# ---- block 1 ----
## config.mk

```make
export PLATFORM = sky130hd
export DESIGN_NAME = instruction_fetch_controller
export DESIGN_NICKNAME = d
export VERILOG_FILES = /design/src/rtl/instruction_fetch_controller.sv
export SDC_FILE = /design/constraint.sdc
export NUM_CORES = 1
export LEC_CHECK = 0
export CAP_MARGIN = 20
export CORE_AREA = 2 2 68 86
export CTS_CLUSTER_SIZE = 30
export DETAILED_ROUTE_END_ITERATION = 16
export DIE_AREA = 0 0 70 88
export MAX_ROUTING_LAYER = met4
export PLACE_DENSITY_LB_ADDON = 0.2
export SLEW_MARGIN = 10
export SYNTH_ARGS = -nofsm -noshare
export SYNTH_HDL_FRONTEND = slang
export SYNTH_SLANG_ARGS = --single-unit
export TNS_END_PERCENT = 1
```

## constraint.sdc

```tcl
create_clock -name i_clk -period 1.7 [get_ports i_clk]
set_input_delay 0.34 -clock i_clk [delete_from_list [all_inputs] [get_ports i_clk]]
set_output_delay 0.34 -clock i_clk [all_outputs]
set_load 0.005 [all_outputs]
```

## src/rtl/instruction_fetch_controller.sv

```systemverilog
// Two-byte instruction fetch sequencer: owns the PC, drives the 8-bit memory read,
// and steers bytes into the 16-bit IR low byte first, with a per-byte wait timeout.
module instruction_fetch_controller #(
  parameter logic [15:0] RESET_PC = 16'h0000,
  parameter int unsigned MAX_WAIT = 8,
  parameter int unsigned WAIT_W   = 4
) (
  input  logic        i_clk,
  input  logic        i_rst_n,
  input  logic        i_start,
  input  logic        i_pc_load,
  input  logic [15:0] i_pc_load_value,
  input  logic        i_mem_ready,
  output logic        o_mem_read,
  output logic [15:0] o_address,
  output logic        o_ir_write,
  output logic        o_ir_lh,
  output logic [15:0] o_pc,
  output logic        o_busy,
  output logic        o_fetch_done,
  output logic        o_fault
);

  typedef enum logic [1:0] {StIdle, StFetchLo, StFetchHi, StDone} state_e;

  localparam logic [WAIT_W-1:0] WaitLast = WAIT_W'(MAX_WAIT - 1);

  state_e            r_state;
  logic [15:0]       r_pc;
  logic [15:0]       r_start_pc;
  logic [WAIT_W-1:0] r_wait;
  logic              r_fault;

  logic w_fetching;
  logic w_timeout;

  assign w_fetching = (r_state == StFetchLo) || (r_state == StFetchHi);
  assign w_timeout  = w_fetching && !i_mem_ready && (r_wait == WaitLast);

  always_ff @(posedge i_clk or negedge i_rst_n) begin
    if (!i_rst_n) begin
      r_state    <= StIdle;
      r_pc       <= RESET_PC;
      r_start_pc <= RESET_PC;
      r_wait     <= '0;
      r_fault    <= 1'b0;
    end else begin
      r_fault <= 1'b0;
      if (i_pc_load) begin
        // A branch/jump flushes any fetch in flight and suppresses Start.
        r_pc    <= i_pc_load_value;
        r_state <= StIdle;
        r_wait  <= '0;
      end else begin
        case (r_state)
          StIdle, StDone: begin
            if (i_start) begin
              r_start_pc <= r_pc;
              r_wait     <= '0;
              r_state    <= StFetchLo;
            end else begin
              r_state <= StIdle;
            end
          end
          StFetchLo, StFetchHi: begin
            if (i_mem_ready) begin
              r_pc    <= r_pc + 16'd1;
              r_wait  <= '0;
              r_state <= (r_state == StFetchLo) ? StFetchHi : StDone;
            end else if (w_timeout) begin
              // Rewind to the instruction start so a failed high byte undoes the low-byte step.
              r_fault <= 1'b1;
              r_pc    <= r_start_pc;
              r_wait  <= '0;
              r_state <= StIdle;
            end else begin
              r_wait <= r_wait + 1'b1;
            end
          end
          default: r_state <= StIdle;
        endcase
      end
    end
  end

  assign o_mem_read   = w_fetching;
  assign o_address    = r_pc;
  assign o_pc         = r_pc;
  assign o_busy       = w_fetching;
  assign o_ir_lh      = (r_state == StFetchHi);
  assign o_ir_write   = w_fetching && i_mem_ready && !i_pc_load;
  assign o_fetch_done = (r_state == StDone);
  assign o_fault      = r_fault;

endmodule

```

==> impl_metrics.csv <==
group,metric,value,unit
outcome,status,"finished with violations",
cells_and_area,seq_share,0.301,
worst_setup_path,rr_startpoint,"r_state[1]",
sta,setup_viol,8,
cells_and_area,stdcell_count,376,
clock_network,numCtsBuffers,5,
floorplanning,die-area,0.00616,mm^2
logic_synthesis,synthCells,240,
sta,finClkSkew,3.66,ps
logic_synthesis,synthAoiAreaFrac,0.199,
outcome,failed_checks,"setup timing",
place,post-place-cells,365,
cells_and_area,fin_area,0.00327,mm^2
pwr,clockPowerShare,0.193,
sta,fin_setup_tns,-224,ps
logic_synthesis,simple_gate_share,0.163,
logic_synthesis,seq_area_frac_synth,0.415,
worst_setup_path,r2r_end,"o_address[15]",
cells_and_area,final-clk-cell-share,0.0306,
logic_synthesis,top_logic_kind,"AND-OR/OR-AND gates",
clock_network,cts_resized,25,
cells_and_area,final_nets,337,
pwr,power_leader,"registers",
clock_network,cts.path.max_buffers,2,
logic_synthesis,ys_cells,240,
pwr,powerClk,702,uW
pwr,p_comb_frac,0.394,
pwr,combinationalPower,1430,uW
cells_and_area,syn2layout_area_growth,38.9,%
min_path,min_path_type,"in2async",
logic_synthesis,syn-num-nets,266,
drt,antenna_left,0,
sta,fin_ws,-52.1,ps
global_route,grt.busiest_layer,"met2",
worst_setup_path,cp.arrival,1940,ps
worst_setup_path,cp_top_family,"simple AND/OR/NAND/NOR gates",
worst_setup_path,reg2reg_depth,7,
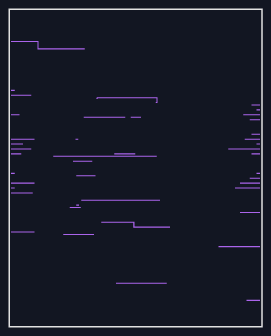
Fig. 1. Metal 3 (block 1).
wire length on this layer: 273 um
nets with wire on the layer: 39

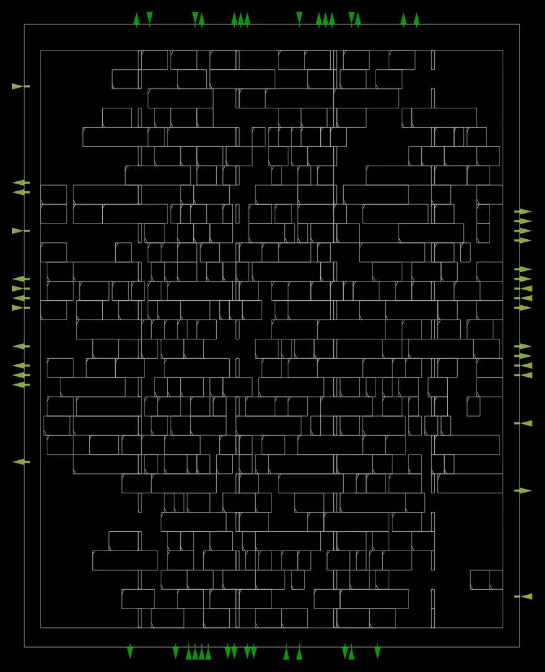
Fig. 2. Cell placement (block 1).
placement row count: 30
core area: 0.00533 mm^2


# ---- block 2 ----
===== config.mk =====
export PLATFORM = sky130hd
export DESIGN_NAME = demux_1to2_d
export DESIGN_NICKNAME = d
export VERILOG_FILES = /design/src/rtl/demux_1to2_d.sv
export SDC_FILE = /design/constraint.sdc
export NUM_CORES = 1
export LEC_CHECK = 0
export ABC_AREA = 1
export CAP_MARGIN = 40
export CORE_AREA = 2 2 39 41
export CTS_CLUSTER_SIZE = 8
export DETAILED_ROUTE_END_ITERATION = 10
export DIE_AREA = 0 0 41 43
export GPL_TIMING_DRIVEN = 0
export PLACE_DENSITY = 0.55
export SYNTH_ARGS = -nofsm -noshare
export SYNTH_HDL_FRONTEND = slang
export SYNTH_SLANG_ARGS = --single-unit
export TNS_END_PERCENT = 5

===== constraint.sdc =====
create_clock -name clk -period 0.8 [get_ports clk]
set_clock_uncertainty 0.2 [all_clocks]
set_input_delay 0.2 -clock clk [delete_from_list [all_inputs] [get_ports clk]]
set_output_delay 0.2 -clock clk [all_outputs]
set_load 0.05 [all_outputs]

===== src/rtl/demux_1to2_d.sv =====
// demux_1to2_d: registered 1-to-2 demux; the unselected branch and idle cycles drive all-zeros
module demux_1to2_d #(
   parameter int width = 4
) (
   input  logic             clk,
   input  logic             rst_n,
   input  logic [width-1:0] i,
   input  logic             sel,
   input  logic             in_vld,
   output logic [width-1:0] o0,
   output logic [width-1:0] o1,
   output logic             o0_vld,
   output logic             o1_vld
);
   logic [width-1:0] o0_d, o0_q, o1_d, o1_q;
   logic             o0_vld_d, o0_vld_q, o1_vld_d, o1_vld_q;
   always_comb begin
      o0_vld_d = in_vld & ~sel;
      o1_vld_d = in_vld & sel;
      o0_d     = o0_vld_d ? i : '0;
      o1_d     = o1_vld_d ? i : '0;
   end
   always_ff @(posedge clk or negedge rst_n) begin
      if (!rst_n) begin
         o0_q     <= '0;
         o1_q     <= '0;
         o0_vld_q <= 1'b0;
         o1_vld_q <= 1'b0;
      end else begin
         o0_q     <= o0_d;
         o1_q     <= o1_d;
         o0_vld_q <= o0_vld_d;
         o1_vld_q <= o1_vld_d;
      end
   end
   assign o0     = o0_q;
   assign o1     = o1_q;
   assign o0_vld = o0_vld_q;
   assign o1_vld = o1_vld_q;
endmodule


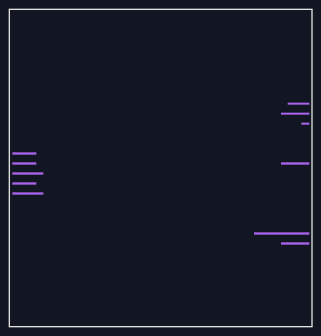
Fig. 3. Metal 3 (block 2).
longest straight run: 7.20 um
wire length on this layer: 38.2 um

==> impl_metrics.csv <==
group,metric,value,unit
floorplanning,dieWidth,41,um
logic_synthesis,netlist_area,319,um^2
pwr,peakVddDrop,0.000678,V
cells_and_area,syn2layout_area_growth,78.4,%
drt,wl_met3,38,um
outcome,failed_checks,"hold timing, setup timing",
outcome,status,"finished with violations",
clock_network,cts_resized,72,
clock_network,numCtsBuffers,3,
logic_synthesis,mux_share,0,
cells_and_area,final-clk-cell-share,0.0396,
clock_network,cts_tree,"done",
floorplanning,coreArea,0.00138,mm^2
sta,hold_viol,15,
logic_synthesis,yosys.cell_types.count,4,
global_route,grt_pass1_wl,931,um
drt,drt_first_pass_iters,2,
sta,setup_viol,11,
worst_setup_path,cp.required,400,ps
cells_and_area,final_core_util,0.411,
floorplanning,num_rows,14,
pwr,p_sw_frac,0.263,
sta,hold_slack,-344,ps
logic_synthesis,ys_async_sr_fraction,1.00,
clock_network,cts.path.max_buffers,2,
cells_and_area,nonClockBufferCount,17,
worst_setup_path,worstSetupStartpoint,"o1[3]",
floorplanning,die-area,0.00176,mm^2
sta,fin_ws,-407,ps
drt,viasPerCell,3.67,
flow_run,warnings,30,
drt,drc,0,
drt,post_drt_wl_per_cell,8.89,um
worst_setup_path,crit_type,"reg2out",
place,dp_hpwl,423,um
place,port_buffers,17,
min_path,min_path_type,"in2async",
pwr,leakage,0.000320,uW
clock_network,cts_max_level,1,

# ---- block 3 ----
Fig. 4: block 3, routed metal per tile
28 x 28 tiles, from black (low) to pale yellow (high), scaled to the fullest tile. Values are wire area over tile area, all layers added.
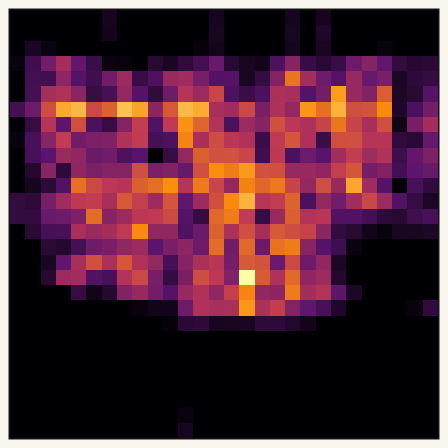
Fig. 5: block 3, cell placement
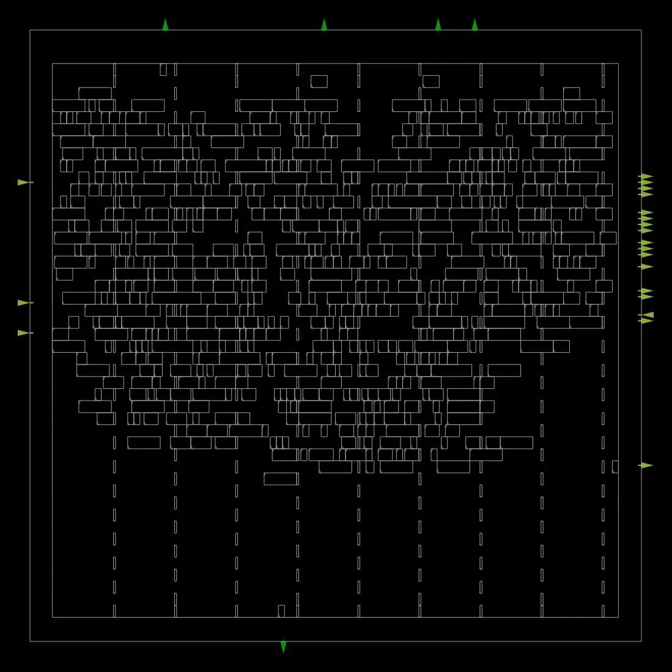
[src/rtl/duty_cycle_meter_if.sv]
// Signal-side bundle of the duty cycle meter: enable and input pin toward the
// meter, result registers and status strobes back from it.
`timescale 1ns/1ps
interface duty_cycle_meter_if;
    logic       Enable;
    logic       Signal;
    logic [6:0] DutyPercent;
    logic [3:0] Hundreds;
    logic [3:0] Tens;
    logic [3:0] Ones;
    logic       DutyValid;
    logic       Busy;

    modport master (
        output Enable, Signal,
        input  DutyPercent, Hundreds, Tens, Ones, DutyValid, Busy
    );

    modport slave (
        input  Enable, Signal,
        output DutyPercent, Hundreds, Tens, Ones, DutyValid, Busy
    );
endinterface

[src/rtl/duty_cycle_meter.sv]
// Windowed duty cycle meter: samples a synchronised input on prescaled ticks,
// counts high samples over WINDOW ticks, then divides and converts to BCD.
`timescale 1ns/1ps
module duty_cycle_meter #(
    parameter int unsigned PRESCALE = 2500,
    parameter int unsigned WINDOW   = 200
) (
    input logic              InputClock,
    input logic              Reset,
    duty_cycle_meter_if.slave bus
);
    localparam int unsigned CNT_W = $clog2(WINDOW + 1);
    localparam int unsigned NUM_W = CNT_W + 7;
    localparam int unsigned PS_W  = $clog2(PRESCALE);

    typedef enum logic [1:0] {IDLE, DIVIDE, CONVERT} state_t;

    logic             sync_a;
    logic             sync_b;
    logic [PS_W-1:0]  ps_cnt;
    logic             tick;
    logic [CNT_W-1:0] smp_cnt;
    logic [CNT_W-1:0] high_cnt;
    logic [CNT_W-1:0] high_final;
    logic             win_close;
    logic [NUM_W-1:0] num_load;

    state_t           state;
    logic [NUM_W-1:0] rem;
    logic [NUM_W-1:0] dsh;
    logic [6:0]       quo;
    logic [2:0]       step;

    logic             hund_c;
    logic [6:0]       q_lo;
    logic [3:0]       tens_c;
    logic [3:0]       ones_c;

    assign tick       = bus.Enable && (ps_cnt == PS_W'(PRESCALE - 1));
    assign win_close  = tick && (smp_cnt == CNT_W'(WINDOW - 1));
    assign high_final = high_cnt + CNT_W'(sync_b);
    assign num_load   = NUM_W'(high_final) * NUM_W'(7'd100);

    // Two-flop synchroniser for the asynchronous input pin
    always_ff @(posedge InputClock) begin
        if (Reset) begin
            sync_a <= 1'b0;
            sync_b <= 1'b0;
        end else begin
            sync_a <= bus.Signal;
            sync_b <= sync_a;
        end
    end

    // Prescaler: one-cycle tick every PRESCALE cycles while enabled
    always_ff @(posedge InputClock) begin
        if (Reset || !bus.Enable) begin
            ps_cnt <= '0;
        end else if (tick) begin
            ps_cnt <= '0;
        end else begin
            ps_cnt <= ps_cnt + PS_W'(1);
        end
    end

    // Window counters; a closing tick restarts both so no sample is lost
    always_ff @(posedge InputClock) begin
        if (Reset || !bus.Enable) begin
            smp_cnt  <= '0;
            high_cnt <= '0;
        end else if (win_close) begin
            smp_cnt  <= '0;
            high_cnt <= '0;
        end else if (tick) begin
            smp_cnt  <= smp_cnt + CNT_W'(1);
            high_cnt <= high_final;
        end
    end

    // Binary to BCD of the 0..100 quotient
    always_comb begin
        hund_c = (quo == 7'd100);
        q_lo   = hund_c ? 7'd0 : quo;
        tens_c = '0;
        for (int unsigned i = 1; i < 10; i++) begin
            if (q_lo >= 7'(i * 10)) tens_c = 4'(i);
        end
        ones_c = 4'(q_lo - 7'(32'(tens_c) * 10));
    end

    // Control FSM: latch numerator, 7-step restoring divide, convert, publish.
    // The divisor starts at WINDOW<<6 and shifts right, so the numerator is
    // never shifted and each step decides one quotient bit MSB first.
    always_ff @(posedge InputClock) begin
        if (Reset) begin
            state           <= IDLE;
            rem             <= '0;
            dsh             <= '0;
            quo             <= '0;
            step            <= '0;
            bus.DutyPercent <= '0;
            bus.Hundreds    <= '0;
            bus.Tens        <= '0;
            bus.Ones        <= '0;
            bus.DutyValid   <= 1'b0;
            bus.Busy        <= 1'b0;
        end else begin
            bus.DutyValid <= 1'b0;
            case (state)
                IDLE: begin
                    if (win_close) begin
                        rem      <= num_load;
                        dsh      <= NUM_W'(WINDOW) << 6;
                        quo      <= '0;
                        step     <= '0;
                        bus.Busy <= 1'b1;
                        state    <= DIVIDE;
                    end
                end
                DIVIDE: begin
                    if (rem >= dsh) rem <= rem - dsh;
                    quo  <= {quo[5:0], (rem >= dsh)};
                    dsh  <= dsh >> 1;
                    step <= step + 3'd1;
                    if (step == 3'd6) state <= CONVERT;
                end
                CONVERT: begin
                    bus.DutyPercent <= quo;
                    bus.Hundreds    <= {3'b000, hund_c};
                    bus.Tens        <= tens_c;
                    bus.Ones        <= ones_c;
                    bus.DutyValid   <= 1'b1;
                    bus.Busy        <= 1'b0;
                    state           <= IDLE;
                end
                default: state <= IDLE;
            endcase
        end
    end
endmodule

[src/flat_wrapper.sv]
// flat-port wrapper written by rule: the top's interface ports become plain ports
module duty_cycle_meter_flat 
#(
    parameter int unsigned PRESCALE = 2500,
    parameter int unsigned WINDOW   = 200
)
  (InputClock, Reset, bus_Enable, bus_Signal, bus_DutyPercent, bus_Hundreds, bus_Tens, bus_Ones, bus_DutyValid, bus_Busy);
  duty_cycle_meter_if bus_i ();
  input logic InputClock;
  input logic Reset;
  input wire logic [$bits(bus_i.Enable)-1:0] bus_Enable;
  input wire logic [$bits(bus_i.Signal)-1:0] bus_Signal;
  output wire logic [$bits(bus_i.DutyPercent)-1:0] bus_DutyPercent;
  output wire logic [$bits(bus_i.Hundreds)-1:0] bus_Hundreds;
  output wire logic [$bits(bus_i.Tens)-1:0] bus_Tens;
  output wire logic [$bits(bus_i.Ones)-1:0] bus_Ones;
  output wire logic [$bits(bus_i.DutyValid)-1:0] bus_DutyValid;
  output wire logic [$bits(bus_i.Busy)-1:0] bus_Busy;
  assign bus_i.Enable = bus_Enable;
  assign bus_i.Signal = bus_Signal;
  assign bus_DutyPercent = bus_i.DutyPercent;
  assign bus_Hundreds = bus_i.Hundreds;
  assign bus_Tens = bus_i.Tens;
  assign bus_Ones = bus_i.Ones;
  assign bus_DutyValid = bus_i.DutyValid;
  assign bus_Busy = bus_i.Busy;
  duty_cycle_meter #(.PRESCALE(PRESCALE), .WINDOW(WINDOW)) u_core (.InputClock(InputClock), .Reset(Reset), .bus(bus_i));
endmodule
[config.mk]
export PLATFORM = sky130hd
export DESIGN_NAME = duty_cycle_meter_flat
export DESIGN_NICKNAME = d
export VERILOG_FILES = /design/src/rtl/duty_cycle_meter_if.sv /design/src/rtl/duty_cycle_meter.sv /design/src/flat_wrapper.sv
export SDC_FILE = /design/constraint.sdc
export NUM_CORES = 1
export LEC_CHECK = 0
export CAP_MARGIN = 20
export CORE_MARGIN = 5
export CORE_UTILIZATION = 31
export CTS_CLUSTER_DIAMETER = 100
export DETAILED_ROUTE_END_ITERATION = 6
export GPL_TIMING_DRIVEN = 1
export SLEW_MARGIN = 20
export SYNTH_ARGS = -nofsm -noshare
export SYNTH_HDL_FRONTEND = slang
export SYNTH_SLANG_ARGS = --single-unit
[constraint.sdc]
create_clock -name InputClock -period 6.14 [get_ports InputClock]
set_input_delay 1.228 -clock InputClock [delete_from_list [all_inputs] [get_ports InputClock]]
set_output_delay 1.228 -clock InputClock [all_outputs]
set_load 0.01 [all_outputs]
==> impl_metrics.csv <==
group,metric,value,unit
clock_network,path_clk_slew,60,ps
clock_network,cts_tree,"done",
worst_setup_path,worst-path-buf-inv,2,
sta,rsz0062_at_grt,"false",
worst_setup_path,cp.depth,16,
sta,hold_slack,439,ps
drt,post_drt_wl_per_cell,12.3,um
cells_and_area,bufAreaShareNonClock,0.0394,
drt,wl_met3,304,um
logic_synthesis,synthAoiAreaFrac,0.155,
outcome,status,"finished, final reports clean",
pwr,internal_power,940,uW
cells_and_area,seqCellArea,0.00178,mm^2
sta,fin_setup_tns,0,ps
flow_run,cap_violations,0,
drt,vias,3930,
pwr,leakage,0.00232,uW
logic_synthesis,synth_area_per_cell,8.40,um^2
clock_network,cts_resized,0,
logic_synthesis,yosys_area,0.00509,mm^2
cells_and_area,comb_area_frac,0.526,
logic_synthesis,edf_count,0,
cells_and_area,logic_gates,452,
floorplanning,num_rows,46,
worst_setup_path,r2r_end,"u_core.rem[14]",
min_path,whs_path_depth,1,
place,gp_congestion,0.792,
pwr,peakVddDrop,0.000116,V
cells_and_area,final_nets,674,
pwr,power,1190,uW
min_path,hp-start,"u_core.sync_a",
sta,slew_headroom,0.398,
logic_synthesis,post_synth_xor_area_fraction,0.0843,
pwr,clockPowerShare,0.498,
cells_and_area,final_common_cell,"dfxtp_1",
drt,viasPerCell,4.71,
pwr,power_leader,"clock",
floorplanning,fp_util,0.318,
worst_setup_path,cp_slowest_cell,"fa_1",
clock_network,cts_sinks,89,
worst_setup_path,critPathCaptureType,"flop",
worst_setup_path,crit_end,"u_core.rem[14]",
floorplanning,die_h,138,um
worst_setup_path,cp_common_cell,"ha_1",
pwr,power_density,206,mW/mm^2
Notes on Fig. 4 above:
fullest tile: 0.41
densest ninth of the die: center
tiles over half the peak: 14%
mean over tiles: 0.083
emptiest ninth of the die: lower left
nearly empty tiles: 43%

Notes on Fig. 5 above:
final core utilization: 0.362
Final Non-Filler Cells: 835
Filler Cells Inserted: 1721
Seq cells: 89


# ---- block 4 ----
Fig. 6: block 4, I/O nets highlighted
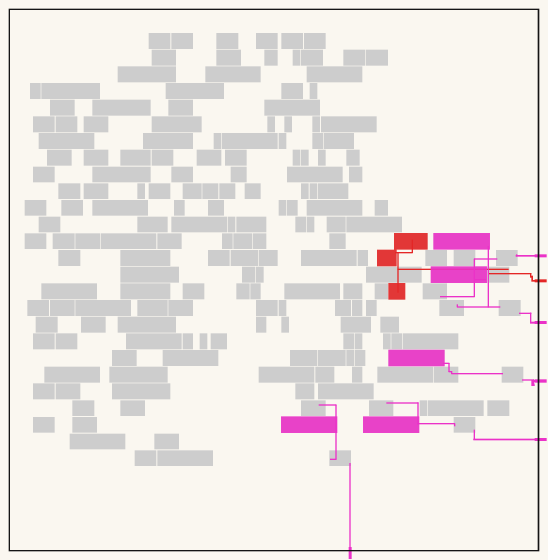
File: config.mk
export PLATFORM = sky130hd
export DESIGN_NAME = nand_lut_eval
export DESIGN_NICKNAME = d
export VERILOG_FILES = /design/src/rtl/nand_lut_eval.sv
export SDC_FILE = /design/constraint.sdc
export NUM_CORES = 1
export LEC_CHECK = 0
export CAP_MARGIN = 20
export CORE_AREA = 2 2 84 86
export CTS_CLUSTER_SIZE = 12
export DETAILED_ROUTE_END_ITERATION = 8
export DIE_AREA = 0 0 86 88
export PLACE_DENSITY = 0.55
export SYNTH_ARGS = -nofsm -noshare
export SYNTH_HDL_FRONTEND = slang
export SYNTH_SLANG_ARGS = --single-unit
File: constraint.sdc
create_clock -name clk -period 2.85 [get_ports clk]
set_input_delay 0.4275 -clock clk [delete_from_list [all_inputs] [get_ports clk]]
set_output_delay 0.4275 -clock clk [all_outputs]
set_load 0.01 [all_outputs]
File: src/rtl/nand_lut_eval.sv
// Programmable N-input truth-table function unit with registered evaluate path and self-test sweep.
// Latency: 1 cycle from accept to s_valid. A full sweep is T result cycles plus 1 done cycle.
// Backpressure: in_ready is low while a sweep runs, and cfg_load is ignored until the sweep finishes.
module nand_lut_eval #(
    parameter int                N    = 4,
    parameter logic [(1<<N)-1:0] INIT = 16'h212F
) (
    input  logic                clk,
    input  logic                rst_n,
    input  logic                cfg_load,
    input  logic [(1<<N)-1:0]   cfg_table,
    input  logic                in_valid,
    output logic                in_ready,
    input  logic [N-1:0]        x,
    output logic                s_valid,
    output logic                s,
    output logic [N-1:0]        s_idx,
    input  logic                sweep_start,
    output logic                sweep_busy,
    output logic                sweep_done,
    output logic [N:0]          ones_count
);

    typedef enum logic [1:0] {
        ST_IDLE = 2'd0,
        ST_RUN  = 2'd1,
        ST_DONE = 2'd2
    } state_t;

    state_t              state_q, state_d;
    logic [(1<<N)-1:0]   table_q;
    logic [N-1:0]        idx_q;
    logic [N:0]          acc_q;

    assign in_ready   = (state_q == ST_IDLE);
    assign sweep_busy = (state_q != ST_IDLE);

    always_comb begin
        state_d = state_q;
        case (state_q)
            ST_IDLE: if (sweep_start) state_d = ST_RUN;
            // Leave RUN once the last index has been issued, so the counter never wraps into a second pass.
            ST_RUN:  if (&idx_q) state_d = ST_DONE;
            ST_DONE: state_d = ST_IDLE;
            default: state_d = ST_IDLE;
        endcase
    end

    always_ff @(posedge clk or negedge rst_n) begin
        if (!rst_n) begin
            state_q    <= ST_IDLE;
            table_q    <= INIT;
            idx_q      <= '0;
            acc_q      <= '0;
            s_valid    <= 1'b0;
            s          <= 1'b0;
            s_idx      <= '0;
            sweep_done <= 1'b0;
            ones_count <= '0;
        end else begin
            state_q    <= state_d;
            s_valid    <= 1'b0;
            sweep_done <= 1'b0;
            case (state_q)
                ST_IDLE: begin
                    // A sweep start takes this slot, so a same-cycle evaluate request produces no result.
                    if (sweep_start) begin
                        idx_q <= '0;
                        acc_q <= '0;
                    end else if (in_valid) begin
                        s       <= table_q[x];
                        s_idx   <= x;
                        s_valid <= 1'b1;
                    end
                    if (cfg_load) table_q <= cfg_table;
                end
                ST_RUN: begin
                    s       <= table_q[idx_q];
                    s_idx   <= idx_q;
                    s_valid <= 1'b1;
                    acc_q   <= acc_q + (N+1)'(table_q[idx_q]);
                    idx_q   <= idx_q + N'(1);
                end
                ST_DONE: begin
                    ones_count <= acc_q;
                    sweep_done <= 1'b1;
                end
                default: ;
            endcase
        end
    end

endmodule
==> impl_metrics.csv <==
group,metric,value,unit
outcome,status,"finished, final reports clean",
cells_and_area,inverters,4,
floorplanning,dieWidth,86,um
drt,post_drt_wl_per_cell,14.4,um
worst_setup_path,r2r_end,"acc_q[4]",
worst_setup_path,critPathCaptureType,"flop",
pwr,internal_power,1660,uW
global_route,grt_pass1_wl,6760,um
logic_synthesis,edf_count,0,
cells_and_area,reg_top3,"table_q: 16 flops, acc_q: 5 flops, ones_count: 5 flops",
floorplanning,num_rows,30,
logic_synthesis,yosys_warnings,0,
place,gp_congestion,0.763,
drt,routed_wirelength,3880,um
logic_synthesis,netlist_area,0.00194,mm^2
cells_and_area,num-fill-cells,647,
pwr,combinationalPower,1010,uW
cells_and_area,logic_area,871,um^2
worst_setup_path,crit_end,"acc_q[4]",
logic_synthesis,synth_area_per_cell,12.7,um^2
pwr,power,2500,uW
logic_synthesis,common_cells,"dfrtp_1, mux2_2, nand2_1",
cells_and_area,fin_area,0.00245,mm^2
sta,fin_setup_tns,0,ps
sta,rsz0062_at_grt,"false",
global_route,grt_overflow,0,
pwr,peakVddDrop,0.000420,V
logic_synthesis,yosys.cell_types.count,39,
logic_synthesis,synth_top_cell_by_area,"dfrtp_1",
worst_setup_path,crit_chain,"mux4_1 > mux2_2 > nand2_1 > nand2_1 > ha_1 > ha_1 > nand3_1 > xor2_1 > o21ai_0",
sta,setup_viol,0,
worst_setup_path,rr_startpoint,"idx_q[1]",
cells_and_area,final-clk-cell-share,0.0408,
cells_and_area,bufAreaShareNonClock,0.156,
logic_synthesis,seq_area_frac_synth,0.508,
clock_network,cts_sinks,39,
cells_and_area,final_nets,217,
place,dp_hpwl,2800,um
logic_synthesis,synthAoiAreaFrac,0.0819,
floorplanning,die-area,0.00757,mm^2
sta,fin_crit_sh,0.843,
logic_synthesis,mux_share,0.239,
worst_setup_path,cp.required,3010,ps
## Picture notes: Fig. 6
| color | port | bits | direction | edge | end cells | buffers | wire |
|---|---|---|---|---|---|---|---|
| magenta | ones_count | 5 | output | 4 right, 1 bottom | 5 | 5 | 110 um |
| red | sweep_start | 1 | input | right | 3 | 1 | 38.0 um |


# ---- block 5 ----
Fig. 7: block 5, routed metal per tile
15 x 15 tiles, from black (low) to pale yellow (high), scaled to the fullest tile. Values are wire area over tile area, all layers added.
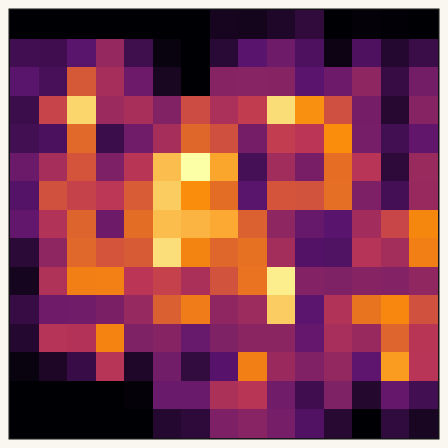
Fig. 8: block 5, cell placement
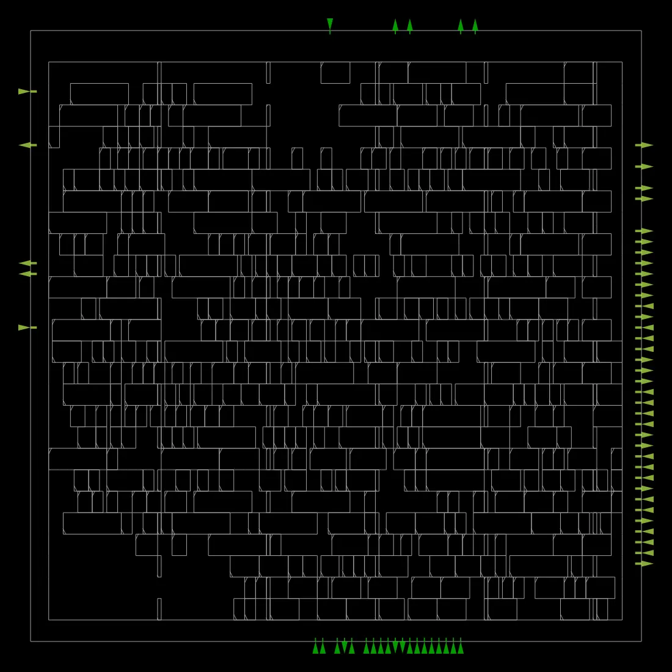
==> src/rtl/lane_align_pkg.sv <==
// lane_align_pkg
//   Shared definitions for the DDR lane alignment sequencer:
//   - align_state_e : sequencer FSM state enum
//   - *_CNT_W       : counter widths sized for the legal parameter ranges
//                     (SETTLE_CYCLES 2..255, MATCH_CYCLES 1..255, MAX_SLIPS 1..15)
//   - lane_idx_w    : width of a lane index, never narrower than one bit
package lane_align_pkg;

  typedef enum logic [2:0] {
    IDLE,
    SETTLE,
    CHECK,
    SLIP,
    NEXT,
    DONE
  } align_state_e;

  localparam int unsigned SETTLE_CNT_W = 8;
  localparam int unsigned MATCH_CNT_W  = 8;
  localparam int unsigned SLIP_CNT_W   = 4;

  function automatic int unsigned lane_idx_w(input int unsigned lanes);
    return (lanes > 1) ? $clog2(lanes) : 1;
  endfunction

endpackage

==> src/rtl/lane_align_ctrl.sv <==
// lane_align_ctrl
//   Walks every DDR lane in turn: waits for the data to settle, compares the
//   corrected rise/fall bits against the expected training pattern, requests a
//   bitslip on mismatch and retries, and marks each lane locked or failed.
//
//   Ports
//     dco_clk        sole clock, rising edge
//     rst            synchronous active-high reset, overrides everything
//     start          one-cycle pulse, begins a pass (ignored while busy)
//     lane_rise/fall corrected data bits from the bitslip stage
//     exp_rise/fall  expected training bits, static during a pass
//     bitslip_pulse  one-hot, one-cycle slip request for cur_lane
//     busy           high from the cycle after start until done
//     done           one-cycle end-of-pass pulse
//     lane_locked    per-lane lock flags
//     lane_fail      per-lane failure flags
//     cur_lane       lane currently being aligned
//     realign_req    loss-of-lock indication
//
//   Build option
//     LANE_ALIGN_MONITOR_EN : when defined, a locked lane that mismatches while
//     idle loses its lock bit and sets realign_req until the next start/rst.
//     When undefined realign_req is constant 0 and no monitor logic exists.
module lane_align_ctrl
  import lane_align_pkg::*;
#(
  parameter int unsigned LANES         = 8,
  parameter int unsigned SETTLE_CYCLES = 4,
  parameter int unsigned MATCH_CYCLES  = 16,
  parameter int unsigned MAX_SLIPS     = 3
) (
  input  logic                         dco_clk,
  input  logic                         rst,
  input  logic                         start,
  input  logic [LANES-1:0]             lane_rise,
  input  logic [LANES-1:0]             lane_fall,
  input  logic [LANES-1:0]             exp_rise,
  input  logic [LANES-1:0]             exp_fall,
  output logic [LANES-1:0]             bitslip_pulse,
  output logic                         busy,
  output logic                         done,
  output logic [LANES-1:0]             lane_locked,
  output logic [LANES-1:0]             lane_fail,
  output logic [lane_idx_w(LANES)-1:0] cur_lane,
  output logic                         realign_req
);

  localparam int unsigned LANE_W = lane_idx_w(LANES);

  localparam logic [SETTLE_CNT_W-1:0] SETTLE_LAST = SETTLE_CNT_W'(SETTLE_CYCLES - 1);
  localparam logic [MATCH_CNT_W-1:0]  MATCH_LAST  = MATCH_CNT_W'(MATCH_CYCLES - 1);
  localparam logic [SLIP_CNT_W-1:0]   SLIP_LIMIT  = SLIP_CNT_W'(MAX_SLIPS);
  localparam logic [LANE_W-1:0]       LAST_LANE   = LANE_W'(LANES - 1);

  align_state_e            state;
  logic [SETTLE_CNT_W-1:0] settle_cnt;
  logic [MATCH_CNT_W-1:0]  match_cnt;
  logic [SLIP_CNT_W-1:0]   slip_cnt;

  logic [LANES-1:0] lane_sel;
  logic [LANES-1:0] lane_ok;
  logic             cur_match;

  // One-hot decode of cur_lane; doubles as the slip request vector and as
  // the mask that picks the active lane out of the per-lane match vector.
  always_comb begin
    lane_sel = '0;
    for (int unsigned i = 0; i < LANES; i++) begin
      lane_sel[i] = (cur_lane == LANE_W'(i));
    end
  end

  assign lane_ok   = ~((lane_rise ^ exp_rise) | (lane_fall ^ exp_fall));
  assign cur_match = |(lane_sel & lane_ok);

`ifdef LANE_ALIGN_MONITOR_EN
  logic [LANES-1:0] lock_loss;
  assign lock_loss = lane_locked & ~lane_ok;
`else
  assign realign_req = 1'b0;
`endif

  always_ff @(posedge dco_clk) begin
    if (rst) begin
      state         <= IDLE;
      settle_cnt    <= '0;
      match_cnt     <= '0;
      slip_cnt      <= '0;
      cur_lane      <= '0;
      bitslip_pulse <= '0;
      busy          <= 1'b0;
      done          <= 1'b0;
      lane_locked   <= '0;
      lane_fail     <= '0;
`ifdef LANE_ALIGN_MONITOR_EN
      realign_req   <= 1'b0;
`endif
    end else begin
      bitslip_pulse <= '0;
      done          <= 1'b0;

      unique case (state)
        IDLE: begin
          if (start) begin
            lane_locked <= '0;
            lane_fail   <= '0;
            cur_lane    <= '0;
            settle_cnt  <= '0;
            match_cnt   <= '0;
            slip_cnt    <= '0;
            busy        <= 1'b1;
`ifdef LANE_ALIGN_MONITOR_EN
            realign_req <= 1'b0;
`endif
            state       <= SETTLE;
          end
`ifdef LANE_ALIGN_MONITOR_EN
          else if (|lock_loss) begin
            lane_locked <= lane_locked & ~lock_loss;
            realign_req <= 1'b1;
          end
`endif
        end

        SETTLE: begin
          if (settle_cnt == SETTLE_LAST) begin
            settle_cnt <= '0;
            match_cnt  <= '0;
            state      <= CHECK;
          end else begin
            settle_cnt <= settle_cnt + 1'b1;
          end
        end

        CHECK: begin
          if (cur_match) begin
            match_cnt <= match_cnt + 1'b1;
            if (match_cnt == MATCH_LAST) begin
              lane_locked <= lane_locked | lane_sel;
              state       <= NEXT;
            end
          end else if (slip_cnt == SLIP_LIMIT) begin
            lane_fail <= lane_fail | lane_sel;
            state     <= NEXT;
          end else begin
            // The pulse register is loaded here so it is high exactly during
            // the SLIP cycle and low in every other state.
            bitslip_pulse <= lane_sel;
            state         <= SLIP;
          end
        end

        SLIP: begin
          slip_cnt   <= slip_cnt + 1'b1;
          settle_cnt <= '0;
          state      <= SETTLE;
        end

        NEXT: begin
          slip_cnt   <= '0;
          match_cnt  <= '0;
          settle_cnt <= '0;
          if (cur_lane == LAST_LANE) begin
            state <= DONE;
          end else begin
            cur_lane <= cur_lane + 1'b1;
            state    <= SETTLE;
          end
        end

        DONE: begin
          done  <= 1'b1;
          busy  <= 1'b0;
          state <= IDLE;
        end

        default: state <= IDLE;
      endcase
    end
  end

endmodule

==> config.mk <==
export PLATFORM = sky130hd
export DESIGN_NAME = lane_align_ctrl
export DESIGN_NICKNAME = d
export VERILOG_FILES = /design/src/rtl/lane_align_pkg.sv /design/src/rtl/lane_align_ctrl.sv
export SDC_FILE = /design/constraint.sdc
export NUM_CORES = 1
export LEC_CHECK = 0
export ABC_AREA = 1
export CAP_MARGIN = 20
export CORE_MARGIN = 2
export CORE_UTILIZATION = 49
export DETAILED_ROUTE_END_ITERATION = 8
export PLACE_DENSITY_LB_ADDON = 0.25
export SLEW_MARGIN = 10
export SYNTH_ARGS = -nofsm -noshare
export SYNTH_HDL_FRONTEND = slang
export SYNTH_SLANG_ARGS = --single-unit
==> constraint.sdc <==
create_clock -name dco_clk -period 2.4 [get_ports dco_clk]
set_input_delay 0.6 -clock dco_clk [delete_from_list [all_inputs] [get_ports dco_clk]]
set_output_delay 0.6 -clock dco_clk [all_outputs]
set_load 0.005 [all_outputs]
==> impl_metrics.csv <==
group,metric,value,unit
outcome,status,"finished, final reports clean",
clock_network,cts_sinks,52,
clock_network,numCtsBuffers,5,
worst_setup_path,rr_startpoint,"cur_lane[0]",
pwr,clockPowerShare,0.186,
drt,wl_met1,2720,um
worst_setup_path,start_kind,"input pin",
clock_network,cts_hold_buf,0,
clock_network,clock-root-buffer,"clkbuf_8",
logic_synthesis,seq_area_frac_synth,0.394,
worst_setup_path,crit_chain,"clkdlybuf4s50_1 > inv_1 > or2_2 > nand3_1 > nand2_1 > nor2_2 > nand3_2 > nand2_1 > inv_2 > nand2_1 > a21oi_1",
sta,tightest_slew,581,ps
drt,post_drt_wl_per_cell,11.4,um
logic_synthesis,yosysTopAreaCellShare,0.394,
min_path,min_path_type,"reg2reg",
worst_setup_path,cp.required,2580,ps
worst_setup_path,critical_path.max_fanout,8,
worst_setup_path,cp_top_family,"simple AND/OR/NAND/NOR gates",
Notes on Fig. 7 above:
emptiest ninth of the die: lower left
densest ninth of the die: center
fullest tile: 0.44

Notes on Fig. 8 above:
Seq cells: 52
final core utilization: 0.671
fraction of area in registers: 0.302


# ---- block 6 ----
Fig. 9: block 6, sequential cells colored by netlist name
Other sequential cells in the stronger gray, the rest of the logic in the fainter gray.
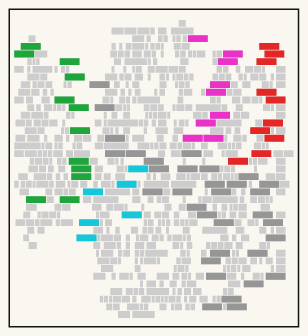
Fig. 10: block 6, metal 3
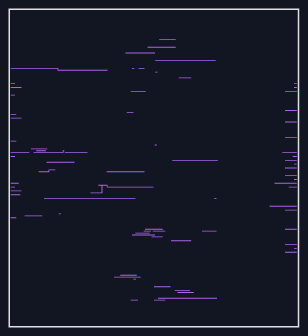
[src/rtl/fm_mod_if.sv]
// fm_mod_if: sample-in / I-Q-out bundle of the FM modulator
interface fm_mod_if #(parameter int WIDTH = 10);
   logic clken_i, dvalid_i, dvalid_o;
   logic signed [WIDTH-1:0] x_i, I_o, Q_o;
   modport master (output clken_i, x_i, dvalid_i, input I_o, Q_o, dvalid_o);
   modport slave (input clken_i, x_i, dvalid_i, output I_o, Q_o, dvalid_o);
endinterface

[src/rtl/fm_mod.sv]
// fm_mod: FM modulator, sample-driven NCO with quarter-wave sine LUT producing I/Q
module fm_mod #(
   parameter int WIDTH = 10,
   parameter int PHASE_W = 16,
   parameter int ADDR_W = 6,
   parameter int DEV_SHIFT = 4,
   parameter logic [PHASE_W-1:0] CENTER_INC = '0
) (
   input logic clk,
   input logic rst_i,
   fm_mod_if.slave bus
);
   localparam int N = 2 ** ADDR_W;
   localparam int M = WIDTH - 1;
   logic [M-1:0] lut [N];
   // half-step sample points make ~k the exact mirror of k
   for (genvar g = 0; g < N; g++) begin : g_lut
      localparam real T = 1.5707963267948966 * (real'(g) + 0.5) / real'(N);
      localparam real T2 = T * T;
      localparam real S = T * (1.0 - T2 / 6.0 * (1.0 - T2 / 20.0 * (1.0 - T2 / 42.0 *
                          (1.0 - T2 / 72.0 * (1.0 - T2 / 110.0 * (1.0 - T2 / 156.0))))));
      localparam int V = $rtoi(real'(2 ** M - 1) * S + 0.5);
      assign lut[g] = V[M-1:0];
   end
   logic [PHASE_W-1:0] phase_q, phase_d;
   logic [ADDR_W-1:0] sa_q, sa_d, ca_q, ca_d, a;
   logic [M-1:0] sm_q, sm_d, cm_q, cm_d;
   logic [WIDTH-1:0] i_q, i_d, q_q, q_d;
   logic [1:0] ng_q, ng_d, ng3_q, ng3_d, qs, qc;
   logic [3:0] v_q, v_d;
   always_comb begin
      qs = phase_q[PHASE_W-1 -: 2];
      qc = qs + 2'd1;
      a = phase_q[PHASE_W-3 -: ADDR_W];
      phase_d = bus.dvalid_i ? phase_q + CENTER_INC + (PHASE_W'(bus.x_i) << DEV_SHIFT) : phase_q;
      sa_d = qs[0] ? ~a : a;
      ca_d = qc[0] ? ~a : a;
      ng_d = {qs[1], qc[1]};
      sm_d = lut[sa_q];
      cm_d = lut[ca_q];
      ng3_d = ng_q;
      q_d = v_q[2] ? (ng3_q[1] ? -WIDTH'({1'b0, sm_q}) : WIDTH'({1'b0, sm_q})) : q_q;
      i_d = v_q[2] ? (ng3_q[0] ? -WIDTH'({1'b0, cm_q}) : WIDTH'({1'b0, cm_q})) : i_q;
      v_d = {v_q[2:0], bus.dvalid_i};
   end
   always_ff @(posedge clk) begin
      if (rst_i) begin
         phase_q <= '0;
         sa_q <= '0;
         ca_q <= '0;
         ng_q <= '0;
         sm_q <= '0;
         cm_q <= '0;
         ng3_q <= '0;
         i_q <= '0;
         q_q <= '0;
         v_q <= '0;
      end else if (bus.clken_i) begin
         phase_q <= phase_d;
         sa_q <= sa_d;
         ca_q <= ca_d;
         ng_q <= ng_d;
         sm_q <= sm_d;
         cm_q <= cm_d;
         ng3_q <= ng3_d;
         i_q <= i_d;
         q_q <= q_d;
         v_q <= v_d;
      end
   end
   assign bus.I_o = i_q;
   assign bus.Q_o = q_q;
   assign bus.dvalid_o = v_q[3];
endmodule

[src/flat_wrapper.sv]
// flat-port wrapper written by rule: the top's interface ports become plain ports
module fm_mod_flat 
#(
   parameter int WIDTH = 10,
   parameter int PHASE_W = 16,
   parameter int ADDR_W = 6,
   parameter int DEV_SHIFT = 4,
   parameter logic [PHASE_W-1:0] CENTER_INC = '0
)
  (clk, rst_i, bus_clken_i, bus_x_i, bus_dvalid_i, bus_I_o, bus_Q_o, bus_dvalid_o);
  fm_mod_if #(.WIDTH(WIDTH)) bus_i ();
  input logic clk;
  input logic rst_i;
  input wire logic [$bits(bus_i.clken_i)-1:0] bus_clken_i;
  input wire logic [$bits(bus_i.x_i)-1:0] bus_x_i;
  input wire logic [$bits(bus_i.dvalid_i)-1:0] bus_dvalid_i;
  output wire logic [$bits(bus_i.I_o)-1:0] bus_I_o;
  output wire logic [$bits(bus_i.Q_o)-1:0] bus_Q_o;
  output wire logic [$bits(bus_i.dvalid_o)-1:0] bus_dvalid_o;
  assign bus_i.clken_i = bus_clken_i;
  assign bus_i.x_i = bus_x_i;
  assign bus_i.dvalid_i = bus_dvalid_i;
  assign bus_I_o = bus_i.I_o;
  assign bus_Q_o = bus_i.Q_o;
  assign bus_dvalid_o = bus_i.dvalid_o;
  fm_mod #(.WIDTH(WIDTH), .PHASE_W(PHASE_W), .ADDR_W(ADDR_W), .DEV_SHIFT(DEV_SHIFT), .CENTER_INC(CENTER_INC)) u_core (.clk(clk), .rst_i(rst_i), .bus(bus_i));
endmodule
[config.mk]
export PLATFORM = sky130hd
export DESIGN_NAME = fm_mod_flat
export DESIGN_NICKNAME = d
export VERILOG_FILES = /design/src/rtl/fm_mod_if.sv /design/src/rtl/fm_mod.sv /design/src/flat_wrapper.sv
export SDC_FILE = /design/constraint.sdc
export NUM_CORES = 1
export LEC_CHECK = 0
export CAP_MARGIN = 20
export CORE_ASPECT_RATIO = 1.1
export CORE_UTILIZATION = 45
export DETAILED_ROUTE_END_ITERATION = 10
export PLACE_DENSITY = 0.67
export SYNTH_ARGS = -nofsm -noshare
export SYNTH_HDL_FRONTEND = slang
export SYNTH_SLANG_ARGS = --single-unit
[constraint.sdc]
create_clock -name clk -period 2.8 [get_ports clk]
set_clock_uncertainty 0.15 [all_clocks]
set_input_delay 0.56 -clock clk [delete_from_list [all_inputs] [get_ports clk]]
set_output_delay 0.56 -clock clk [all_outputs]
set_load 0.02 [all_outputs]
==> impl_metrics.csv <==
group,metric,value,unit
clock_network,clk_latency,320,ps
clock_network,post_cts_buffers,0,
drt,viasPerCell,5.71,
drt,post_drt_wl_per_cell,14.1,um
sta,hold_slack,307,ps
clock_network,cts_max_level,3,
pwr,leakage,0.00213,uW
worst_setup_path,critPathCaptureType,"flop",
cells_and_area,seq_cells,70,
cells_and_area,stdcell_count,785,
outcome,status,"finished, final reports clean",
worst_setup_path,slowest_delay,470,ps
drt,wl_met3,434,um
pwr,powerClk,1100,uW
clock_network,clock-root-buffer,"clkbuf_16",
logic_synthesis,syn-num-nets,673,
logic_synthesis,post_synth_xor_area_fraction,0.0476,
flow_run,warnings,44,
floorplanning,tapCellCount,143,
pwr,seq-power,1160,uW
worst_setup_path,cp.depth,8,
pwr,peakVddDrop,0.000397,V
place,placed_area,0.00543,mm^2
cells_and_area,bufAreaShareNonClock,0.0890,
cells_and_area,seq_share,0.244,
pwr,internal_power,2120,uW
logic_synthesis,fa_ha_area_frac,0.0922,
min_path,holdPathEnd,"u_core.bus.I_o[9]",
pwr,p_seq_frac,0.381,
cells_and_area,max_flop_register,"u_core.phase_q",
logic_synthesis,edf_count,0,
floorplanning,boundaryPins,35,
pwr,p_sw_frac,0.305,
place,dp_hpwl,8070,um
worst_setup_path,rr_startpoint,"u_core.ca_q[2]",
min_path,min_path_type,"reg2reg",
cells_and_area,seqCellArea,0.00140,mm^2
cells_and_area,syn2layout_area_growth,15.4,%
drt,antenna_left,0,
global_route,grt_use_met3,0.0280,
cells_and_area,nClkBuffers,11,
cells_and_area,lay_top_cells,"dfxtp_1, nor2_1, nand2_1",
logic_synthesis,yosys_warnings,0,
logic_synthesis,synth_top_cell_by_area,"dfxtp_1",
cells_and_area,logic_gates,476,
## Picture notes: Fig. 9
| color | netlist name | sequential cells |
|---|---|---|
| red | u_core.bus.Q_o | 10 |
| magenta | u_core.sm_q | 9 |
| green | u_core.phase_q | 12 |
| cyan | u_core.ca_q | 6 |

## Picture notes: Fig. 10
main direction: horizontal
longest straight run: 32.2 um
nets with wire on the layer: 66
share of all routed wire: 3.9%
wire length on this layer: 435 um


# ---- block 7 ----
Fig. 11: block 7, I/O nets highlighted
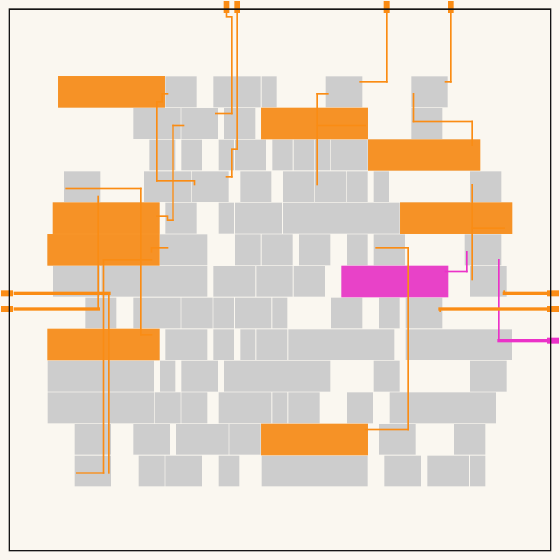
Fig. 12: block 7, sequential cells colored by netlist name
Other sequential cells in the stronger gray, the rest of the logic in the fainter gray.
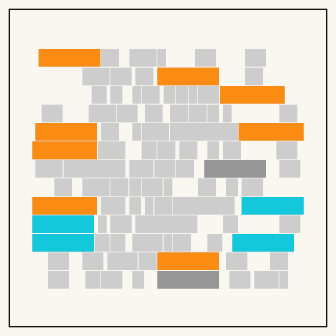
Fig. 13: block 7, metal 3
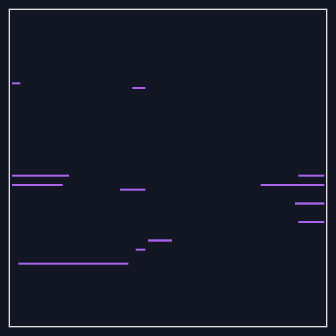
**src/rtl/arith_pkg.sv**
```systemverilog
// Shared arithmetic-library definitions: default widths and the encoding
// of the two-bit operand-pair index used by coverage logic.
package arith_pkg;

  localparam int unsigned HA_CNT_W = 8;

  localparam logic [1:0] IDX_00 = 2'd0;
  localparam logic [1:0] IDX_01 = 2'd1;
  localparam logic [1:0] IDX_10 = 2'd2;
  localparam logic [1:0] IDX_11 = 2'd3;

  // Operand pair {a,b} as an index, a is the more significant bit.
  function automatic logic [1:0] pair_idx(input logic a, input logic b);
    return {a, b};
  endfunction

  // One-hot mask selecting the coverage bit for a given pair index.
  function automatic logic [3:0] idx_mask(input logic [1:0] idx);
    logic [3:0] m;
    m = 4'b0000;
    case (idx)
      IDX_00:  m = 4'b0001;
      IDX_01:  m = 4'b0010;
      IDX_10:  m = 4'b0100;
      IDX_11:  m = 4'b1000;
      default: m = 4'b0000;
    endcase
    return m;
  endfunction

endpackage

```
**src/rtl/half_adder_core.sv**
```systemverilog
// Purely combinational one-bit half adder, shared with the full adders.
// X/Z on the operands propagates to the outputs unmasked.
module half_adder_core (
  input  logic A,
  input  logic B,
  output logic S,
  output logic Cout
);

  assign S    = A ^ B;
  assign Cout = A & B;

endmodule

```
**src/rtl/half_adder_1b.sv**
```systemverilog
// One-bit half adder with a registered observation stage: registered
// result, saturating carry-event counter and operand-pair coverage mask.
// The combinational outputs bypass reset entirely.
module half_adder_1b
  import arith_pkg::*;
#(
  parameter int unsigned CNT_W = HA_CNT_W
) (
  input  logic             clock,
  input  logic             reset,
  input  logic             A,
  input  logic             B,
  output logic             S,
  output logic             Cout,
  output logic             S_r,
  output logic             Cout_r,
  output logic [CNT_W-1:0] carry_cnt,
  output logic [3:0]       seen
);

  localparam logic [CNT_W-1:0] CNT_MAX = '1;
  localparam logic [CNT_W-1:0] CNT_ONE = {{(CNT_W-1){1'b0}}, 1'b1};

  logic             s_comb;
  logic             cout_comb;
  logic [CNT_W-1:0] cnt_next;
  logic [3:0]       seen_next;

  half_adder_core u_core (
    .A    (A),
    .B    (B),
    .S    (s_comb),
    .Cout (cout_comb)
  );

  assign S    = s_comb;
  assign Cout = cout_comb;

  // Next counter value: count carries, pinned at all-ones.
  always_comb begin
    cnt_next = carry_cnt;
    if (cout_comb && (carry_cnt != CNT_MAX)) begin
      cnt_next = carry_cnt + CNT_ONE;
    end
  end

  // Next coverage mask: sticky OR of the currently presented pair.
  always_comb begin
    seen_next = seen | idx_mask(pair_idx(A, B));
  end

  // Registered copy of the sum and carry.
  always_ff @(posedge clock or posedge reset) begin
    if (reset) begin
      S_r    <= 1'b0;
      Cout_r <= 1'b0;
    end else begin
      S_r    <= s_comb;
      Cout_r <= cout_comb;
    end
  end

  // Saturating carry-event counter.
  always_ff @(posedge clock or posedge reset) begin
    if (reset) begin
      carry_cnt <= '0;
    end else begin
      carry_cnt <= cnt_next;
    end
  end

  // Operand-pair coverage mask.
  always_ff @(posedge clock or posedge reset) begin
    if (reset) begin
      seen <= 4'b0000;
    end else begin
      seen <= seen_next;
    end
  end

endmodule

```
**config.mk**
```make
export PLATFORM = sky130hd
export DESIGN_NAME = half_adder_1b
export DESIGN_NICKNAME = d
export VERILOG_FILES = /design/src/rtl/arith_pkg.sv /design/src/rtl/half_adder_core.sv /design/src/rtl/half_adder_1b.sv
export SDC_FILE = /design/constraint.sdc
export NUM_CORES = 1
export LEC_CHECK = 0
export CAP_MARGIN = 10
export CORE_MARGIN = 3
export CORE_UTILIZATION = 40
export DETAILED_ROUTE_END_ITERATION = 6
export PLACE_DENSITY = 0.73
export SLEW_MARGIN = 20
export SYNTH_ARGS = -nofsm -noshare
export SYNTH_HDL_FRONTEND = slang
export SYNTH_SLANG_ARGS = --single-unit
```
**constraint.sdc**
```tcl
create_clock -name clock -period 1.44 [get_ports clock]
set_input_delay 0.36 -clock clock [delete_from_list [all_inputs] [get_ports clock]]
set_output_delay 0.36 -clock clock [all_outputs]
set_load 0.005 [all_outputs]
```
==> impl_metrics.csv <==
group,metric,value,unit
global_route,antenna_found_initial,0,
worst_setup_path,slowest_delay,420,ps
worst_setup_path,critPathCaptureType,"flop",
clock_network,cts_resized,34,
logic_synthesis,seq_area_frac_synth,0.534,
cells_and_area,final_common_cell,"buf_4",
pwr,p_comb_frac,0.503,
logic_synthesis,netlist_area,656,um^2
outcome,status,"finished, final reports clean",
cells_and_area,dominant_cells,"flip-flops and latches",
cells_and_area,lay_top_cells,"buf_4, dlygate4sd2_1, dfrtp_1",
worst_setup_path,critical_path.max_fanout,4,
clock_network,clk_latency,290,ps
global_route,first_global_vias,589,
clock_network,cts_max_level,1,
pwr,power,1570,uW
logic_synthesis,ys_ff,14,
pwr,peakVddDrop,0.000991,V
flow_run,warnings,30,
floorplanning,coreArea,0.00142,mm^2
cells_and_area,logic_gates,37,
cells_and_area,final_core_util,0.744,
place,preCtsSetupSlack,-711,ps
logic_synthesis,yosys.cell_types.count,21,
pwr,p_sw_frac,0.361,
cells_and_area,reg_top3,"carry_cnt: 8 flops, seen: 4 flops",
global_route,grt_overflow,0,
logic_synthesis,syn-num-nets,64,
drt,wl_met1,693,um
drt,routed-wl-met2,880,um
global_route,use_met2,0.341,
sta,rsz0062_at_grt,"true",
pwr,internal_power,1000,uW
sta,slew_headroom,0.826,
worst_setup_path,crit_chain,"buf_6 > ha_4 > buf_4 > a2111oi_4 > xor2_1",
cells_and_area,final_nets,106,
cells_and_area,seq_share,0.337,
logic_synthesis,fa_ha_area_frac,0.0954,
cells_and_area,inverters,4,
global_route,grtUsageTotal,0.201,
clock_network,post_cts_buffers,8,
About Fig. 11:
| color | port | bits | direction | edge | end cells | buffers | wire |
|---|---|---|---|---|---|---|---|
| magenta | Cout_r | 1 | output | right | 1 | 1 | 14.5 um |
| orange | carry_cnt | 8 | output | 4 top, 2 left, 2 right | 8 | 8 | 218 um |

About Fig. 12:
| color | netlist name | sequential cells |
|---|---|---|
| cyan | seen | 4 |
| orange | carry_cnt | 8 |
not colored: 2

About Fig. 13:
longest straight run: 15.9 um
main direction: horizontal
wire length on this layer: 61.5 um


# ---- block 8 ----
$ cat config.mk
export PLATFORM = sky130hd
export DESIGN_NAME = clk_div_ctrl
export DESIGN_NICKNAME = d
export VERILOG_FILES = /design/src/rtl/clk_div_pkg.sv /design/src/rtl/div_counter.sv /design/src/rtl/clk_div_ctrl.sv
export SDC_FILE = /design/constraint.sdc
export NUM_CORES = 1
export LEC_CHECK = 0
export ABC_AREA = 1
export CORE_MARGIN = 2
export CORE_UTILIZATION = 45
export CTS_BUF_LIST = sky130_fd_sc_hd__clkbuf_2 sky130_fd_sc_hd__clkbuf_4 sky130_fd_sc_hd__clkbuf_8
export DETAILED_ROUTE_END_ITERATION = 10
export GPL_ROUTABILITY_DRIVEN = 0
export PLACE_DENSITY = 0.69
export SLEW_MARGIN = 20
export SYNTH_ARGS = -nofsm -noshare
export SYNTH_HDL_FRONTEND = slang
export SYNTH_HIERARCHICAL = 1
export SYNTH_SLANG_ARGS = --single-unit
$ cat constraint.sdc
create_clock -name i_clk -period 2.43 [get_ports i_clk]
set_input_delay 0.486 -clock i_clk [delete_from_list [all_inputs] [get_ports i_clk]]
set_output_delay 0.486 -clock i_clk [all_outputs]
set_load 0.1 [all_outputs]
$ cat src/rtl/clk_div_pkg.sv
// Shared types and constants for the clock-divider controller.
package clk_div_pkg;

    // Default width of the divide ratio and the period counter.
    localparam int CNT_W_DEF = 8;

    // Smallest divide ratio that still produces a high and a low phase.
    localparam int MIN_DIV = 2;

    // Controller states: stopped, dividing, dividing with a request queued.
    typedef enum logic [1:0] {
        IDLE = 2'd0,
        RUN  = 2'd1,
        PEND = 2'd2
    } state_t;

endpackage

$ cat src/rtl/div_counter.sv
// Period counter: counts 0..ratio-1 and wraps. A ratio of 0 freezes it.
// last marks the final cycle of a period; high is the first ceil(ratio/2) cycles.
module div_counter
    import clk_div_pkg::*;
#(
    parameter int CNT_W = CNT_W_DEF
) (
    input  logic             clk,
    input  logic             rst,
    input  logic             load,
    input  logic [CNT_W-1:0] ratio,
    output logic [CNT_W-1:0] count,
    output logic             last,
    output logic             high
);

    logic             running;
    logic [CNT_W:0]   ratio_ext;
    logic [CNT_W:0]   half;

    // One extra bit so ratio+1 cannot overflow at the top of the range.
    assign ratio_ext = {1'b0, ratio};
    assign half      = (ratio_ext + 1'b1) >> 1;
    assign running   = (ratio != '0);
    assign last      = running && (count == ratio - 1'b1);
    assign high      = running && ({1'b0, count} < half);

    // Advance the count each cycle; load restarts a period at 0.
    always_ff @(posedge clk) begin
        if (rst || load) begin
            count <= '0;
        end else if (running) begin
            count <= last ? '0 : count + 1'b1;
        end
    end

endmodule

$ cat src/rtl/clk_div_ctrl.sv
// Clock-divider controller: handshake, state machine and the queued request.
// Handshake: a request transfers on any rising edge where i_cfg_valid and
// o_cfg_ready are both 1; o_cfg_ready is low only while a request is queued.
// Reconfiguration and stop always land on a period boundary.
module clk_div_ctrl
    import clk_div_pkg::*;
#(
    parameter int CNT_W = CNT_W_DEF
) (
    input  logic             i_clk,
    input  logic             i_rst,
    input  logic             i_cfg_valid,
    output logic             o_cfg_ready,
    input  logic             i_cfg_en,
    input  logic [CNT_W-1:0] i_cfg_div,
    output logic             o_clk_div,
    output logic             o_tick,
    output logic             o_active,
    output logic [CNT_W-1:0] o_cur_div,
    output logic             o_cfg_err
);

    state_t           state_q, state_nxt;
    logic [CNT_W-1:0] cur_q, cur_nxt;
    logic             pend_en_q, pend_en_nxt;
    logic [CNT_W-1:0] pend_div_q, pend_div_nxt;
    logic             err_q, err_nxt;
    logic             load;
    logic             accept;
    logic             bad_req;
    logic [CNT_W-1:0] count;
    logic             last;
    logic             high;

    assign o_cfg_ready = (state_q != PEND);
    assign accept      = i_cfg_valid && o_cfg_ready;
    assign bad_req     = i_cfg_en && (i_cfg_div < CNT_W'(MIN_DIV));

    div_counter #(.CNT_W(CNT_W)) u_cnt (
        .clk   (i_clk),
        .rst   (i_rst),
        .load  (load),
        .ratio (cur_q),
        .count (count),
        .last  (last),
        .high  (high)
    );

    // Next-state logic: rejects illegal runs, queues mid-period requests and
    // applies a request (direct or queued) only on the last cycle of a period.
    always_comb begin
        state_nxt    = state_q;
        cur_nxt      = cur_q;
        pend_en_nxt  = pend_en_q;
        pend_div_nxt = pend_div_q;
        err_nxt      = 1'b0;
        load         = 1'b0;
        unique case (state_q)
            IDLE: begin
                if (accept) begin
                    if (bad_req) begin
                        err_nxt = 1'b1;
                    end else if (i_cfg_en) begin
                        state_nxt = RUN;
                        cur_nxt   = i_cfg_div;
                        load      = 1'b1;
                    end
                end
            end
            RUN: begin
                if (accept) begin
                    if (bad_req) begin
                        err_nxt = 1'b1;
                    end else if (last) begin
                        load      = 1'b1;
                        state_nxt = i_cfg_en ? RUN : IDLE;
                        cur_nxt   = i_cfg_en ? i_cfg_div : '0;
                    end else begin
                        state_nxt    = PEND;
                        pend_en_nxt  = i_cfg_en;
                        pend_div_nxt = i_cfg_div;
                    end
                end
            end
            PEND: begin
                if (last) begin
                    load         = 1'b1;
                    state_nxt    = pend_en_q ? RUN : IDLE;
                    cur_nxt      = pend_en_q ? pend_div_q : '0;
                    pend_en_nxt  = 1'b0;
                    pend_div_nxt = '0;
                end
            end
            default: begin
                state_nxt = IDLE;
                cur_nxt   = '0;
                load      = 1'b1;
            end
        endcase
    end

    // State, ratio, queued request and error pulse registers.
    always_ff @(posedge i_clk) begin
        if (i_rst) begin
            state_q    <= IDLE;
            cur_q      <= '0;
            pend_en_q  <= 1'b0;
            pend_div_q <= '0;
            err_q      <= 1'b0;
        end else begin
            state_q    <= state_nxt;
            cur_q      <= cur_nxt;
            pend_en_q  <= pend_en_nxt;
            pend_div_q <= pend_div_nxt;
            err_q      <= err_nxt;
        end
    end

    // Outputs come from registers only; cur_q is 0 in IDLE so high is 0 there.
    assign o_active  = (state_q != IDLE);
    assign o_tick    = o_active && (count == '0);
    assign o_clk_div = high;
    assign o_cur_div = cur_q;
    assign o_cfg_err = err_q;

endmodule

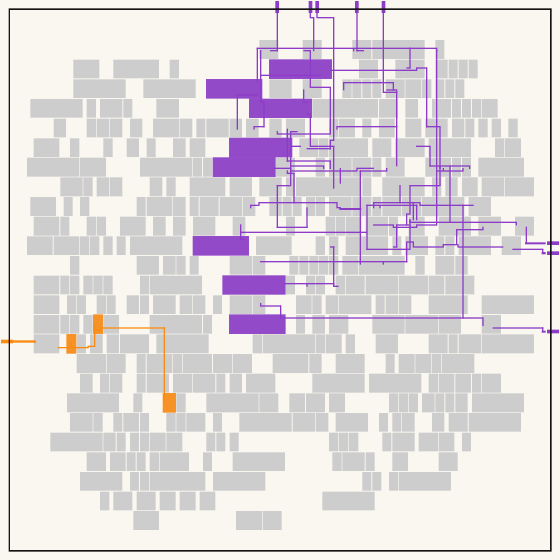
Fig. 14. I/O nets highlighted (block 8).
| color | port | bits | direction | edge | end cells | buffers | wire |
|---|---|---|---|---|---|---|---|
| orange | i_cfg_en | 1 | input | left | 3 | 1 | 32.3 um |
| purple | o_cur_div | 8 | output | 5 top, 3 right | 8 | 12 | 592 um |

==> impl_metrics.csv <==
group,metric,value,unit
logic_synthesis,post_synth_xor_area_fraction,0.0427,
logic_synthesis,yosys_warnings,6,
drt,routed-wl-met2,2730,um
drt,wl_met3,150,um
drt,wl_met1,2520,um
clock_network,cts_sinks,28,
outcome,status,"finished with violations",
clock_network,clock-root-buffer,"clkbuf_8",
worst_setup_path,cp.arrival,2140,ps
floorplanning,die-area,0.00560,mm^2
worst_setup_path,cp_top_family,"adder cells",
clock_network,clk_latency,280,ps
logic_synthesis,yosys_area,0.00226,mm^2
floorplanning,die_h,74.8,um
min_path,min_path_type,"reg2reg",
worst_setup_path,cp.depth,10,
sta,fin_crit_sh,1.08,
flow_run,warnings,31,
pwr,power.switching,1890,uW
logic_synthesis,synth_top_cell_by_area,"dfxtp_1",
sta,setup_viol,1,
worst_setup_path,crit_end,"o_clk_div",
global_route,antenna_found_initial,0,
cells_and_area,lay_top_cells,"nand2_1, nor2_1, inv_1, buf_4, nand3_1",
place,placed_area,0.00268,mm^2
logic_synthesis,netlist_area,0.00226,mm^2
global_route,grtUsageTotal,0.202,
global_route,grt_max_degree,19,
global_route,grt_use_met3,0.0308,
outcome,failed_checks,"setup timing",
logic_synthesis,flop_cell,"dfxtp_1",
logic_synthesis,simple_gate_share,0.422,
logic_synthesis,yosysTopAreaCellShare,0.248,
clock_network,post_cts_buffers,10,
sta,hold_viol,0,
sta,finalMaxSlewViolations,0,
drt,drc,0,
pwr,peakVddDrop,0.000684,V
place,port_buffers,24,
cells_and_area,syn2layout_area_growth,33.3,%
cells_and_area,comb_area_frac,0.554,
sta,fin_ws,-195,ps

# ---- block 9 ----
Fig. 15: block 9, sequential cells colored by netlist name
Other sequential cells in the stronger gray, the rest of the logic in the fainter gray.
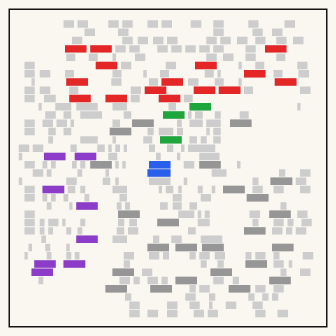
Fig. 16: block 9, routed metal per tile
21 x 21 tiles, from black (low) to pale yellow (high), scaled to the fullest tile. Values are wire area over tile area, all layers added.
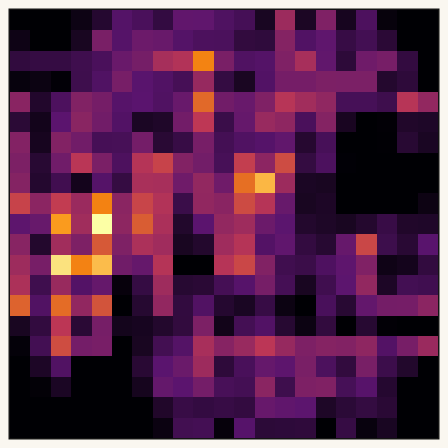
**config.mk**
```make
export PLATFORM = sky130hd
export DESIGN_NAME = sram_arbiter
export DESIGN_NICKNAME = d
export VERILOG_FILES = /design/src/rtl/sram_arbiter_pkg.sv /design/src/rtl/sram_arbiter.sv
export SDC_FILE = /design/constraint.sdc
export NUM_CORES = 1
export LEC_CHECK = 0
export CELL_PAD_IN_SITES_DETAIL_PLACEMENT = 1
export CELL_PAD_IN_SITES_GLOBAL_PLACEMENT = 2
export CORE_MARGIN = 2
export CORE_UTILIZATION = 22
export DETAILED_ROUTE_END_ITERATION = 6
export PLACE_DENSITY_LB_ADDON = 0.2
export RECOVER_POWER = 50
export SYNTH_ARGS = -nofsm -noshare
export SYNTH_HDL_FRONTEND = slang
export SYNTH_SLANG_ARGS = --single-unit
```
**constraint.sdc**
```tcl
create_clock -name clk -period 1.6 [get_ports clk]
set_clock_uncertainty 0.05 [all_clocks]
set_input_delay 0.24 -clock clk [delete_from_list [all_inputs] [get_ports clk]]
set_output_delay 0.24 -clock clk [all_outputs]
set_load 0.02 [all_outputs]
```
**src/rtl/sram_arbiter_pkg.sv**
```systemverilog
// Shared SRAM arbiter defaults and FSM encoding, also used by the fetcher and execution units.
package sram_arbiter_pkg;

  localparam int SRAM_ADDR_SIZE_DEF = 15;
  localparam int DATA_SIZE_DEF      = 8;
  localparam int WAIT_STATES_DEF    = 2;
  localparam int WAIT_CNT_W         = 3;

  localparam logic [1:0] ST_IDLE   = 2'd0;
  localparam logic [1:0] ST_ACCESS = 2'd1;
  localparam logic [1:0] ST_DONE   = 2'd2;

  localparam logic GRANT_IF = 1'b0;
  localparam logic GRANT_EX = 1'b1;

  // Round-robin pick: a sole requester wins; on contention the port not served last wins.
  function automatic logic arb_pick_ex(input logic if_req, input logic ex_req,
                                       input logic last_grant);
    if (if_req && ex_req) return (last_grant == GRANT_IF);
    return ex_req;
  endfunction

endpackage

```
**src/rtl/sram_arbiter.sv**
```systemverilog
// Two-port round-robin arbiter (fetcher read, execution read/write) onto one async SRAM.
// Latency: WAIT_STATES+2 cycles from the sampling IDLE cycle to ack; one access per WAIT_STATES+3 cycles.
// Backpressure: requests are held until ack; the losing requester simply waits for the next grant.
module sram_arbiter
  import sram_arbiter_pkg::*;
#(
  parameter int SRAM_ADDR_SIZE = SRAM_ADDR_SIZE_DEF,
  parameter int DATA_SIZE      = DATA_SIZE_DEF,
  parameter int WAIT_STATES    = WAIT_STATES_DEF
) (
  input  logic                      clk,
  input  logic                      reset,
  input  logic [SRAM_ADDR_SIZE-1:0] if_addr,
  input  logic                      if_rd_en,
  output logic [DATA_SIZE-1:0]      if_d_out,
  output logic                      if_ack,
  input  logic [SRAM_ADDR_SIZE-1:0] ex_addr,
  input  logic                      ex_rd_en,
  input  logic                      ex_wr_en,
  input  logic [DATA_SIZE-1:0]      ex_wr_data,
  output logic [DATA_SIZE-1:0]      ex_d_out,
  output logic                      ex_ack,
  output logic [SRAM_ADDR_SIZE-1:0] sram_addr,
  output logic [DATA_SIZE-1:0]      sram_wr_data,
  input  logic [DATA_SIZE-1:0]      sram_rd_data,
  output logic                      sram_ce_n,
  output logic                      sram_oe_n,
  output logic                      sram_we_n,
  output logic                      busy
);

  localparam logic [WAIT_CNT_W-1:0] WAIT_LOAD = WAIT_CNT_W'(WAIT_STATES);

  logic [1:0]            state;
  logic [WAIT_CNT_W-1:0] wait_cnt;
  logic                  grant;
  logic                  grant_wr;
  logic                  last_grant;
  logic                  ex_req;
  logic                  pick_ex;
  logic                  pick_wr;

  // A simultaneous read+write from the execution stage is a write.
  assign ex_req  = ex_rd_en | ex_wr_en;
  assign pick_ex = arb_pick_ex(if_rd_en, ex_req, last_grant);
  assign pick_wr = pick_ex & ex_wr_en;
  assign busy    = (state != ST_IDLE);

  always_ff @(posedge clk) begin
    if (reset) begin
      state        <= ST_IDLE;
      wait_cnt     <= '0;
      grant        <= GRANT_IF;
      grant_wr     <= 1'b0;
      last_grant   <= GRANT_EX;
      sram_addr    <= '0;
      sram_wr_data <= '0;
      sram_ce_n    <= 1'b1;
      sram_oe_n    <= 1'b1;
      sram_we_n    <= 1'b1;
      if_ack       <= 1'b0;
      ex_ack       <= 1'b0;
      if_d_out     <= '0;
      ex_d_out     <= '0;
    end else begin
      if_ack <= 1'b0;
      ex_ack <= 1'b0;
      case (state)
        ST_IDLE: begin
          if (if_rd_en || ex_req) begin
            state     <= ST_ACCESS;
            grant     <= pick_ex ? GRANT_EX : GRANT_IF;
            grant_wr  <= pick_wr;
            sram_addr <= pick_ex ? ex_addr : if_addr;
            if (pick_wr) sram_wr_data <= ex_wr_data;
            wait_cnt  <= WAIT_LOAD;
            sram_ce_n <= 1'b0;
            sram_oe_n <= pick_wr;
            sram_we_n <= ~pick_wr;
          end
        end
        ST_ACCESS: begin
          if (wait_cnt == '0) begin
            // Last access cycle: sample read data and raise the ack for the DONE cycle.
            state     <= ST_DONE;
            sram_ce_n <= 1'b1;
            sram_oe_n <= 1'b1;
            sram_we_n <= 1'b1;
            if (!grant_wr) begin
              if (grant == GRANT_EX) ex_d_out <= sram_rd_data;
              else                   if_d_out <= sram_rd_data;
            end
            if_ack <= (grant == GRANT_IF);
            ex_ack <= (grant == GRANT_EX);
          end else begin
            wait_cnt <= wait_cnt - 1'b1;
          end
        end
        ST_DONE: begin
          state      <= ST_IDLE;
          last_grant <= grant;
        end
        default: state <= ST_IDLE;
      endcase
    end
  end

endmodule

```
==> impl_metrics.csv <==
group,metric,value,unit
sta,fin_setup_tns,0,ps
clock_network,clk_latency,310,ps
drt,routed-wl-met2,3020,um
place,port_buffers,95,
min_path,hp-start,"sram_addr[2]",
logic_synthesis,synthCells,211,
pwr,combinationalPower,903,uW
floorplanning,die-area,0.0108,mm^2
logic_synthesis,ys_cells,211,
cells_and_area,inverters,3,
floorplanning,die_h,104,um
pwr,p_comb_frac,0.285,
worst_setup_path,crit_chain,"clkdlybuf4s50_1",
worst_setup_path,rrSetupSlack,110,ps
worst_setup_path,worstSetupStartpoint,"sram_wr_data[5]",
worst_setup_path,r2r_end,"ex_d_out[2]",
global_route,grt.busiest_layer,"met2",
global_route,grt_use_met3,0.0376,
global_route,use_met2,0.192,
place,post-place-cells,444,
worst_setup_path,cp.required,1310,ps
cells_and_area,bufAreaShareNonClock,0.294,
cells_and_area,stdcell_count,453,
floorplanning,boundaryPins,96,
worst_setup_path,worst-path-buf-inv,1,
pwr,leakage,0.00133,uW
cells_and_area,lay_top_cells,"clkdlybuf4s50_1, dfxtp_1, mux2i_1",
outcome,status,"finished, final reports clean",
logic_synthesis,edf_count,0,
sta,rsz0062_at_grt,"false",
clock_network,cts_max_level,2,
clock_network,cts.path.max_buffers,2,
min_path,whs_path_depth,1,
cells_and_area,final_core_util,0.352,
cells_and_area,logic_area,0.00111,mm^2
About Fig. 15:
| color | netlist name | sequential cells |
|---|---|---|
| red | sram_addr | 15 |
| blue | state | 2 |
| green | wait_cnt | 3 |
| purple | sram_wr_data | 8 |
not colored: 24

About Fig. 16:
mean over tiles: 0.090
densest ninth of the die: middle left
fullest tile: 0.41
nearly empty tiles: 17%


# ---- block 10 ----
Fig. 17: block 10, routed metal per tile
38 x 29 tiles, from black (low) to pale yellow (high), scaled to the fullest tile. Values are wire area over tile area, all layers added.
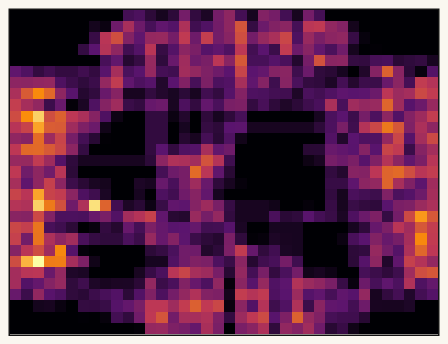
Fig. 18: block 10, sequential cells colored by netlist name
Other sequential cells in the stronger gray, the rest of the logic in the fainter gray.
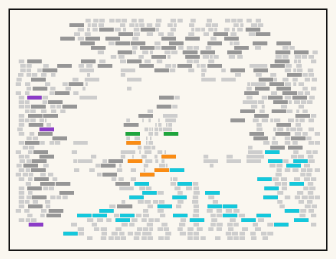
Fig. 19: block 10, I/O nets highlighted
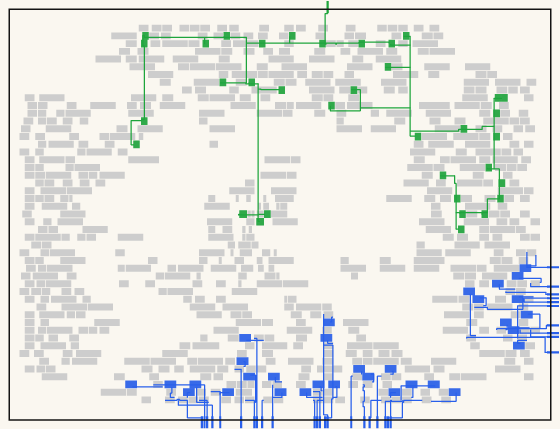
## config.mk

```make
export PLATFORM = sky130hd
export DESIGN_NAME = mem_arbiter
export DESIGN_NICKNAME = d
export VERILOG_FILES = /design/src/rtl/mem_arbiter_pkg.sv /design/src/rtl/mem_arbiter_watchdog.sv /design/src/rtl/mem_arbiter.sv
export SDC_FILE = /design/constraint.sdc
export NUM_CORES = 1
export LEC_CHECK = 0
export CORE_ASPECT_RATIO = 0.75
export CORE_MARGIN = 3
export CORE_UTILIZATION = 24
export CTS_BUF_LIST = sky130_fd_sc_hd__clkbuf_16
export DETAILED_ROUTE_END_ITERATION = 16
export PLACE_DENSITY = 0.59
export SYNTH_ARGS = -nofsm -noshare
export SYNTH_HDL_FRONTEND = slang
export SYNTH_HIERARCHICAL = 1
export SYNTH_SLANG_ARGS = --single-unit
```

## constraint.sdc

```tcl
create_clock -name i_clk -period 7.5 [get_ports i_clk]
set_input_delay 1.5 -clock i_clk [delete_from_list [all_inputs] [get_ports i_clk]]
set_output_delay 1.5 -clock i_clk [all_outputs]
set_load 0.005 [all_outputs]
```

## src/rtl/mem_arbiter_pkg.sv

```systemverilog
// Shared encodings for the unified-memory arbiter: FSM states, grant owner,
// the fixed word access size used for instruction fetches, and a width helper.
package mem_arbiter_pkg;

  typedef enum logic [1:0] {
    ARB_IDLE = 2'd0,
    ARB_BUSY = 2'd1,
    ARB_RESP = 2'd2
  } arb_state_e;

  typedef enum logic {
    GNT_INST = 1'b0,
    GNT_DATA = 1'b1
  } gnt_e;

  localparam logic [2:0] FUNCT3_WORD = 3'b010;

  // Watchdog counter width: enough to hold TIMEOUT_CYCLES, never below one bit.
  function automatic int wd_width(input int timeout_cycles);
    int w;
    w = $clog2(timeout_cycles + 1);
    return (w < 1) ? 1 : w;
  endfunction

endpackage

```

## src/rtl/mem_arbiter_watchdog.sv

```systemverilog
// Saturating cycle counter that flags a memory transaction which has gone
// TIMEOUT_CYCLES cycles without completion. TIMEOUT_CYCLES = 0 disables it.
module mem_arb_watchdog
  import mem_arbiter_pkg::*;
#(
  parameter int TIMEOUT_CYCLES = 16
) (
  input  logic i_clk,
  input  logic i_rst,
  input  logic i_clear,
  input  logic i_enable,
  output logic o_expired
);

  localparam int CW = wd_width(TIMEOUT_CYCLES);
  localparam logic [CW-1:0] CNT_MAX  = '1;
  // Count value at which the next un-acked cycle reaches the limit.
  localparam logic [CW-1:0] CNT_LAST = (TIMEOUT_CYCLES == 0) ? '0 : CW'(TIMEOUT_CYCLES - 1);

  logic [CW-1:0] cnt_q, cnt_d;

  // Next count: clear wins, otherwise count up while enabled and stick at the top.
  always_comb begin
    cnt_d = cnt_q;
    if (i_clear) begin
      cnt_d = '0;
    end else if (i_enable && (cnt_q != CNT_MAX)) begin
      cnt_d = cnt_q + CW'(1);
    end
  end

  // Counter register.
  always_ff @(posedge i_clk or posedge i_rst) begin
    if (i_rst) begin
      cnt_q <= '0;
    end else begin
      cnt_q <= cnt_d;
    end
  end

  // Expires in the cycle whose missing ack would bring the count to the limit.
  assign o_expired = (TIMEOUT_CYCLES != 0) && i_enable && !i_clear && (cnt_q == CNT_LAST);

endmodule

```

## src/rtl/mem_arbiter.sv

```systemverilog
// Shares one registered req/ack memory port between the CPU instruction-fetch
// and load/store channels. Round-robin or data-first arbitration, response
// routing back to the granted requester, and a watchdog for hung transactions.
module mem_arbiter
  import mem_arbiter_pkg::*;
#(
  parameter int XLEN           = 32,
  parameter int TIMEOUT_CYCLES = 16,
  parameter int DATA_PRIORITY  = 0
) (
  input  logic            i_clk,
  input  logic            i_rst,
  input  logic            i_inst_req,
  input  logic [XLEN-1:0] i_inst_addr,
  output logic            o_inst_ack,
  output logic [XLEN-1:0] o_inst_data,
  output logic            o_inst_err,
  input  logic            i_data_req,
  input  logic [XLEN-1:0] i_data_addr,
  input  logic [XLEN-1:0] i_data_wdata,
  input  logic [2:0]      i_data_funct3,
  input  logic            i_data_we,
  output logic            o_data_ack,
  output logic [XLEN-1:0] o_data_rdata,
  output logic            o_data_err,
  output logic            o_mem_req,
  output logic [XLEN-1:0] o_mem_addr,
  output logic [XLEN-1:0] o_mem_wdata,
  output logic [2:0]      o_mem_funct3,
  output logic            o_mem_we,
  input  logic            i_mem_ack,
  input  logic [XLEN-1:0] i_mem_rdata
);

  arb_state_e      state_q, state_d;
  gnt_e            gnt_q, gnt_d;
  gnt_e            rr_last_q, rr_last_d;
  logic            mem_req_q, mem_req_d;
  logic [XLEN-1:0] mem_addr_q, mem_addr_d;
  logic [XLEN-1:0] mem_wdata_q, mem_wdata_d;
  logic [2:0]      mem_funct3_q, mem_funct3_d;
  logic            mem_we_q, mem_we_d;
  logic            inst_ack_q, inst_ack_d;
  logic            inst_err_q, inst_err_d;
  logic [XLEN-1:0] inst_data_q, inst_data_d;
  logic            data_ack_q, data_ack_d;
  logic            data_err_q, data_err_d;
  logic [XLEN-1:0] data_rdata_q, data_rdata_d;

  logic pick_data;
  logic wd_clear, wd_enable, wd_expired;

  mem_arb_watchdog #(
    .TIMEOUT_CYCLES(TIMEOUT_CYCLES)
  ) u_watchdog (
    .i_clk    (i_clk),
    .i_rst    (i_rst),
    .i_clear  (wd_clear),
    .i_enable (wd_enable),
    .o_expired(wd_expired)
  );

  // Next-state logic: arbitration in IDLE, completion/timeout in BUSY, ack pulse in RESP.
  always_comb begin
    state_d      = state_q;
    gnt_d        = gnt_q;
    rr_last_d    = rr_last_q;
    mem_req_d    = mem_req_q;
    mem_addr_d   = mem_addr_q;
    mem_wdata_d  = mem_wdata_q;
    mem_funct3_d = mem_funct3_q;
    mem_we_d     = mem_we_q;
    inst_ack_d   = 1'b0;
    inst_err_d   = 1'b0;
    inst_data_d  = inst_data_q;
    data_ack_d   = 1'b0;
    data_err_d   = 1'b0;
    data_rdata_d = data_rdata_q;
    pick_data    = 1'b0;
    wd_clear     = 1'b0;
    wd_enable    = 1'b0;

    unique case (state_q)
      ARB_IDLE: begin
        if (i_inst_req && i_data_req) begin
          pick_data = (DATA_PRIORITY != 0) ? 1'b1 : (rr_last_q == GNT_INST);
        end else begin
          pick_data = i_data_req;
        end
        if (i_inst_req || i_data_req) begin
          gnt_d     = pick_data ? GNT_DATA : GNT_INST;
          rr_last_d = pick_data ? GNT_DATA : GNT_INST;
          mem_req_d = 1'b1;
          wd_clear  = 1'b1;
          state_d   = ARB_BUSY;
          if (pick_data) begin
            mem_addr_d   = i_data_addr;
            mem_wdata_d  = i_data_wdata;
            mem_funct3_d = i_data_funct3;
            mem_we_d     = i_data_we;
          end else begin
            mem_addr_d   = i_inst_addr;
            mem_wdata_d  = '0;
            mem_funct3_d = FUNCT3_WORD;
            mem_we_d     = 1'b0;
          end
        end
      end
      ARB_BUSY: begin
        wd_enable = !i_mem_ack;
        if (i_mem_ack) begin
          mem_req_d = 1'b0;
          state_d   = ARB_RESP;
          if (gnt_q == GNT_DATA) begin
            data_ack_d   = 1'b1;
            data_rdata_d = i_mem_rdata;
          end else begin
            inst_ack_d  = 1'b1;
            inst_data_d = i_mem_rdata;
          end
        end else if (wd_expired) begin
          mem_req_d = 1'b0;
          state_d   = ARB_RESP;
          if (gnt_q == GNT_DATA) begin
            data_ack_d   = 1'b1;
            data_err_d   = 1'b1;
            data_rdata_d = '0;
          end else begin
            inst_ack_d  = 1'b1;
            inst_err_d  = 1'b1;
            inst_data_d = '0;
          end
        end
      end
      ARB_RESP: begin
        state_d = ARB_IDLE;
      end
      default: begin
        state_d = ARB_IDLE;
      end
    endcase
  end

  // State and output registers; reset lands in IDLE with everything cleared.
  always_ff @(posedge i_clk or posedge i_rst) begin
    if (i_rst) begin
      state_q      <= ARB_IDLE;
      gnt_q        <= GNT_INST;
      rr_last_q    <= GNT_DATA;
      mem_req_q    <= 1'b0;
      mem_addr_q   <= '0;
      mem_wdata_q  <= '0;
      mem_funct3_q <= '0;
      mem_we_q     <= 1'b0;
      inst_ack_q   <= 1'b0;
      inst_err_q   <= 1'b0;
      inst_data_q  <= '0;
      data_ack_q   <= 1'b0;
      data_err_q   <= 1'b0;
      data_rdata_q <= '0;
    end else begin
      state_q      <= state_d;
      gnt_q        <= gnt_d;
      rr_last_q    <= rr_last_d;
      mem_req_q    <= mem_req_d;
      mem_addr_q   <= mem_addr_d;
      mem_wdata_q  <= mem_wdata_d;
      mem_funct3_q <= mem_funct3_d;
      mem_we_q     <= mem_we_d;
      inst_ack_q   <= inst_ack_d;
      inst_err_q   <= inst_err_d;
      inst_data_q  <= inst_data_d;
      data_ack_q   <= data_ack_d;
      data_err_q   <= data_err_d;
      data_rdata_q <= data_rdata_d;
    end
  end

  assign o_mem_req    = mem_req_q;
  assign o_mem_addr   = mem_addr_q;
  assign o_mem_wdata  = mem_wdata_q;
  assign o_mem_funct3 = mem_funct3_q;
  assign o_mem_we     = mem_we_q;
  assign o_inst_ack   = inst_ack_q;
  assign o_inst_err   = inst_err_q;
  assign o_inst_data  = inst_data_q;
  assign o_data_ack   = data_ack_q;
  assign o_data_err   = data_err_q;
  assign o_data_rdata = data_rdata_q;

endmodule

```

==> impl_metrics.csv <==
group,metric,value,unit
pwr,power_leader,"combinational cells",
worst_setup_path,rrSetupSlack,4480,ps
pwr,p_seq_frac,0.363,
floorplanning,tapCellCount,331,
logic_synthesis,ys_async_sr_fraction,1.00,
global_route,antenna_found_initial,1,
worst_setup_path,cp.required,7790,ps
logic_synthesis,post_synth_xor_area_fraction,0.00289,
cells_and_area,stdcell_count,1027,
worst_setup_path,critical_path.max_fanout,40,
worst_setup_path,reg2reg_depth,8,
cells_and_area,fin_area,0.00973,mm^2
cells_and_area,inverters,5,
flow_run,cap_violations,0,
pwr,p_comb_frac,0.401,
floorplanning,fp_util,0.249,
place,port_buffers,273,
cells_and_area,seqCellArea,0.00365,mm^2
worst_setup_path,crit_end,"o_data_rdata[25]",
worst_setup_path,slowest_delay,860,ps
logic_synthesis,flop_cell,"dfrtp_1",
cells_and_area,comb_area_frac,0.231,
floorplanning,die-area,0.0273,mm^2
outcome,status,"finished, final reports clean",
Notes on Fig. 17 above:
emptiest ninth of the die: center
fullest tile: 0.43
tiles over half the peak: 9.2%

Notes on Fig. 18 above:
| color | netlist name | sequential cells |
|---|---|---|
| purple | o_mem_funct3 | 3 |
| green | state_q | 2 |
| orange | u_watchdog/cnt_q | 5 |
| cyan | o_mem_addr | 32 |

Notes on Fig. 19 above:
| color | port | bits | direction | edge | end cells | buffers | wire |
|---|---|---|---|---|---|---|---|
| blue | i_inst_addr | 32 | input | 22 bottom, 10 right | 32 | 32 | 727 um |
| green | i_mem_ack | 1 | input | top | 35 | 2 | 463 um |


# ---- block 11 ----
Fig. 20: block 11, cell placement
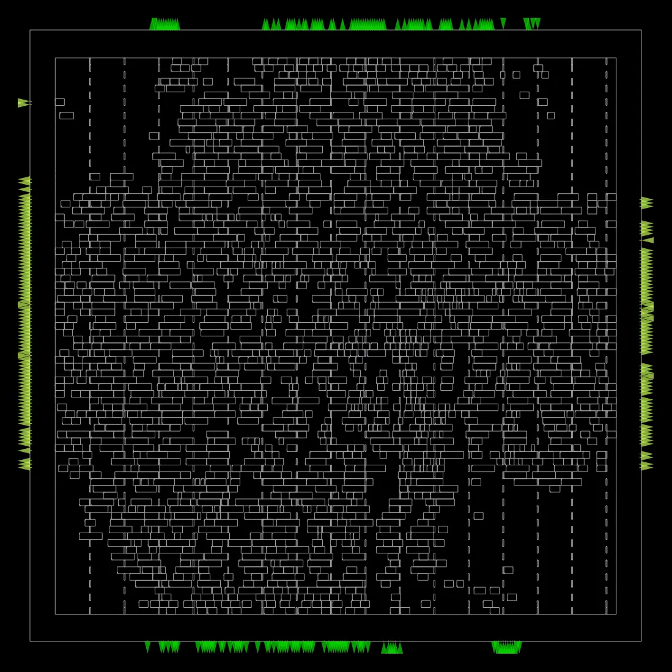
Fig. 21: block 11, sequential cells colored by netlist name
Other sequential cells in the stronger gray, the rest of the logic in the fainter gray.
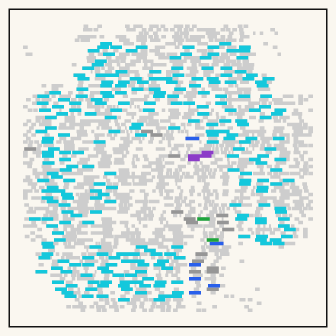
$ cat config.mk
export PLATFORM = sky130hd
export DESIGN_NAME = board_sequencer
export DESIGN_NICKNAME = d
export VERILOG_FILES = /design/src/rtl/board_sequencer.sv
export SDC_FILE = /design/constraint.sdc
export NUM_CORES = 1
export LEC_CHECK = 0
export CAP_MARGIN = 30
export CORE_MARGIN = 10
export CORE_UTILIZATION = 35
export CTS_CLUSTER_DIAMETER = 80
export DETAILED_ROUTE_END_ITERATION = 6
export PLACE_DENSITY = 0.56
export SLEW_MARGIN = 20
export SYNTH_ARGS = -nofsm -noshare
export SYNTH_HDL_FRONTEND = slang
export SYNTH_SLANG_ARGS = --single-unit
$ cat constraint.sdc
create_clock -name clk -period 2.9 [get_ports clk]
set_input_delay 0.29 -clock clk [delete_from_list [all_inputs] [get_ports clk]]
set_output_delay 0.29 -clock clk [all_outputs]
set_load 0.02 [all_outputs]
$ cat src/rtl/board_sequencer.sv
// board_sequencer: sole writer of the 64-square board; runs the initial-position load and atomic two-step moves.
// Move ack cycle 0, done cycle 2; init 64 cycles; reads 1 cycle; mv_req is simply not acked while busy. Optional BOARD_SEQ_CAPTURE_EN.
module board_sequencer #(
   parameter bit INIT_ON_RESET = 1'b1
) (
   input  logic         clk,
   input  logic         Reset_n,
   input  logic         init_req,
   input  logic         mv_req,
   input  logic [5:0]   mv_src,
   input  logic [5:0]   mv_dst,
   output logic         mv_ack,
   output logic         mv_done,
   output logic         busy,
   output logic         init_done,
   input  logic [5:0]   rd_addr_a,
   input  logic [5:0]   rd_addr_b,
   output logic [3:0]   rd_data_a,
   output logic [3:0]   rd_data_b,
   output logic [255:0] board_flat
`ifdef BOARD_SEQ_CAPTURE_EN
   ,
   output logic [3:0]   cap_piece,
   output logic [3:0]   cap_cnt_w,
   output logic [3:0]   cap_cnt_b
`endif
);

   typedef enum logic [1:0] {IDLE, INIT, MV_DST, MV_SRC} state_t;

   localparam state_t RESET_STATE = state_t'(INIT_ON_RESET ? INIT : IDLE);

   state_t     state_q, state_d;
   logic [5:0] cnt_q, cnt_d;
   logic [5:0] src_q, dst_q;
   logic [3:0] board_q [64];
   logic       same_sq;
   logic       wr_en;
   logic [5:0] wr_addr;
   logic [3:0] wr_data;

   // Row 0 black back rank, row 1 black pawns, row 6 white pawns, row 7 white back rank.
   function automatic logic [3:0] init_piece(input logic [5:0] sq);
      logic [2:0] back_type;
      case (sq[2:0])
         3'd0, 3'd7: back_type = 3'd4;
         3'd1, 3'd6: back_type = 3'd2;
         3'd2, 3'd5: back_type = 3'd3;
         3'd3:       back_type = 3'd5;
         default:    back_type = 3'd6;
      endcase
      case (sq[5:3])
         3'd0:    init_piece = {1'b1, back_type};
         3'd1:    init_piece = 4'h9;
         3'd6:    init_piece = 4'h1;
         3'd7:    init_piece = {1'b0, back_type};
         default: init_piece = 4'h0;
      endcase
   endfunction

   assign same_sq = (src_q == dst_q);
   assign busy    = (state_q != IDLE);

   always_ff @(posedge clk or negedge Reset_n) begin
      if (!Reset_n) begin
         state_q <= RESET_STATE;
         cnt_q   <= 6'd0;
      end else begin
         state_q <= state_d;
         cnt_q   <= cnt_d;
      end
   end

   always_comb begin
      state_d   = state_q;
      cnt_d     = cnt_q;
      mv_ack    = 1'b0;
      mv_done   = 1'b0;
      init_done = 1'b0;
      wr_en     = 1'b0;
      wr_addr   = cnt_q;
      wr_data   = init_piece(cnt_q);
      case (state_q)
         IDLE: begin
            if (init_req) begin
               state_d = INIT;
               cnt_d   = 6'd0;
            end else if (mv_req) begin
               mv_ack  = 1'b1;
               state_d = MV_DST;
            end
         end
         INIT: begin
            wr_en = 1'b1;
            cnt_d = cnt_q + 6'd1;
            if (cnt_q == 6'd63) begin
               init_done = 1'b1;
               state_d   = IDLE;
            end
         end
         MV_DST: begin
            wr_en   = !same_sq;
            wr_addr = dst_q;
            wr_data = board_q[src_q];
            state_d = MV_SRC;
         end
         MV_SRC: begin
            wr_en   = !same_sq;
            wr_addr = src_q;
            wr_data = 4'h0;
            mv_done = 1'b1;
            state_d = IDLE;
         end
         default: state_d = IDLE;
      endcase
   end

   always_ff @(posedge clk or negedge Reset_n) begin
      if (!Reset_n) begin
         src_q <= 6'd0;
         dst_q <= 6'd0;
      end else if (mv_ack) begin
         src_q <= mv_src;
         dst_q <= mv_dst;
      end
   end

   always_ff @(posedge clk or negedge Reset_n) begin
      if (!Reset_n) begin
         for (int i = 0; i < 64; i++) board_q[i] <= 4'h0;
      end else if (wr_en) begin
         board_q[wr_addr] <= wr_data;
      end
   end

   // Read ports sample the array before this edge's write lands.
   always_ff @(posedge clk or negedge Reset_n) begin
      if (!Reset_n) begin
         rd_data_a <= 4'h0;
         rd_data_b <= 4'h0;
      end else begin
         rd_data_a <= board_q[rd_addr_a];
         rd_data_b <= board_q[rd_addr_b];
      end
   end

   always_comb begin
      board_flat = '0;
      for (int i = 0; i < 64; i++) board_flat[4*i +: 4] = board_q[i];
   end

`ifdef BOARD_SEQ_CAPTURE_EN
   logic [3:0] victim;

   assign victim = same_sq ? 4'h0 : board_q[dst_q];

   always_ff @(posedge clk or negedge Reset_n) begin
      if (!Reset_n) begin
         cap_piece <= 4'h0;
         cap_cnt_w <= 4'h0;
         cap_cnt_b <= 4'h0;
      end else if (state_q == IDLE && state_d == INIT) begin
         cap_piece <= 4'h0;
         cap_cnt_w <= 4'h0;
         cap_cnt_b <= 4'h0;
      end else if (state_q == MV_DST) begin
         cap_piece <= victim;
         if (victim != 4'h0) begin
            if (victim[3]) begin
               if (cap_cnt_b != 4'hF) cap_cnt_b <= cap_cnt_b + 4'd1;
            end else begin
               if (cap_cnt_w != 4'hF) cap_cnt_w <= cap_cnt_w + 4'd1;
            end
         end
      end
   end
`endif

endmodule
==> impl_metrics.csv <==
group,metric,value,unit
cells_and_area,comb_area_frac,0.431,
logic_synthesis,synth_area_per_cell,14.5,um^2
clock_network,clk_latency,560,ps
floorplanning,coreArea,0.0502,mm^2
cells_and_area,logic_gates,826,
sta,fin_ws,-47.4,ps
pwr,internal_power,14700,uW
global_route,use_met2,0.381,
logic_synthesis,edf_count,0,
sta,fin_crit_sh,1.02,
cells_and_area,inverters,5,
sta,fmax,339,MHz
pwr,clockPowerShare,0.165,
flow_run,warnings,31,
cells_and_area,syn2layout_area_growth,34.6,%
worst_setup_path,critPathCaptureType,"flop",
floorplanning,die-area,0.0601,mm^2
pwr,peakVddDrop,0.000727,V
drt,wl_met3,7010,um
cells_and_area,seqCellArea,0.00712,mm^2
clock_network,cts.path.max_buffers,3,
cells_and_area,nonClockBufferCount,455,
logic_synthesis,synthCells,1224,
logic_synthesis,yosys_warnings,0,
logic_synthesis,netlist_area,0.0177,mm^2
min_path,min_path_type,"in2async",
pwr,p_sw_frac,0.437,
logic_synthesis,ys_cells,1224,
pwr,combinationalPower,14900,uW
floorplanning,fp_util,0.354,
pwr,power,26100,uW
sta,tightest_slew,872,ps
outcome,status,"finished with violations",
cells_and_area,nClkBuffers,51,
logic_synthesis,seq_area_frac_synth,0.401,
clock_network,clock-root-buffer,"clkbuf_16",
outcome,failed_checks,"setup timing",
worst_setup_path,worstSetupStartpoint,"src_q[1]",
sta,finalMaxSlewViolations,0,
worst_setup_path,r2r_end,"board_flat[5]",
sta,setup_viol,125,
drt,drc,0,
worst_setup_path,worst-path-buf-inv,2,
worst_setup_path,cp.depth,8,
About Fig. 20:
Filler Cells Inserted: 4413
Seq cells: 284
fraction of area in registers: 0.298

About Fig. 21:
| color | netlist name | sequential cells |
|---|---|---|
| purple | rd_data_a | 4 |
| green | state_q | 2 |
| cyan | board_flat | 256 |
| blue | src_q | 6 |
not colored: 16


# ---- block 12 ----
Fig. 22: block 12, metal 3
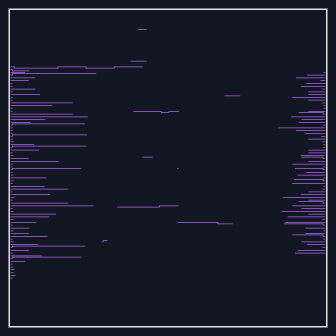
Fig. 23: block 12, routed metal per tile
31 x 31 tiles, from black (low) to pale yellow (high), scaled to the fullest tile. Values are wire area over tile area, all layers added.
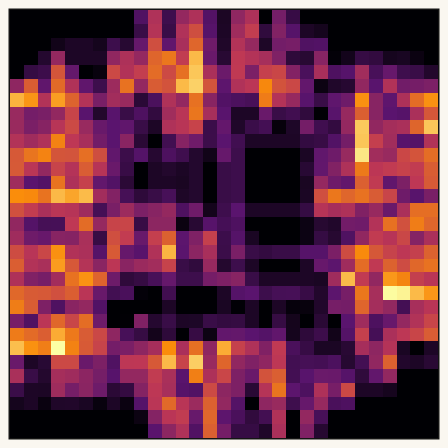
$ cat src/rtl/mem_arbiter.sv
// Two-port round-robin arbiter and sequencer in front of a single-port RAM
// with registered one-cycle read latency. Port 0 is instruction fetch and
// port 1 is load/store. Every granted access walks IDLE -> ACCESS -> WAIT ->
// DONE, so the read and write strobes are never high together.
module mem_arbiter #(
  parameter int ADDR_W = 9,
  parameter int DATA_W = 32
) (
  input  logic              clk,
  input  logic              reset,
  input  logic              req0,
  input  logic              we0,
  input  logic [ADDR_W-1:0] addr0,
  input  logic [DATA_W-1:0] wdata0,
  output logic              ack0,
  output logic [DATA_W-1:0] rdata0,
  input  logic              req1,
  input  logic              we1,
  input  logic [ADDR_W-1:0] addr1,
  input  logic [DATA_W-1:0] wdata1,
  output logic              ack1,
  output logic [DATA_W-1:0] rdata1,
  output logic              busy,
  output logic              ram_read,
  output logic              ram_write,
  output logic [ADDR_W-1:0] ram_addr,
  output logic [DATA_W-1:0] ram_data_in,
  input  logic [DATA_W-1:0] ram_data_out
);

  typedef enum logic [1:0] {IDLE, ACCESS, WAIT, DONE} state_t;

  state_t            state, state_nxt;
  logic              gnt, gnt_nxt;
  logic              last_grant, last_grant_nxt;
  logic              is_rd, is_rd_nxt;
  logic              pick;
  logic              ram_read_nxt, ram_write_nxt;
  logic              ack0_nxt, ack1_nxt;
  logic [ADDR_W-1:0] ram_addr_nxt;
  logic [DATA_W-1:0] ram_data_in_nxt;
  logic [DATA_W-1:0] rdata0_nxt, rdata1_nxt;

  assign busy = (state != IDLE);

  // Next-state and next-output decode; every registered value holds by default.
  always_comb begin
    state_nxt       = state;
    gnt_nxt         = gnt;
    last_grant_nxt  = last_grant;
    is_rd_nxt       = is_rd;
    pick            = 1'b0;
    ram_read_nxt    = ram_read;
    ram_write_nxt   = ram_write;
    ram_addr_nxt    = ram_addr;
    ram_data_in_nxt = ram_data_in;
    ack0_nxt        = ack0;
    ack1_nxt        = ack1;
    rdata0_nxt      = rdata0;
    rdata1_nxt      = rdata1;
    unique case (state)
      IDLE: begin
        if (req0 || req1) begin
          // On a tie the port that did not win last time takes the RAM.
          pick            = (req0 && req1) ? ~last_grant : req1;
          gnt_nxt         = pick;
          last_grant_nxt  = pick;
          ram_addr_nxt    = pick ? addr1 : addr0;
          ram_data_in_nxt = pick ? wdata1 : wdata0;
          is_rd_nxt       = pick ? ~we1 : ~we0;
          ram_read_nxt    = pick ? ~we1 : ~we0;
          ram_write_nxt   = pick ? we1 : we0;
          state_nxt       = ACCESS;
        end
      end
      ACCESS: begin
        // RAM samples the strobe at the edge closing this cycle.
        ram_read_nxt  = 1'b0;
        ram_write_nxt = 1'b0;
        state_nxt     = WAIT;
      end
      WAIT: begin
        // Registered read data is valid now; capture it into the granted port.
        if (is_rd) begin
          if (gnt) rdata1_nxt = ram_data_out;
          else     rdata0_nxt = ram_data_out;
        end
        ack0_nxt  = ~gnt;
        ack1_nxt  = gnt;
        state_nxt = DONE;
      end
      DONE: begin
        ack0_nxt  = 1'b0;
        ack1_nxt  = 1'b0;
        state_nxt = IDLE;
      end
      default: state_nxt = IDLE;
    endcase
  end

  // Control state: FSM, grant bookkeeping, strobes and acks.
  always_ff @(posedge clk or negedge reset) begin
    if (!reset) begin
      state      <= IDLE;
      gnt        <= 1'b0;
      last_grant <= 1'b1;
      is_rd      <= 1'b0;
      ram_read   <= 1'b0;
      ram_write  <= 1'b0;
      ack0       <= 1'b0;
      ack1       <= 1'b0;
    end else begin
      state      <= state_nxt;
      gnt        <= gnt_nxt;
      last_grant <= last_grant_nxt;
      is_rd      <= is_rd_nxt;
      ram_read   <= ram_read_nxt;
      ram_write  <= ram_write_nxt;
      ack0       <= ack0_nxt;
      ack1       <= ack1_nxt;
    end
  end

  // Data registers: RAM address/write data and the per-port read holding regs.
  always_ff @(posedge clk or negedge reset) begin
    if (!reset) begin
      ram_addr    <= '0;
      ram_data_in <= '0;
      rdata0      <= '0;
      rdata1      <= '0;
    end else begin
      ram_addr    <= ram_addr_nxt;
      ram_data_in <= ram_data_in_nxt;
      rdata0      <= rdata0_nxt;
      rdata1      <= rdata1_nxt;
    end
  end

endmodule

$ cat config.mk
export PLATFORM = sky130hd
export DESIGN_NAME = mem_arbiter
export DESIGN_NICKNAME = d
export VERILOG_FILES = /design/src/rtl/mem_arbiter.sv
export SDC_FILE = /design/constraint.sdc
export NUM_CORES = 1
export LEC_CHECK = 0
export CAP_MARGIN = 20
export CELL_PAD_IN_SITES_DETAIL_PLACEMENT = 1
export CELL_PAD_IN_SITES_GLOBAL_PLACEMENT = 1
export CORE_MARGIN = 8
export CORE_UTILIZATION = 25
export CTS_CLUSTER_SIZE = 8
export DETAILED_ROUTE_END_ITERATION = 16
export PLACE_DENSITY = 0.78
export SYNTH_ARGS = -nofsm -noshare
export SYNTH_HDL_FRONTEND = slang
export SYNTH_SLANG_ARGS = --single-unit
$ cat constraint.sdc
create_clock -name clk -period 1.8 [get_ports clk]
set_input_delay 0.36 -clock clk [delete_from_list [all_inputs] [get_ports clk]]
set_output_delay 0.36 -clock clk [all_outputs]
set_load 0.01 [all_outputs]
==> impl_metrics.csv <==
group,metric,value,unit
global_route,grtUsageTotal,0.132,
outcome,status,"finished, final reports clean",
min_path,min_path_type,"in2async",
logic_synthesis,synth_top_cell_by_area,"dfrtp_1",
flow_run,cap_violations,0,
logic_synthesis,mux_share,0.248,
pwr,p_seq_frac,0.329,
sta,slew_headroom,0.692,
pwr,power_leader,"combinational cells",
floorplanning,die-area,0.0239,mm^2
clock_network,clk_latency,400,ps
cells_and_area,bufAreaShareNonClock,0.315,
clock_network,cts_max_level,4,
logic_synthesis,synthTopCellsByArea,"dfrtp_1, mux2_2, mux2i_1, o21ai_0, nand2_1",
drt,routed-wl-met2,7340,um
place,dp_hpwl,11800,um
sta,hold_viol,0,
logic_synthesis,yosysTopAreaCellShare,0.589,
drt,initialDrtViolationCount,50,
pwr,seq-power,4620,uW
pwr,clockPowerShare,0.229,
logic_synthesis,post_synth_xor_area_fraction,0,
drt,post_drt_wl_per_cell,18.2,um
worst_setup_path,critical_path.max_fanout,2,
clock_network,path_clk_slew,50,ps
drt,drt_first_pass_iters,4,
sta,fin_setup_tns,0,ps
logic_synthesis,synthAoiAreaFrac,0.0581,
global_route,antenna_found_initial,0,
sta,tightest_slew,462,ps
worst_setup_path,r2r_end,"rdata0[27]",
clock_network,cts_tree,"done",
pwr,internal_power,9600,uW
logic_synthesis,ys_async_sr_fraction,1.00,
About Fig. 22:
wire length on this layer: 1620 um
main direction: horizontal
nets with wire on the layer: 145
longest straight run: 40.9 um
share of all routed wire: 11%

About Fig. 23:
fullest tile: 0.35
tiles over half the peak: 21%
nearly empty tiles: 17%
mean over tiles: 0.11


# ---- block 13 ----
### src/rtl/block_threshold_unit_pkg.sv
// Shared types and sizing helpers for the block-pruning threshold unit.
// Imported by the top level of the unit.
package block_threshold_unit_pkg;

    typedef enum logic [2:0] {
        S_IDLE,
        S_ACCUM,
        S_DIVIDE,
        S_INTERP,
        S_DONE
    } state_e;

    // Pruning ratio is in eighths; 8 means "threshold at max"
    localparam logic [3:0] RATIO_MAX = 4'd8;

    function automatic int calc_cnt_w(input int max_tiles);
        return $clog2(max_tiles + 1);
    endfunction

    function automatic int calc_sum_w(input int data_w, input int max_tiles);
        return data_w + calc_cnt_w(max_tiles);
    endfunction

endpackage

### src/rtl/block_threshold_unit_seq_divider.sv
// Restoring unsigned divider, one quotient bit per cycle.
// The first bit is produced on the start edge, the last on edge W.
module block_threshold_unit_seq_divider #(
    parameter int W     = 20,
    parameter int DW    = 4,
    parameter int OUT_W = 16
) (
    input  logic             clk,
    input  logic             rst_n,
    input  logic             clear_i,
    input  logic             start_i,
    input  logic [W-1:0]     dividend_i,
    input  logic [DW-1:0]    divisor_i,
    output logic             busy_o,
    output logic             done_o,
    output logic [OUT_W-1:0] quotient_o
);

    localparam int CW = $clog2(W + 1);

    logic [W-1:0]  rem_q, rem_d;
    logic [W-1:0]  quo_q, quo_d;
    logic [DW-1:0] dvs_q;
    logic [CW-1:0] cnt_q;
    logic          busy_q;
    logic [W-1:0]  rem_src, quo_src;
    logic [DW-1:0] dvs_src;
    logic [W:0]    shifted;
    logic          take;

    // One restoring step, on fresh operands at start or on the running state
    always_comb begin
        rem_src = start_i ? '0 : rem_q;
        quo_src = start_i ? dividend_i : quo_q;
        dvs_src = start_i ? divisor_i : dvs_q;
        shifted = {rem_src, quo_src[W-1]};
        take    = shifted >= (W+1)'(dvs_src);
        rem_d   = take ? W'(shifted - (W+1)'(dvs_src)) : shifted[W-1:0];
        quo_d   = {quo_src[W-2:0], take};
    end

    // Iteration state; clear aborts any division in flight
    always_ff @(posedge clk or negedge rst_n) begin
        if (!rst_n) begin
            rem_q  <= '0;
            quo_q  <= '0;
            dvs_q  <= '0;
            cnt_q  <= '0;
            busy_q <= 1'b0;
        end else if (clear_i) begin
            cnt_q  <= '0;
            busy_q <= 1'b0;
        end else if (start_i) begin
            rem_q  <= rem_d;
            quo_q  <= quo_d;
            dvs_q  <= dvs_src;
            cnt_q  <= CW'(1);
            busy_q <= 1'b1;
        end else if (busy_q) begin
            rem_q <= rem_d;
            quo_q <= quo_d;
            cnt_q <= cnt_q + CW'(1);
            if (done_o) begin
                busy_q <= 1'b0;
            end
        end
    end

    assign busy_o     = busy_q;
    assign done_o     = busy_q && (cnt_q == CW'(W - 1));
    assign quotient_o = quo_d[OUT_W-1:0];

endmodule

### src/rtl/block_threshold_unit.sv
// Per-channel min/mean/max accumulation and ratio-interpolated
// block-pruning threshold, one shared divider for all channels.
module block_threshold_unit
    import block_threshold_unit_pkg::*;
#(
    parameter int DATA_W    = 16,
    parameter int FRAC_BITS = 8,
    parameter int CHANNELS  = 2,
    parameter int MAX_TILES = 64,
    localparam int CNT_W    = calc_cnt_w(MAX_TILES),
    localparam int SUM_W    = calc_sum_w(DATA_W, MAX_TILES)
) (
    input  logic                       clk,
    input  logic                       rst_n,
    input  logic                       start,
    input  logic [3:0]                 ratio,
    input  logic                       clear,
    input  logic                       tile_valid,
    output logic                       tile_ready,
    input  logic                       tile_last,
    input  logic [CHANNELS*DATA_W-1:0] tile_score,
    output logic                       thresh_valid,
    input  logic                       thresh_ready,
    output logic [CHANNELS*DATA_W-1:0] threshold,
    output logic [CNT_W-1:0]           tile_count,
    output logic                       overflow
);

    localparam int CH_W = (CHANNELS > 1) ? $clog2(CHANNELS) : 1;
    localparam int IW   = DATA_W + 3;

    if (FRAC_BITS > DATA_W) begin : g_frac_chk
        $error("FRAC_BITS must not exceed DATA_W");
    end

    state_e            state_q;
    logic [3:0]        ratio_q;
    logic [CNT_W-1:0]  cnt_q, cnt_inc;
    logic [CH_W-1:0]   chan_q;
    logic              ovf_q, tready_q, tvalid_q;
    logic [DATA_W-1:0] min_q  [CHANNELS];
    logic [DATA_W-1:0] max_q  [CHANNELS];
    logic [SUM_W-1:0]  sum_q  [CHANNELS];
    logic [DATA_W-1:0] mean_q [CHANNELS];
    logic [DATA_W-1:0] thr_q  [CHANNELS];
    logic [DATA_W-1:0] thr_d  [CHANNELS];
    logic [DATA_W-1:0] score  [CHANNELS];
    logic              beat, div_start, div_busy, div_done;
    logic [DATA_W-1:0] div_quo;

    assign beat      = tile_valid && tready_q;
    assign cnt_inc   = cnt_q + CNT_W'(1);
    assign div_start = (state_q == S_DIVIDE) && !div_busy;

    // Unpack the per-channel score lanes and pack the thresholds back
    always_comb begin
        threshold = '0;
        for (int c = 0; c < CHANNELS; c++) begin
            score[c] = tile_score[c*DATA_W +: DATA_W];
            threshold[c*DATA_W +: DATA_W] = thr_q[c];
        end
    end

    // Eighth-step interpolation: below 4 between min and mean, above between mean and max
    always_comb begin
        logic [IW-1:0]     span, k_ext, prod;
        logic [DATA_W-1:0] base;
        for (int c = 0; c < CHANNELS; c++) begin
            if (ratio_q <= 4'd4) begin
                span  = IW'(mean_q[c] - min_q[c]);
                k_ext = IW'(ratio_q);
                base  = min_q[c];
            end else begin
                span  = IW'(max_q[c] - mean_q[c]);
                k_ext = IW'(ratio_q - 4'd4);
                base  = mean_q[c];
            end
            prod     = span * k_ext;
            thr_d[c] = base + DATA_W'(prod >> 2);
        end
    end

    block_threshold_unit_seq_divider #(
        .W     (SUM_W),
        .DW    (CNT_W),
        .OUT_W (DATA_W)
    ) u_div (
        .clk        (clk),
        .rst_n      (rst_n),
        .clear_i    (clear),
        .start_i    (div_start),
        .dividend_i (sum_q[chan_q]),
        .divisor_i  (cnt_q),
        .busy_o     (div_busy),
        .done_o     (div_done),
        .quotient_o (div_quo)
    );

    // Run sequencer with accumulators and registered handshake outputs
    always_ff @(posedge clk or negedge rst_n) begin
        if (!rst_n) begin
            state_q  <= S_IDLE;
            ratio_q  <= '0;
            cnt_q    <= '0;
            chan_q   <= '0;
            ovf_q    <= 1'b0;
            tready_q <= 1'b0;
            tvalid_q <= 1'b0;
            for (int c = 0; c < CHANNELS; c++) begin
                min_q[c]  <= '0;
                max_q[c]  <= '0;
                sum_q[c]  <= '0;
                mean_q[c] <= '0;
                thr_q[c]  <= '0;
            end
        end else if (clear) begin
            state_q  <= S_IDLE;
            cnt_q    <= '0;
            ovf_q    <= 1'b0;
            tready_q <= 1'b0;
            tvalid_q <= 1'b0;
        end else begin
            unique case (state_q)
                S_IDLE: begin
                    if (start) begin
                        state_q  <= S_ACCUM;
                        tready_q <= 1'b1;
                        ratio_q  <= (ratio > RATIO_MAX) ? RATIO_MAX : ratio;
                        cnt_q    <= '0;
                        ovf_q    <= 1'b0;
                        for (int c = 0; c < CHANNELS; c++) begin
                            min_q[c] <= '1;
                            max_q[c] <= '0;
                            sum_q[c] <= '0;
                        end
                    end
                end
                S_ACCUM: begin
                    if (beat) begin
                        for (int c = 0; c < CHANNELS; c++) begin
                            if (score[c] < min_q[c]) min_q[c] <= score[c];
                            if (score[c] > max_q[c]) max_q[c] <= score[c];
                            sum_q[c] <= sum_q[c] + SUM_W'(score[c]);
                        end
                        cnt_q <= cnt_inc;
                        if (tile_last || cnt_inc == CNT_W'(MAX_TILES)) begin
                            state_q  <= S_DIVIDE;
                            tready_q <= 1'b0;
                            ovf_q    <= !tile_last;
                            chan_q   <= '0;
                        end
                    end
                end
                S_DIVIDE: begin
                    if (div_done) begin
                        mean_q[chan_q] <= div_quo;
                        if (chan_q == CH_W'(CHANNELS - 1)) begin
                            state_q <= S_INTERP;
                        end else begin
                            chan_q <= chan_q + CH_W'(1);
                        end
                    end
                end
                S_INTERP: begin
                    thr_q    <= thr_d;
                    state_q  <= S_DONE;
                    tvalid_q <= 1'b1;
                end
                S_DONE: begin
                    if (thresh_ready) begin
                        state_q  <= S_IDLE;
                        tvalid_q <= 1'b0;
                    end
                end
                default: state_q <= S_IDLE;
            endcase
        end
    end

    assign tile_ready   = tready_q;
    assign thresh_valid = tvalid_q;
    assign tile_count   = cnt_q;
    assign overflow     = ovf_q;

endmodule

### config.mk
export PLATFORM = sky130hd
export DESIGN_NAME = block_threshold_unit
export DESIGN_NICKNAME = d
export VERILOG_FILES = /design/src/rtl/block_threshold_unit_pkg.sv /design/src/rtl/block_threshold_unit_seq_divider.sv /design/src/rtl/block_threshold_unit.sv
export SDC_FILE = /design/constraint.sdc
export NUM_CORES = 1
export LEC_CHECK = 0
export ABC_AREA = 1
export CELL_PAD_IN_SITES_DETAIL_PLACEMENT = 0
export CELL_PAD_IN_SITES_GLOBAL_PLACEMENT = 1
export CORE_MARGIN = 1
export CORE_UTILIZATION = 52
export DETAILED_ROUTE_END_ITERATION = 8
export PLACE_DENSITY = 0.95
export SLEW_MARGIN = 20
export SYNTH_ARGS = -nofsm -noshare
export SYNTH_HDL_FRONTEND = slang
export SYNTH_SLANG_ARGS = --single-unit
export TNS_END_PERCENT = 30
### constraint.sdc
create_clock -name clk -period 12.3 [get_ports clk]
set_clock_uncertainty 0.2 [all_clocks]
set_input_delay 2.46 -clock clk [delete_from_list [all_inputs] [get_ports clk]]
set_output_delay 2.46 -clock clk [all_outputs]
set_load 0.005 [all_outputs]
==> impl_metrics.csv <==
group,metric,value,unit
cells_and_area,fin_area,0.0301,mm^2
cells_and_area,inverters,677,
worst_setup_path,crit_end,"threshold[31]",
worst_setup_path,start_kind,"flop",
floorplanning,coreArea,0.0515,mm^2
clock_network,post_cts_buffers,0,
place,port_buffers,84,
floorplanning,die-area,0.0533,mm^2
global_route,grt_use_met1,0.375,
drt,wl_met1,32700,um
global_route,grt_overflow,0,
clock_network,clk_latency,620,ps
global_route,first_global_vias,22739,
cells_and_area,final-clk-cell-share,0.0343,
cells_and_area,final_common_cell,"nand2_1",
sta,hold_slack,267,ps
sta,fin_crit_sh,0.660,
drt,viasPerCell,5.22,
logic_synthesis,seq_area_frac_synth,0.231,
drt,wl_met3,3030,um
cells_and_area,seq_share,0.208,
logic_synthesis,yosys_area,0.0272,mm^2
outcome,status,"finished, final reports clean",
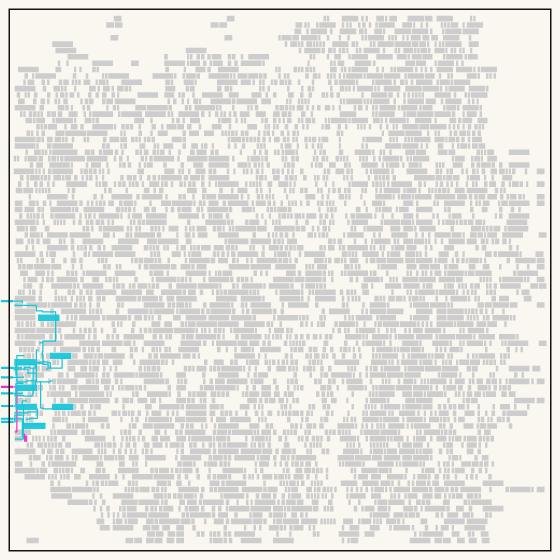
Fig. 24. I/O nets highlighted (block 13).
| color | port | bits | direction | edge | end cells | buffers | wire |
|---|---|---|---|---|---|---|---|
| cyan | tile_count | 7 | output | left | 7 | 7 | 316 um |
| magenta | tile_valid | 1 | input | left | 1 | 1 | 25.6 um |

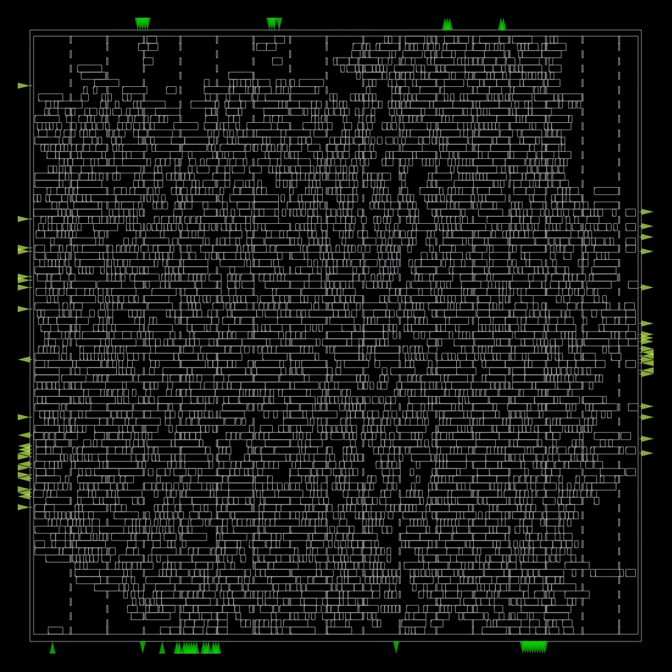
Fig. 25. Cell placement (block 13).
Seq cells: 251
final core utilization: 0.585
Filler Cells Inserted: 4895



## Gallery

Metal 3.
panel A
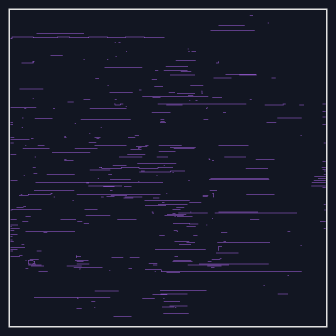
panel B
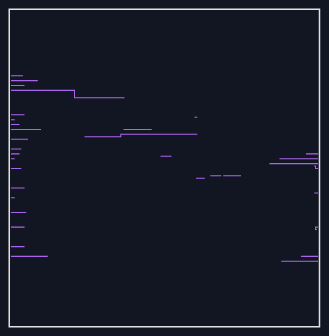
panel C
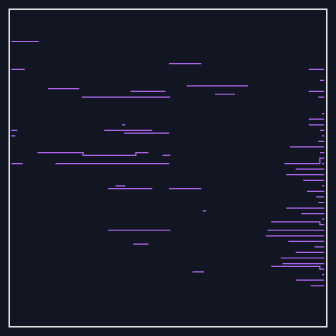
panel D
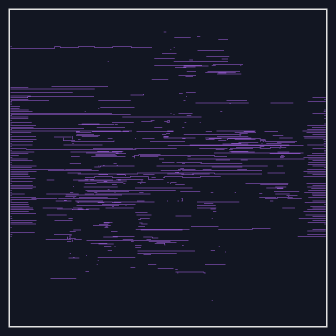
panel E
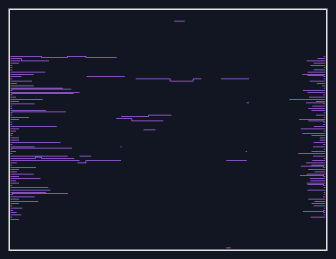
panel F
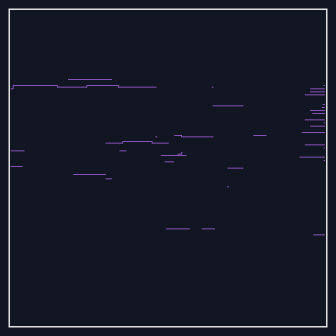
Block 11 is panel D.
Block 10 is panel E.
Block 3 is panel F.
Block 4 is panel B.
Block 13 is panel A.
Block 5 is panel C.

Key to panel A:
main direction: horizontal
wire length on this layer: 3030 um


==> gallery <==
I/O nets highlighted.
picture 1
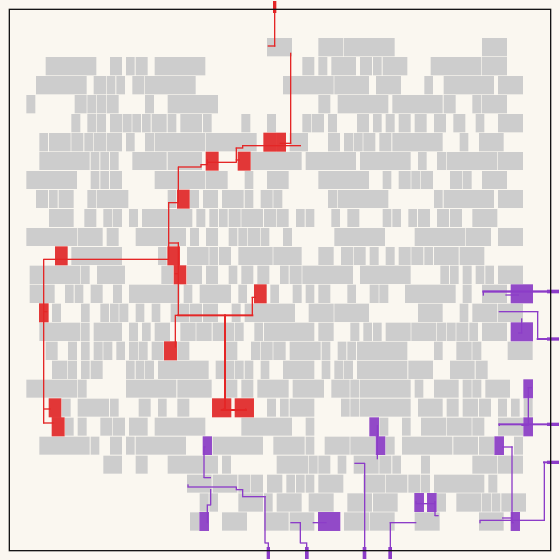
picture 2
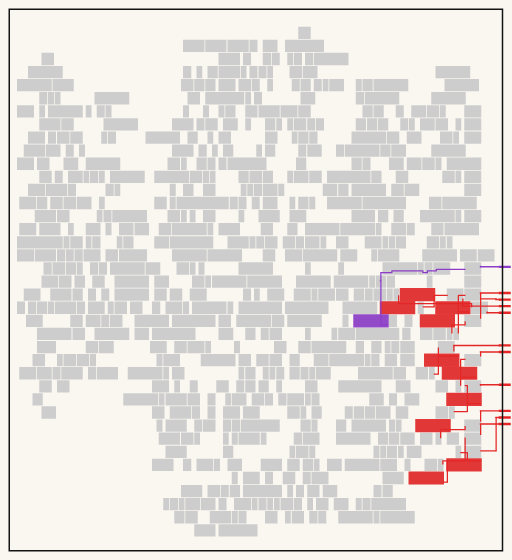
picture 3
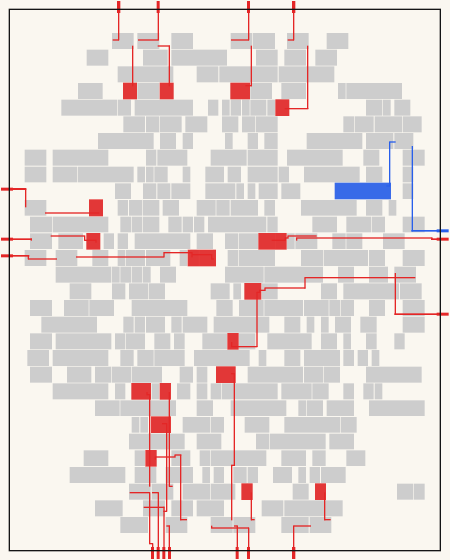
picture 4
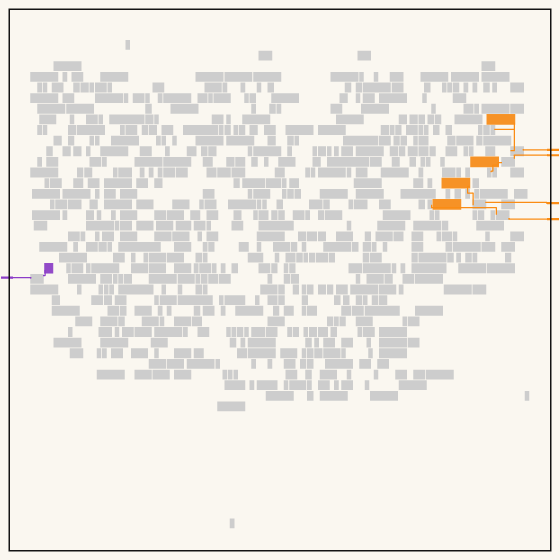
picture 5
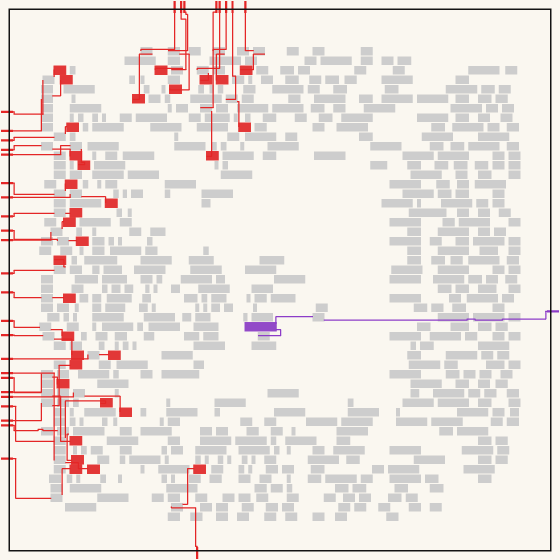
picture 6
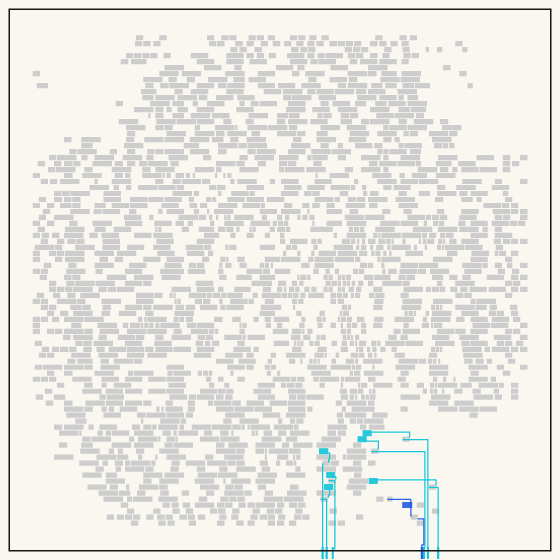
| from | picture |
|---|---|
| block 1 | picture 3 |
| block 3 | picture 4 |
| block 11 | picture 6 |
| block 5 | picture 1 |
| block 6 | picture 2 |
| block 12 | picture 5 |
The one with the fewest cells is picture 3.

Key to picture 5:
| color | port | bits | direction | edge | end cells | buffers | wire |
|---|---|---|---|---|---|---|---|
| red | wdata0 | 32 | input | 23 left, 8 top, 1 bottom | 32 | 32 | 848 um |
| purple | ack0 | 1 | output | right | 1 | 1 | 89.5 um |

No activity file was given, so power comes from the tool's default toggle rates.
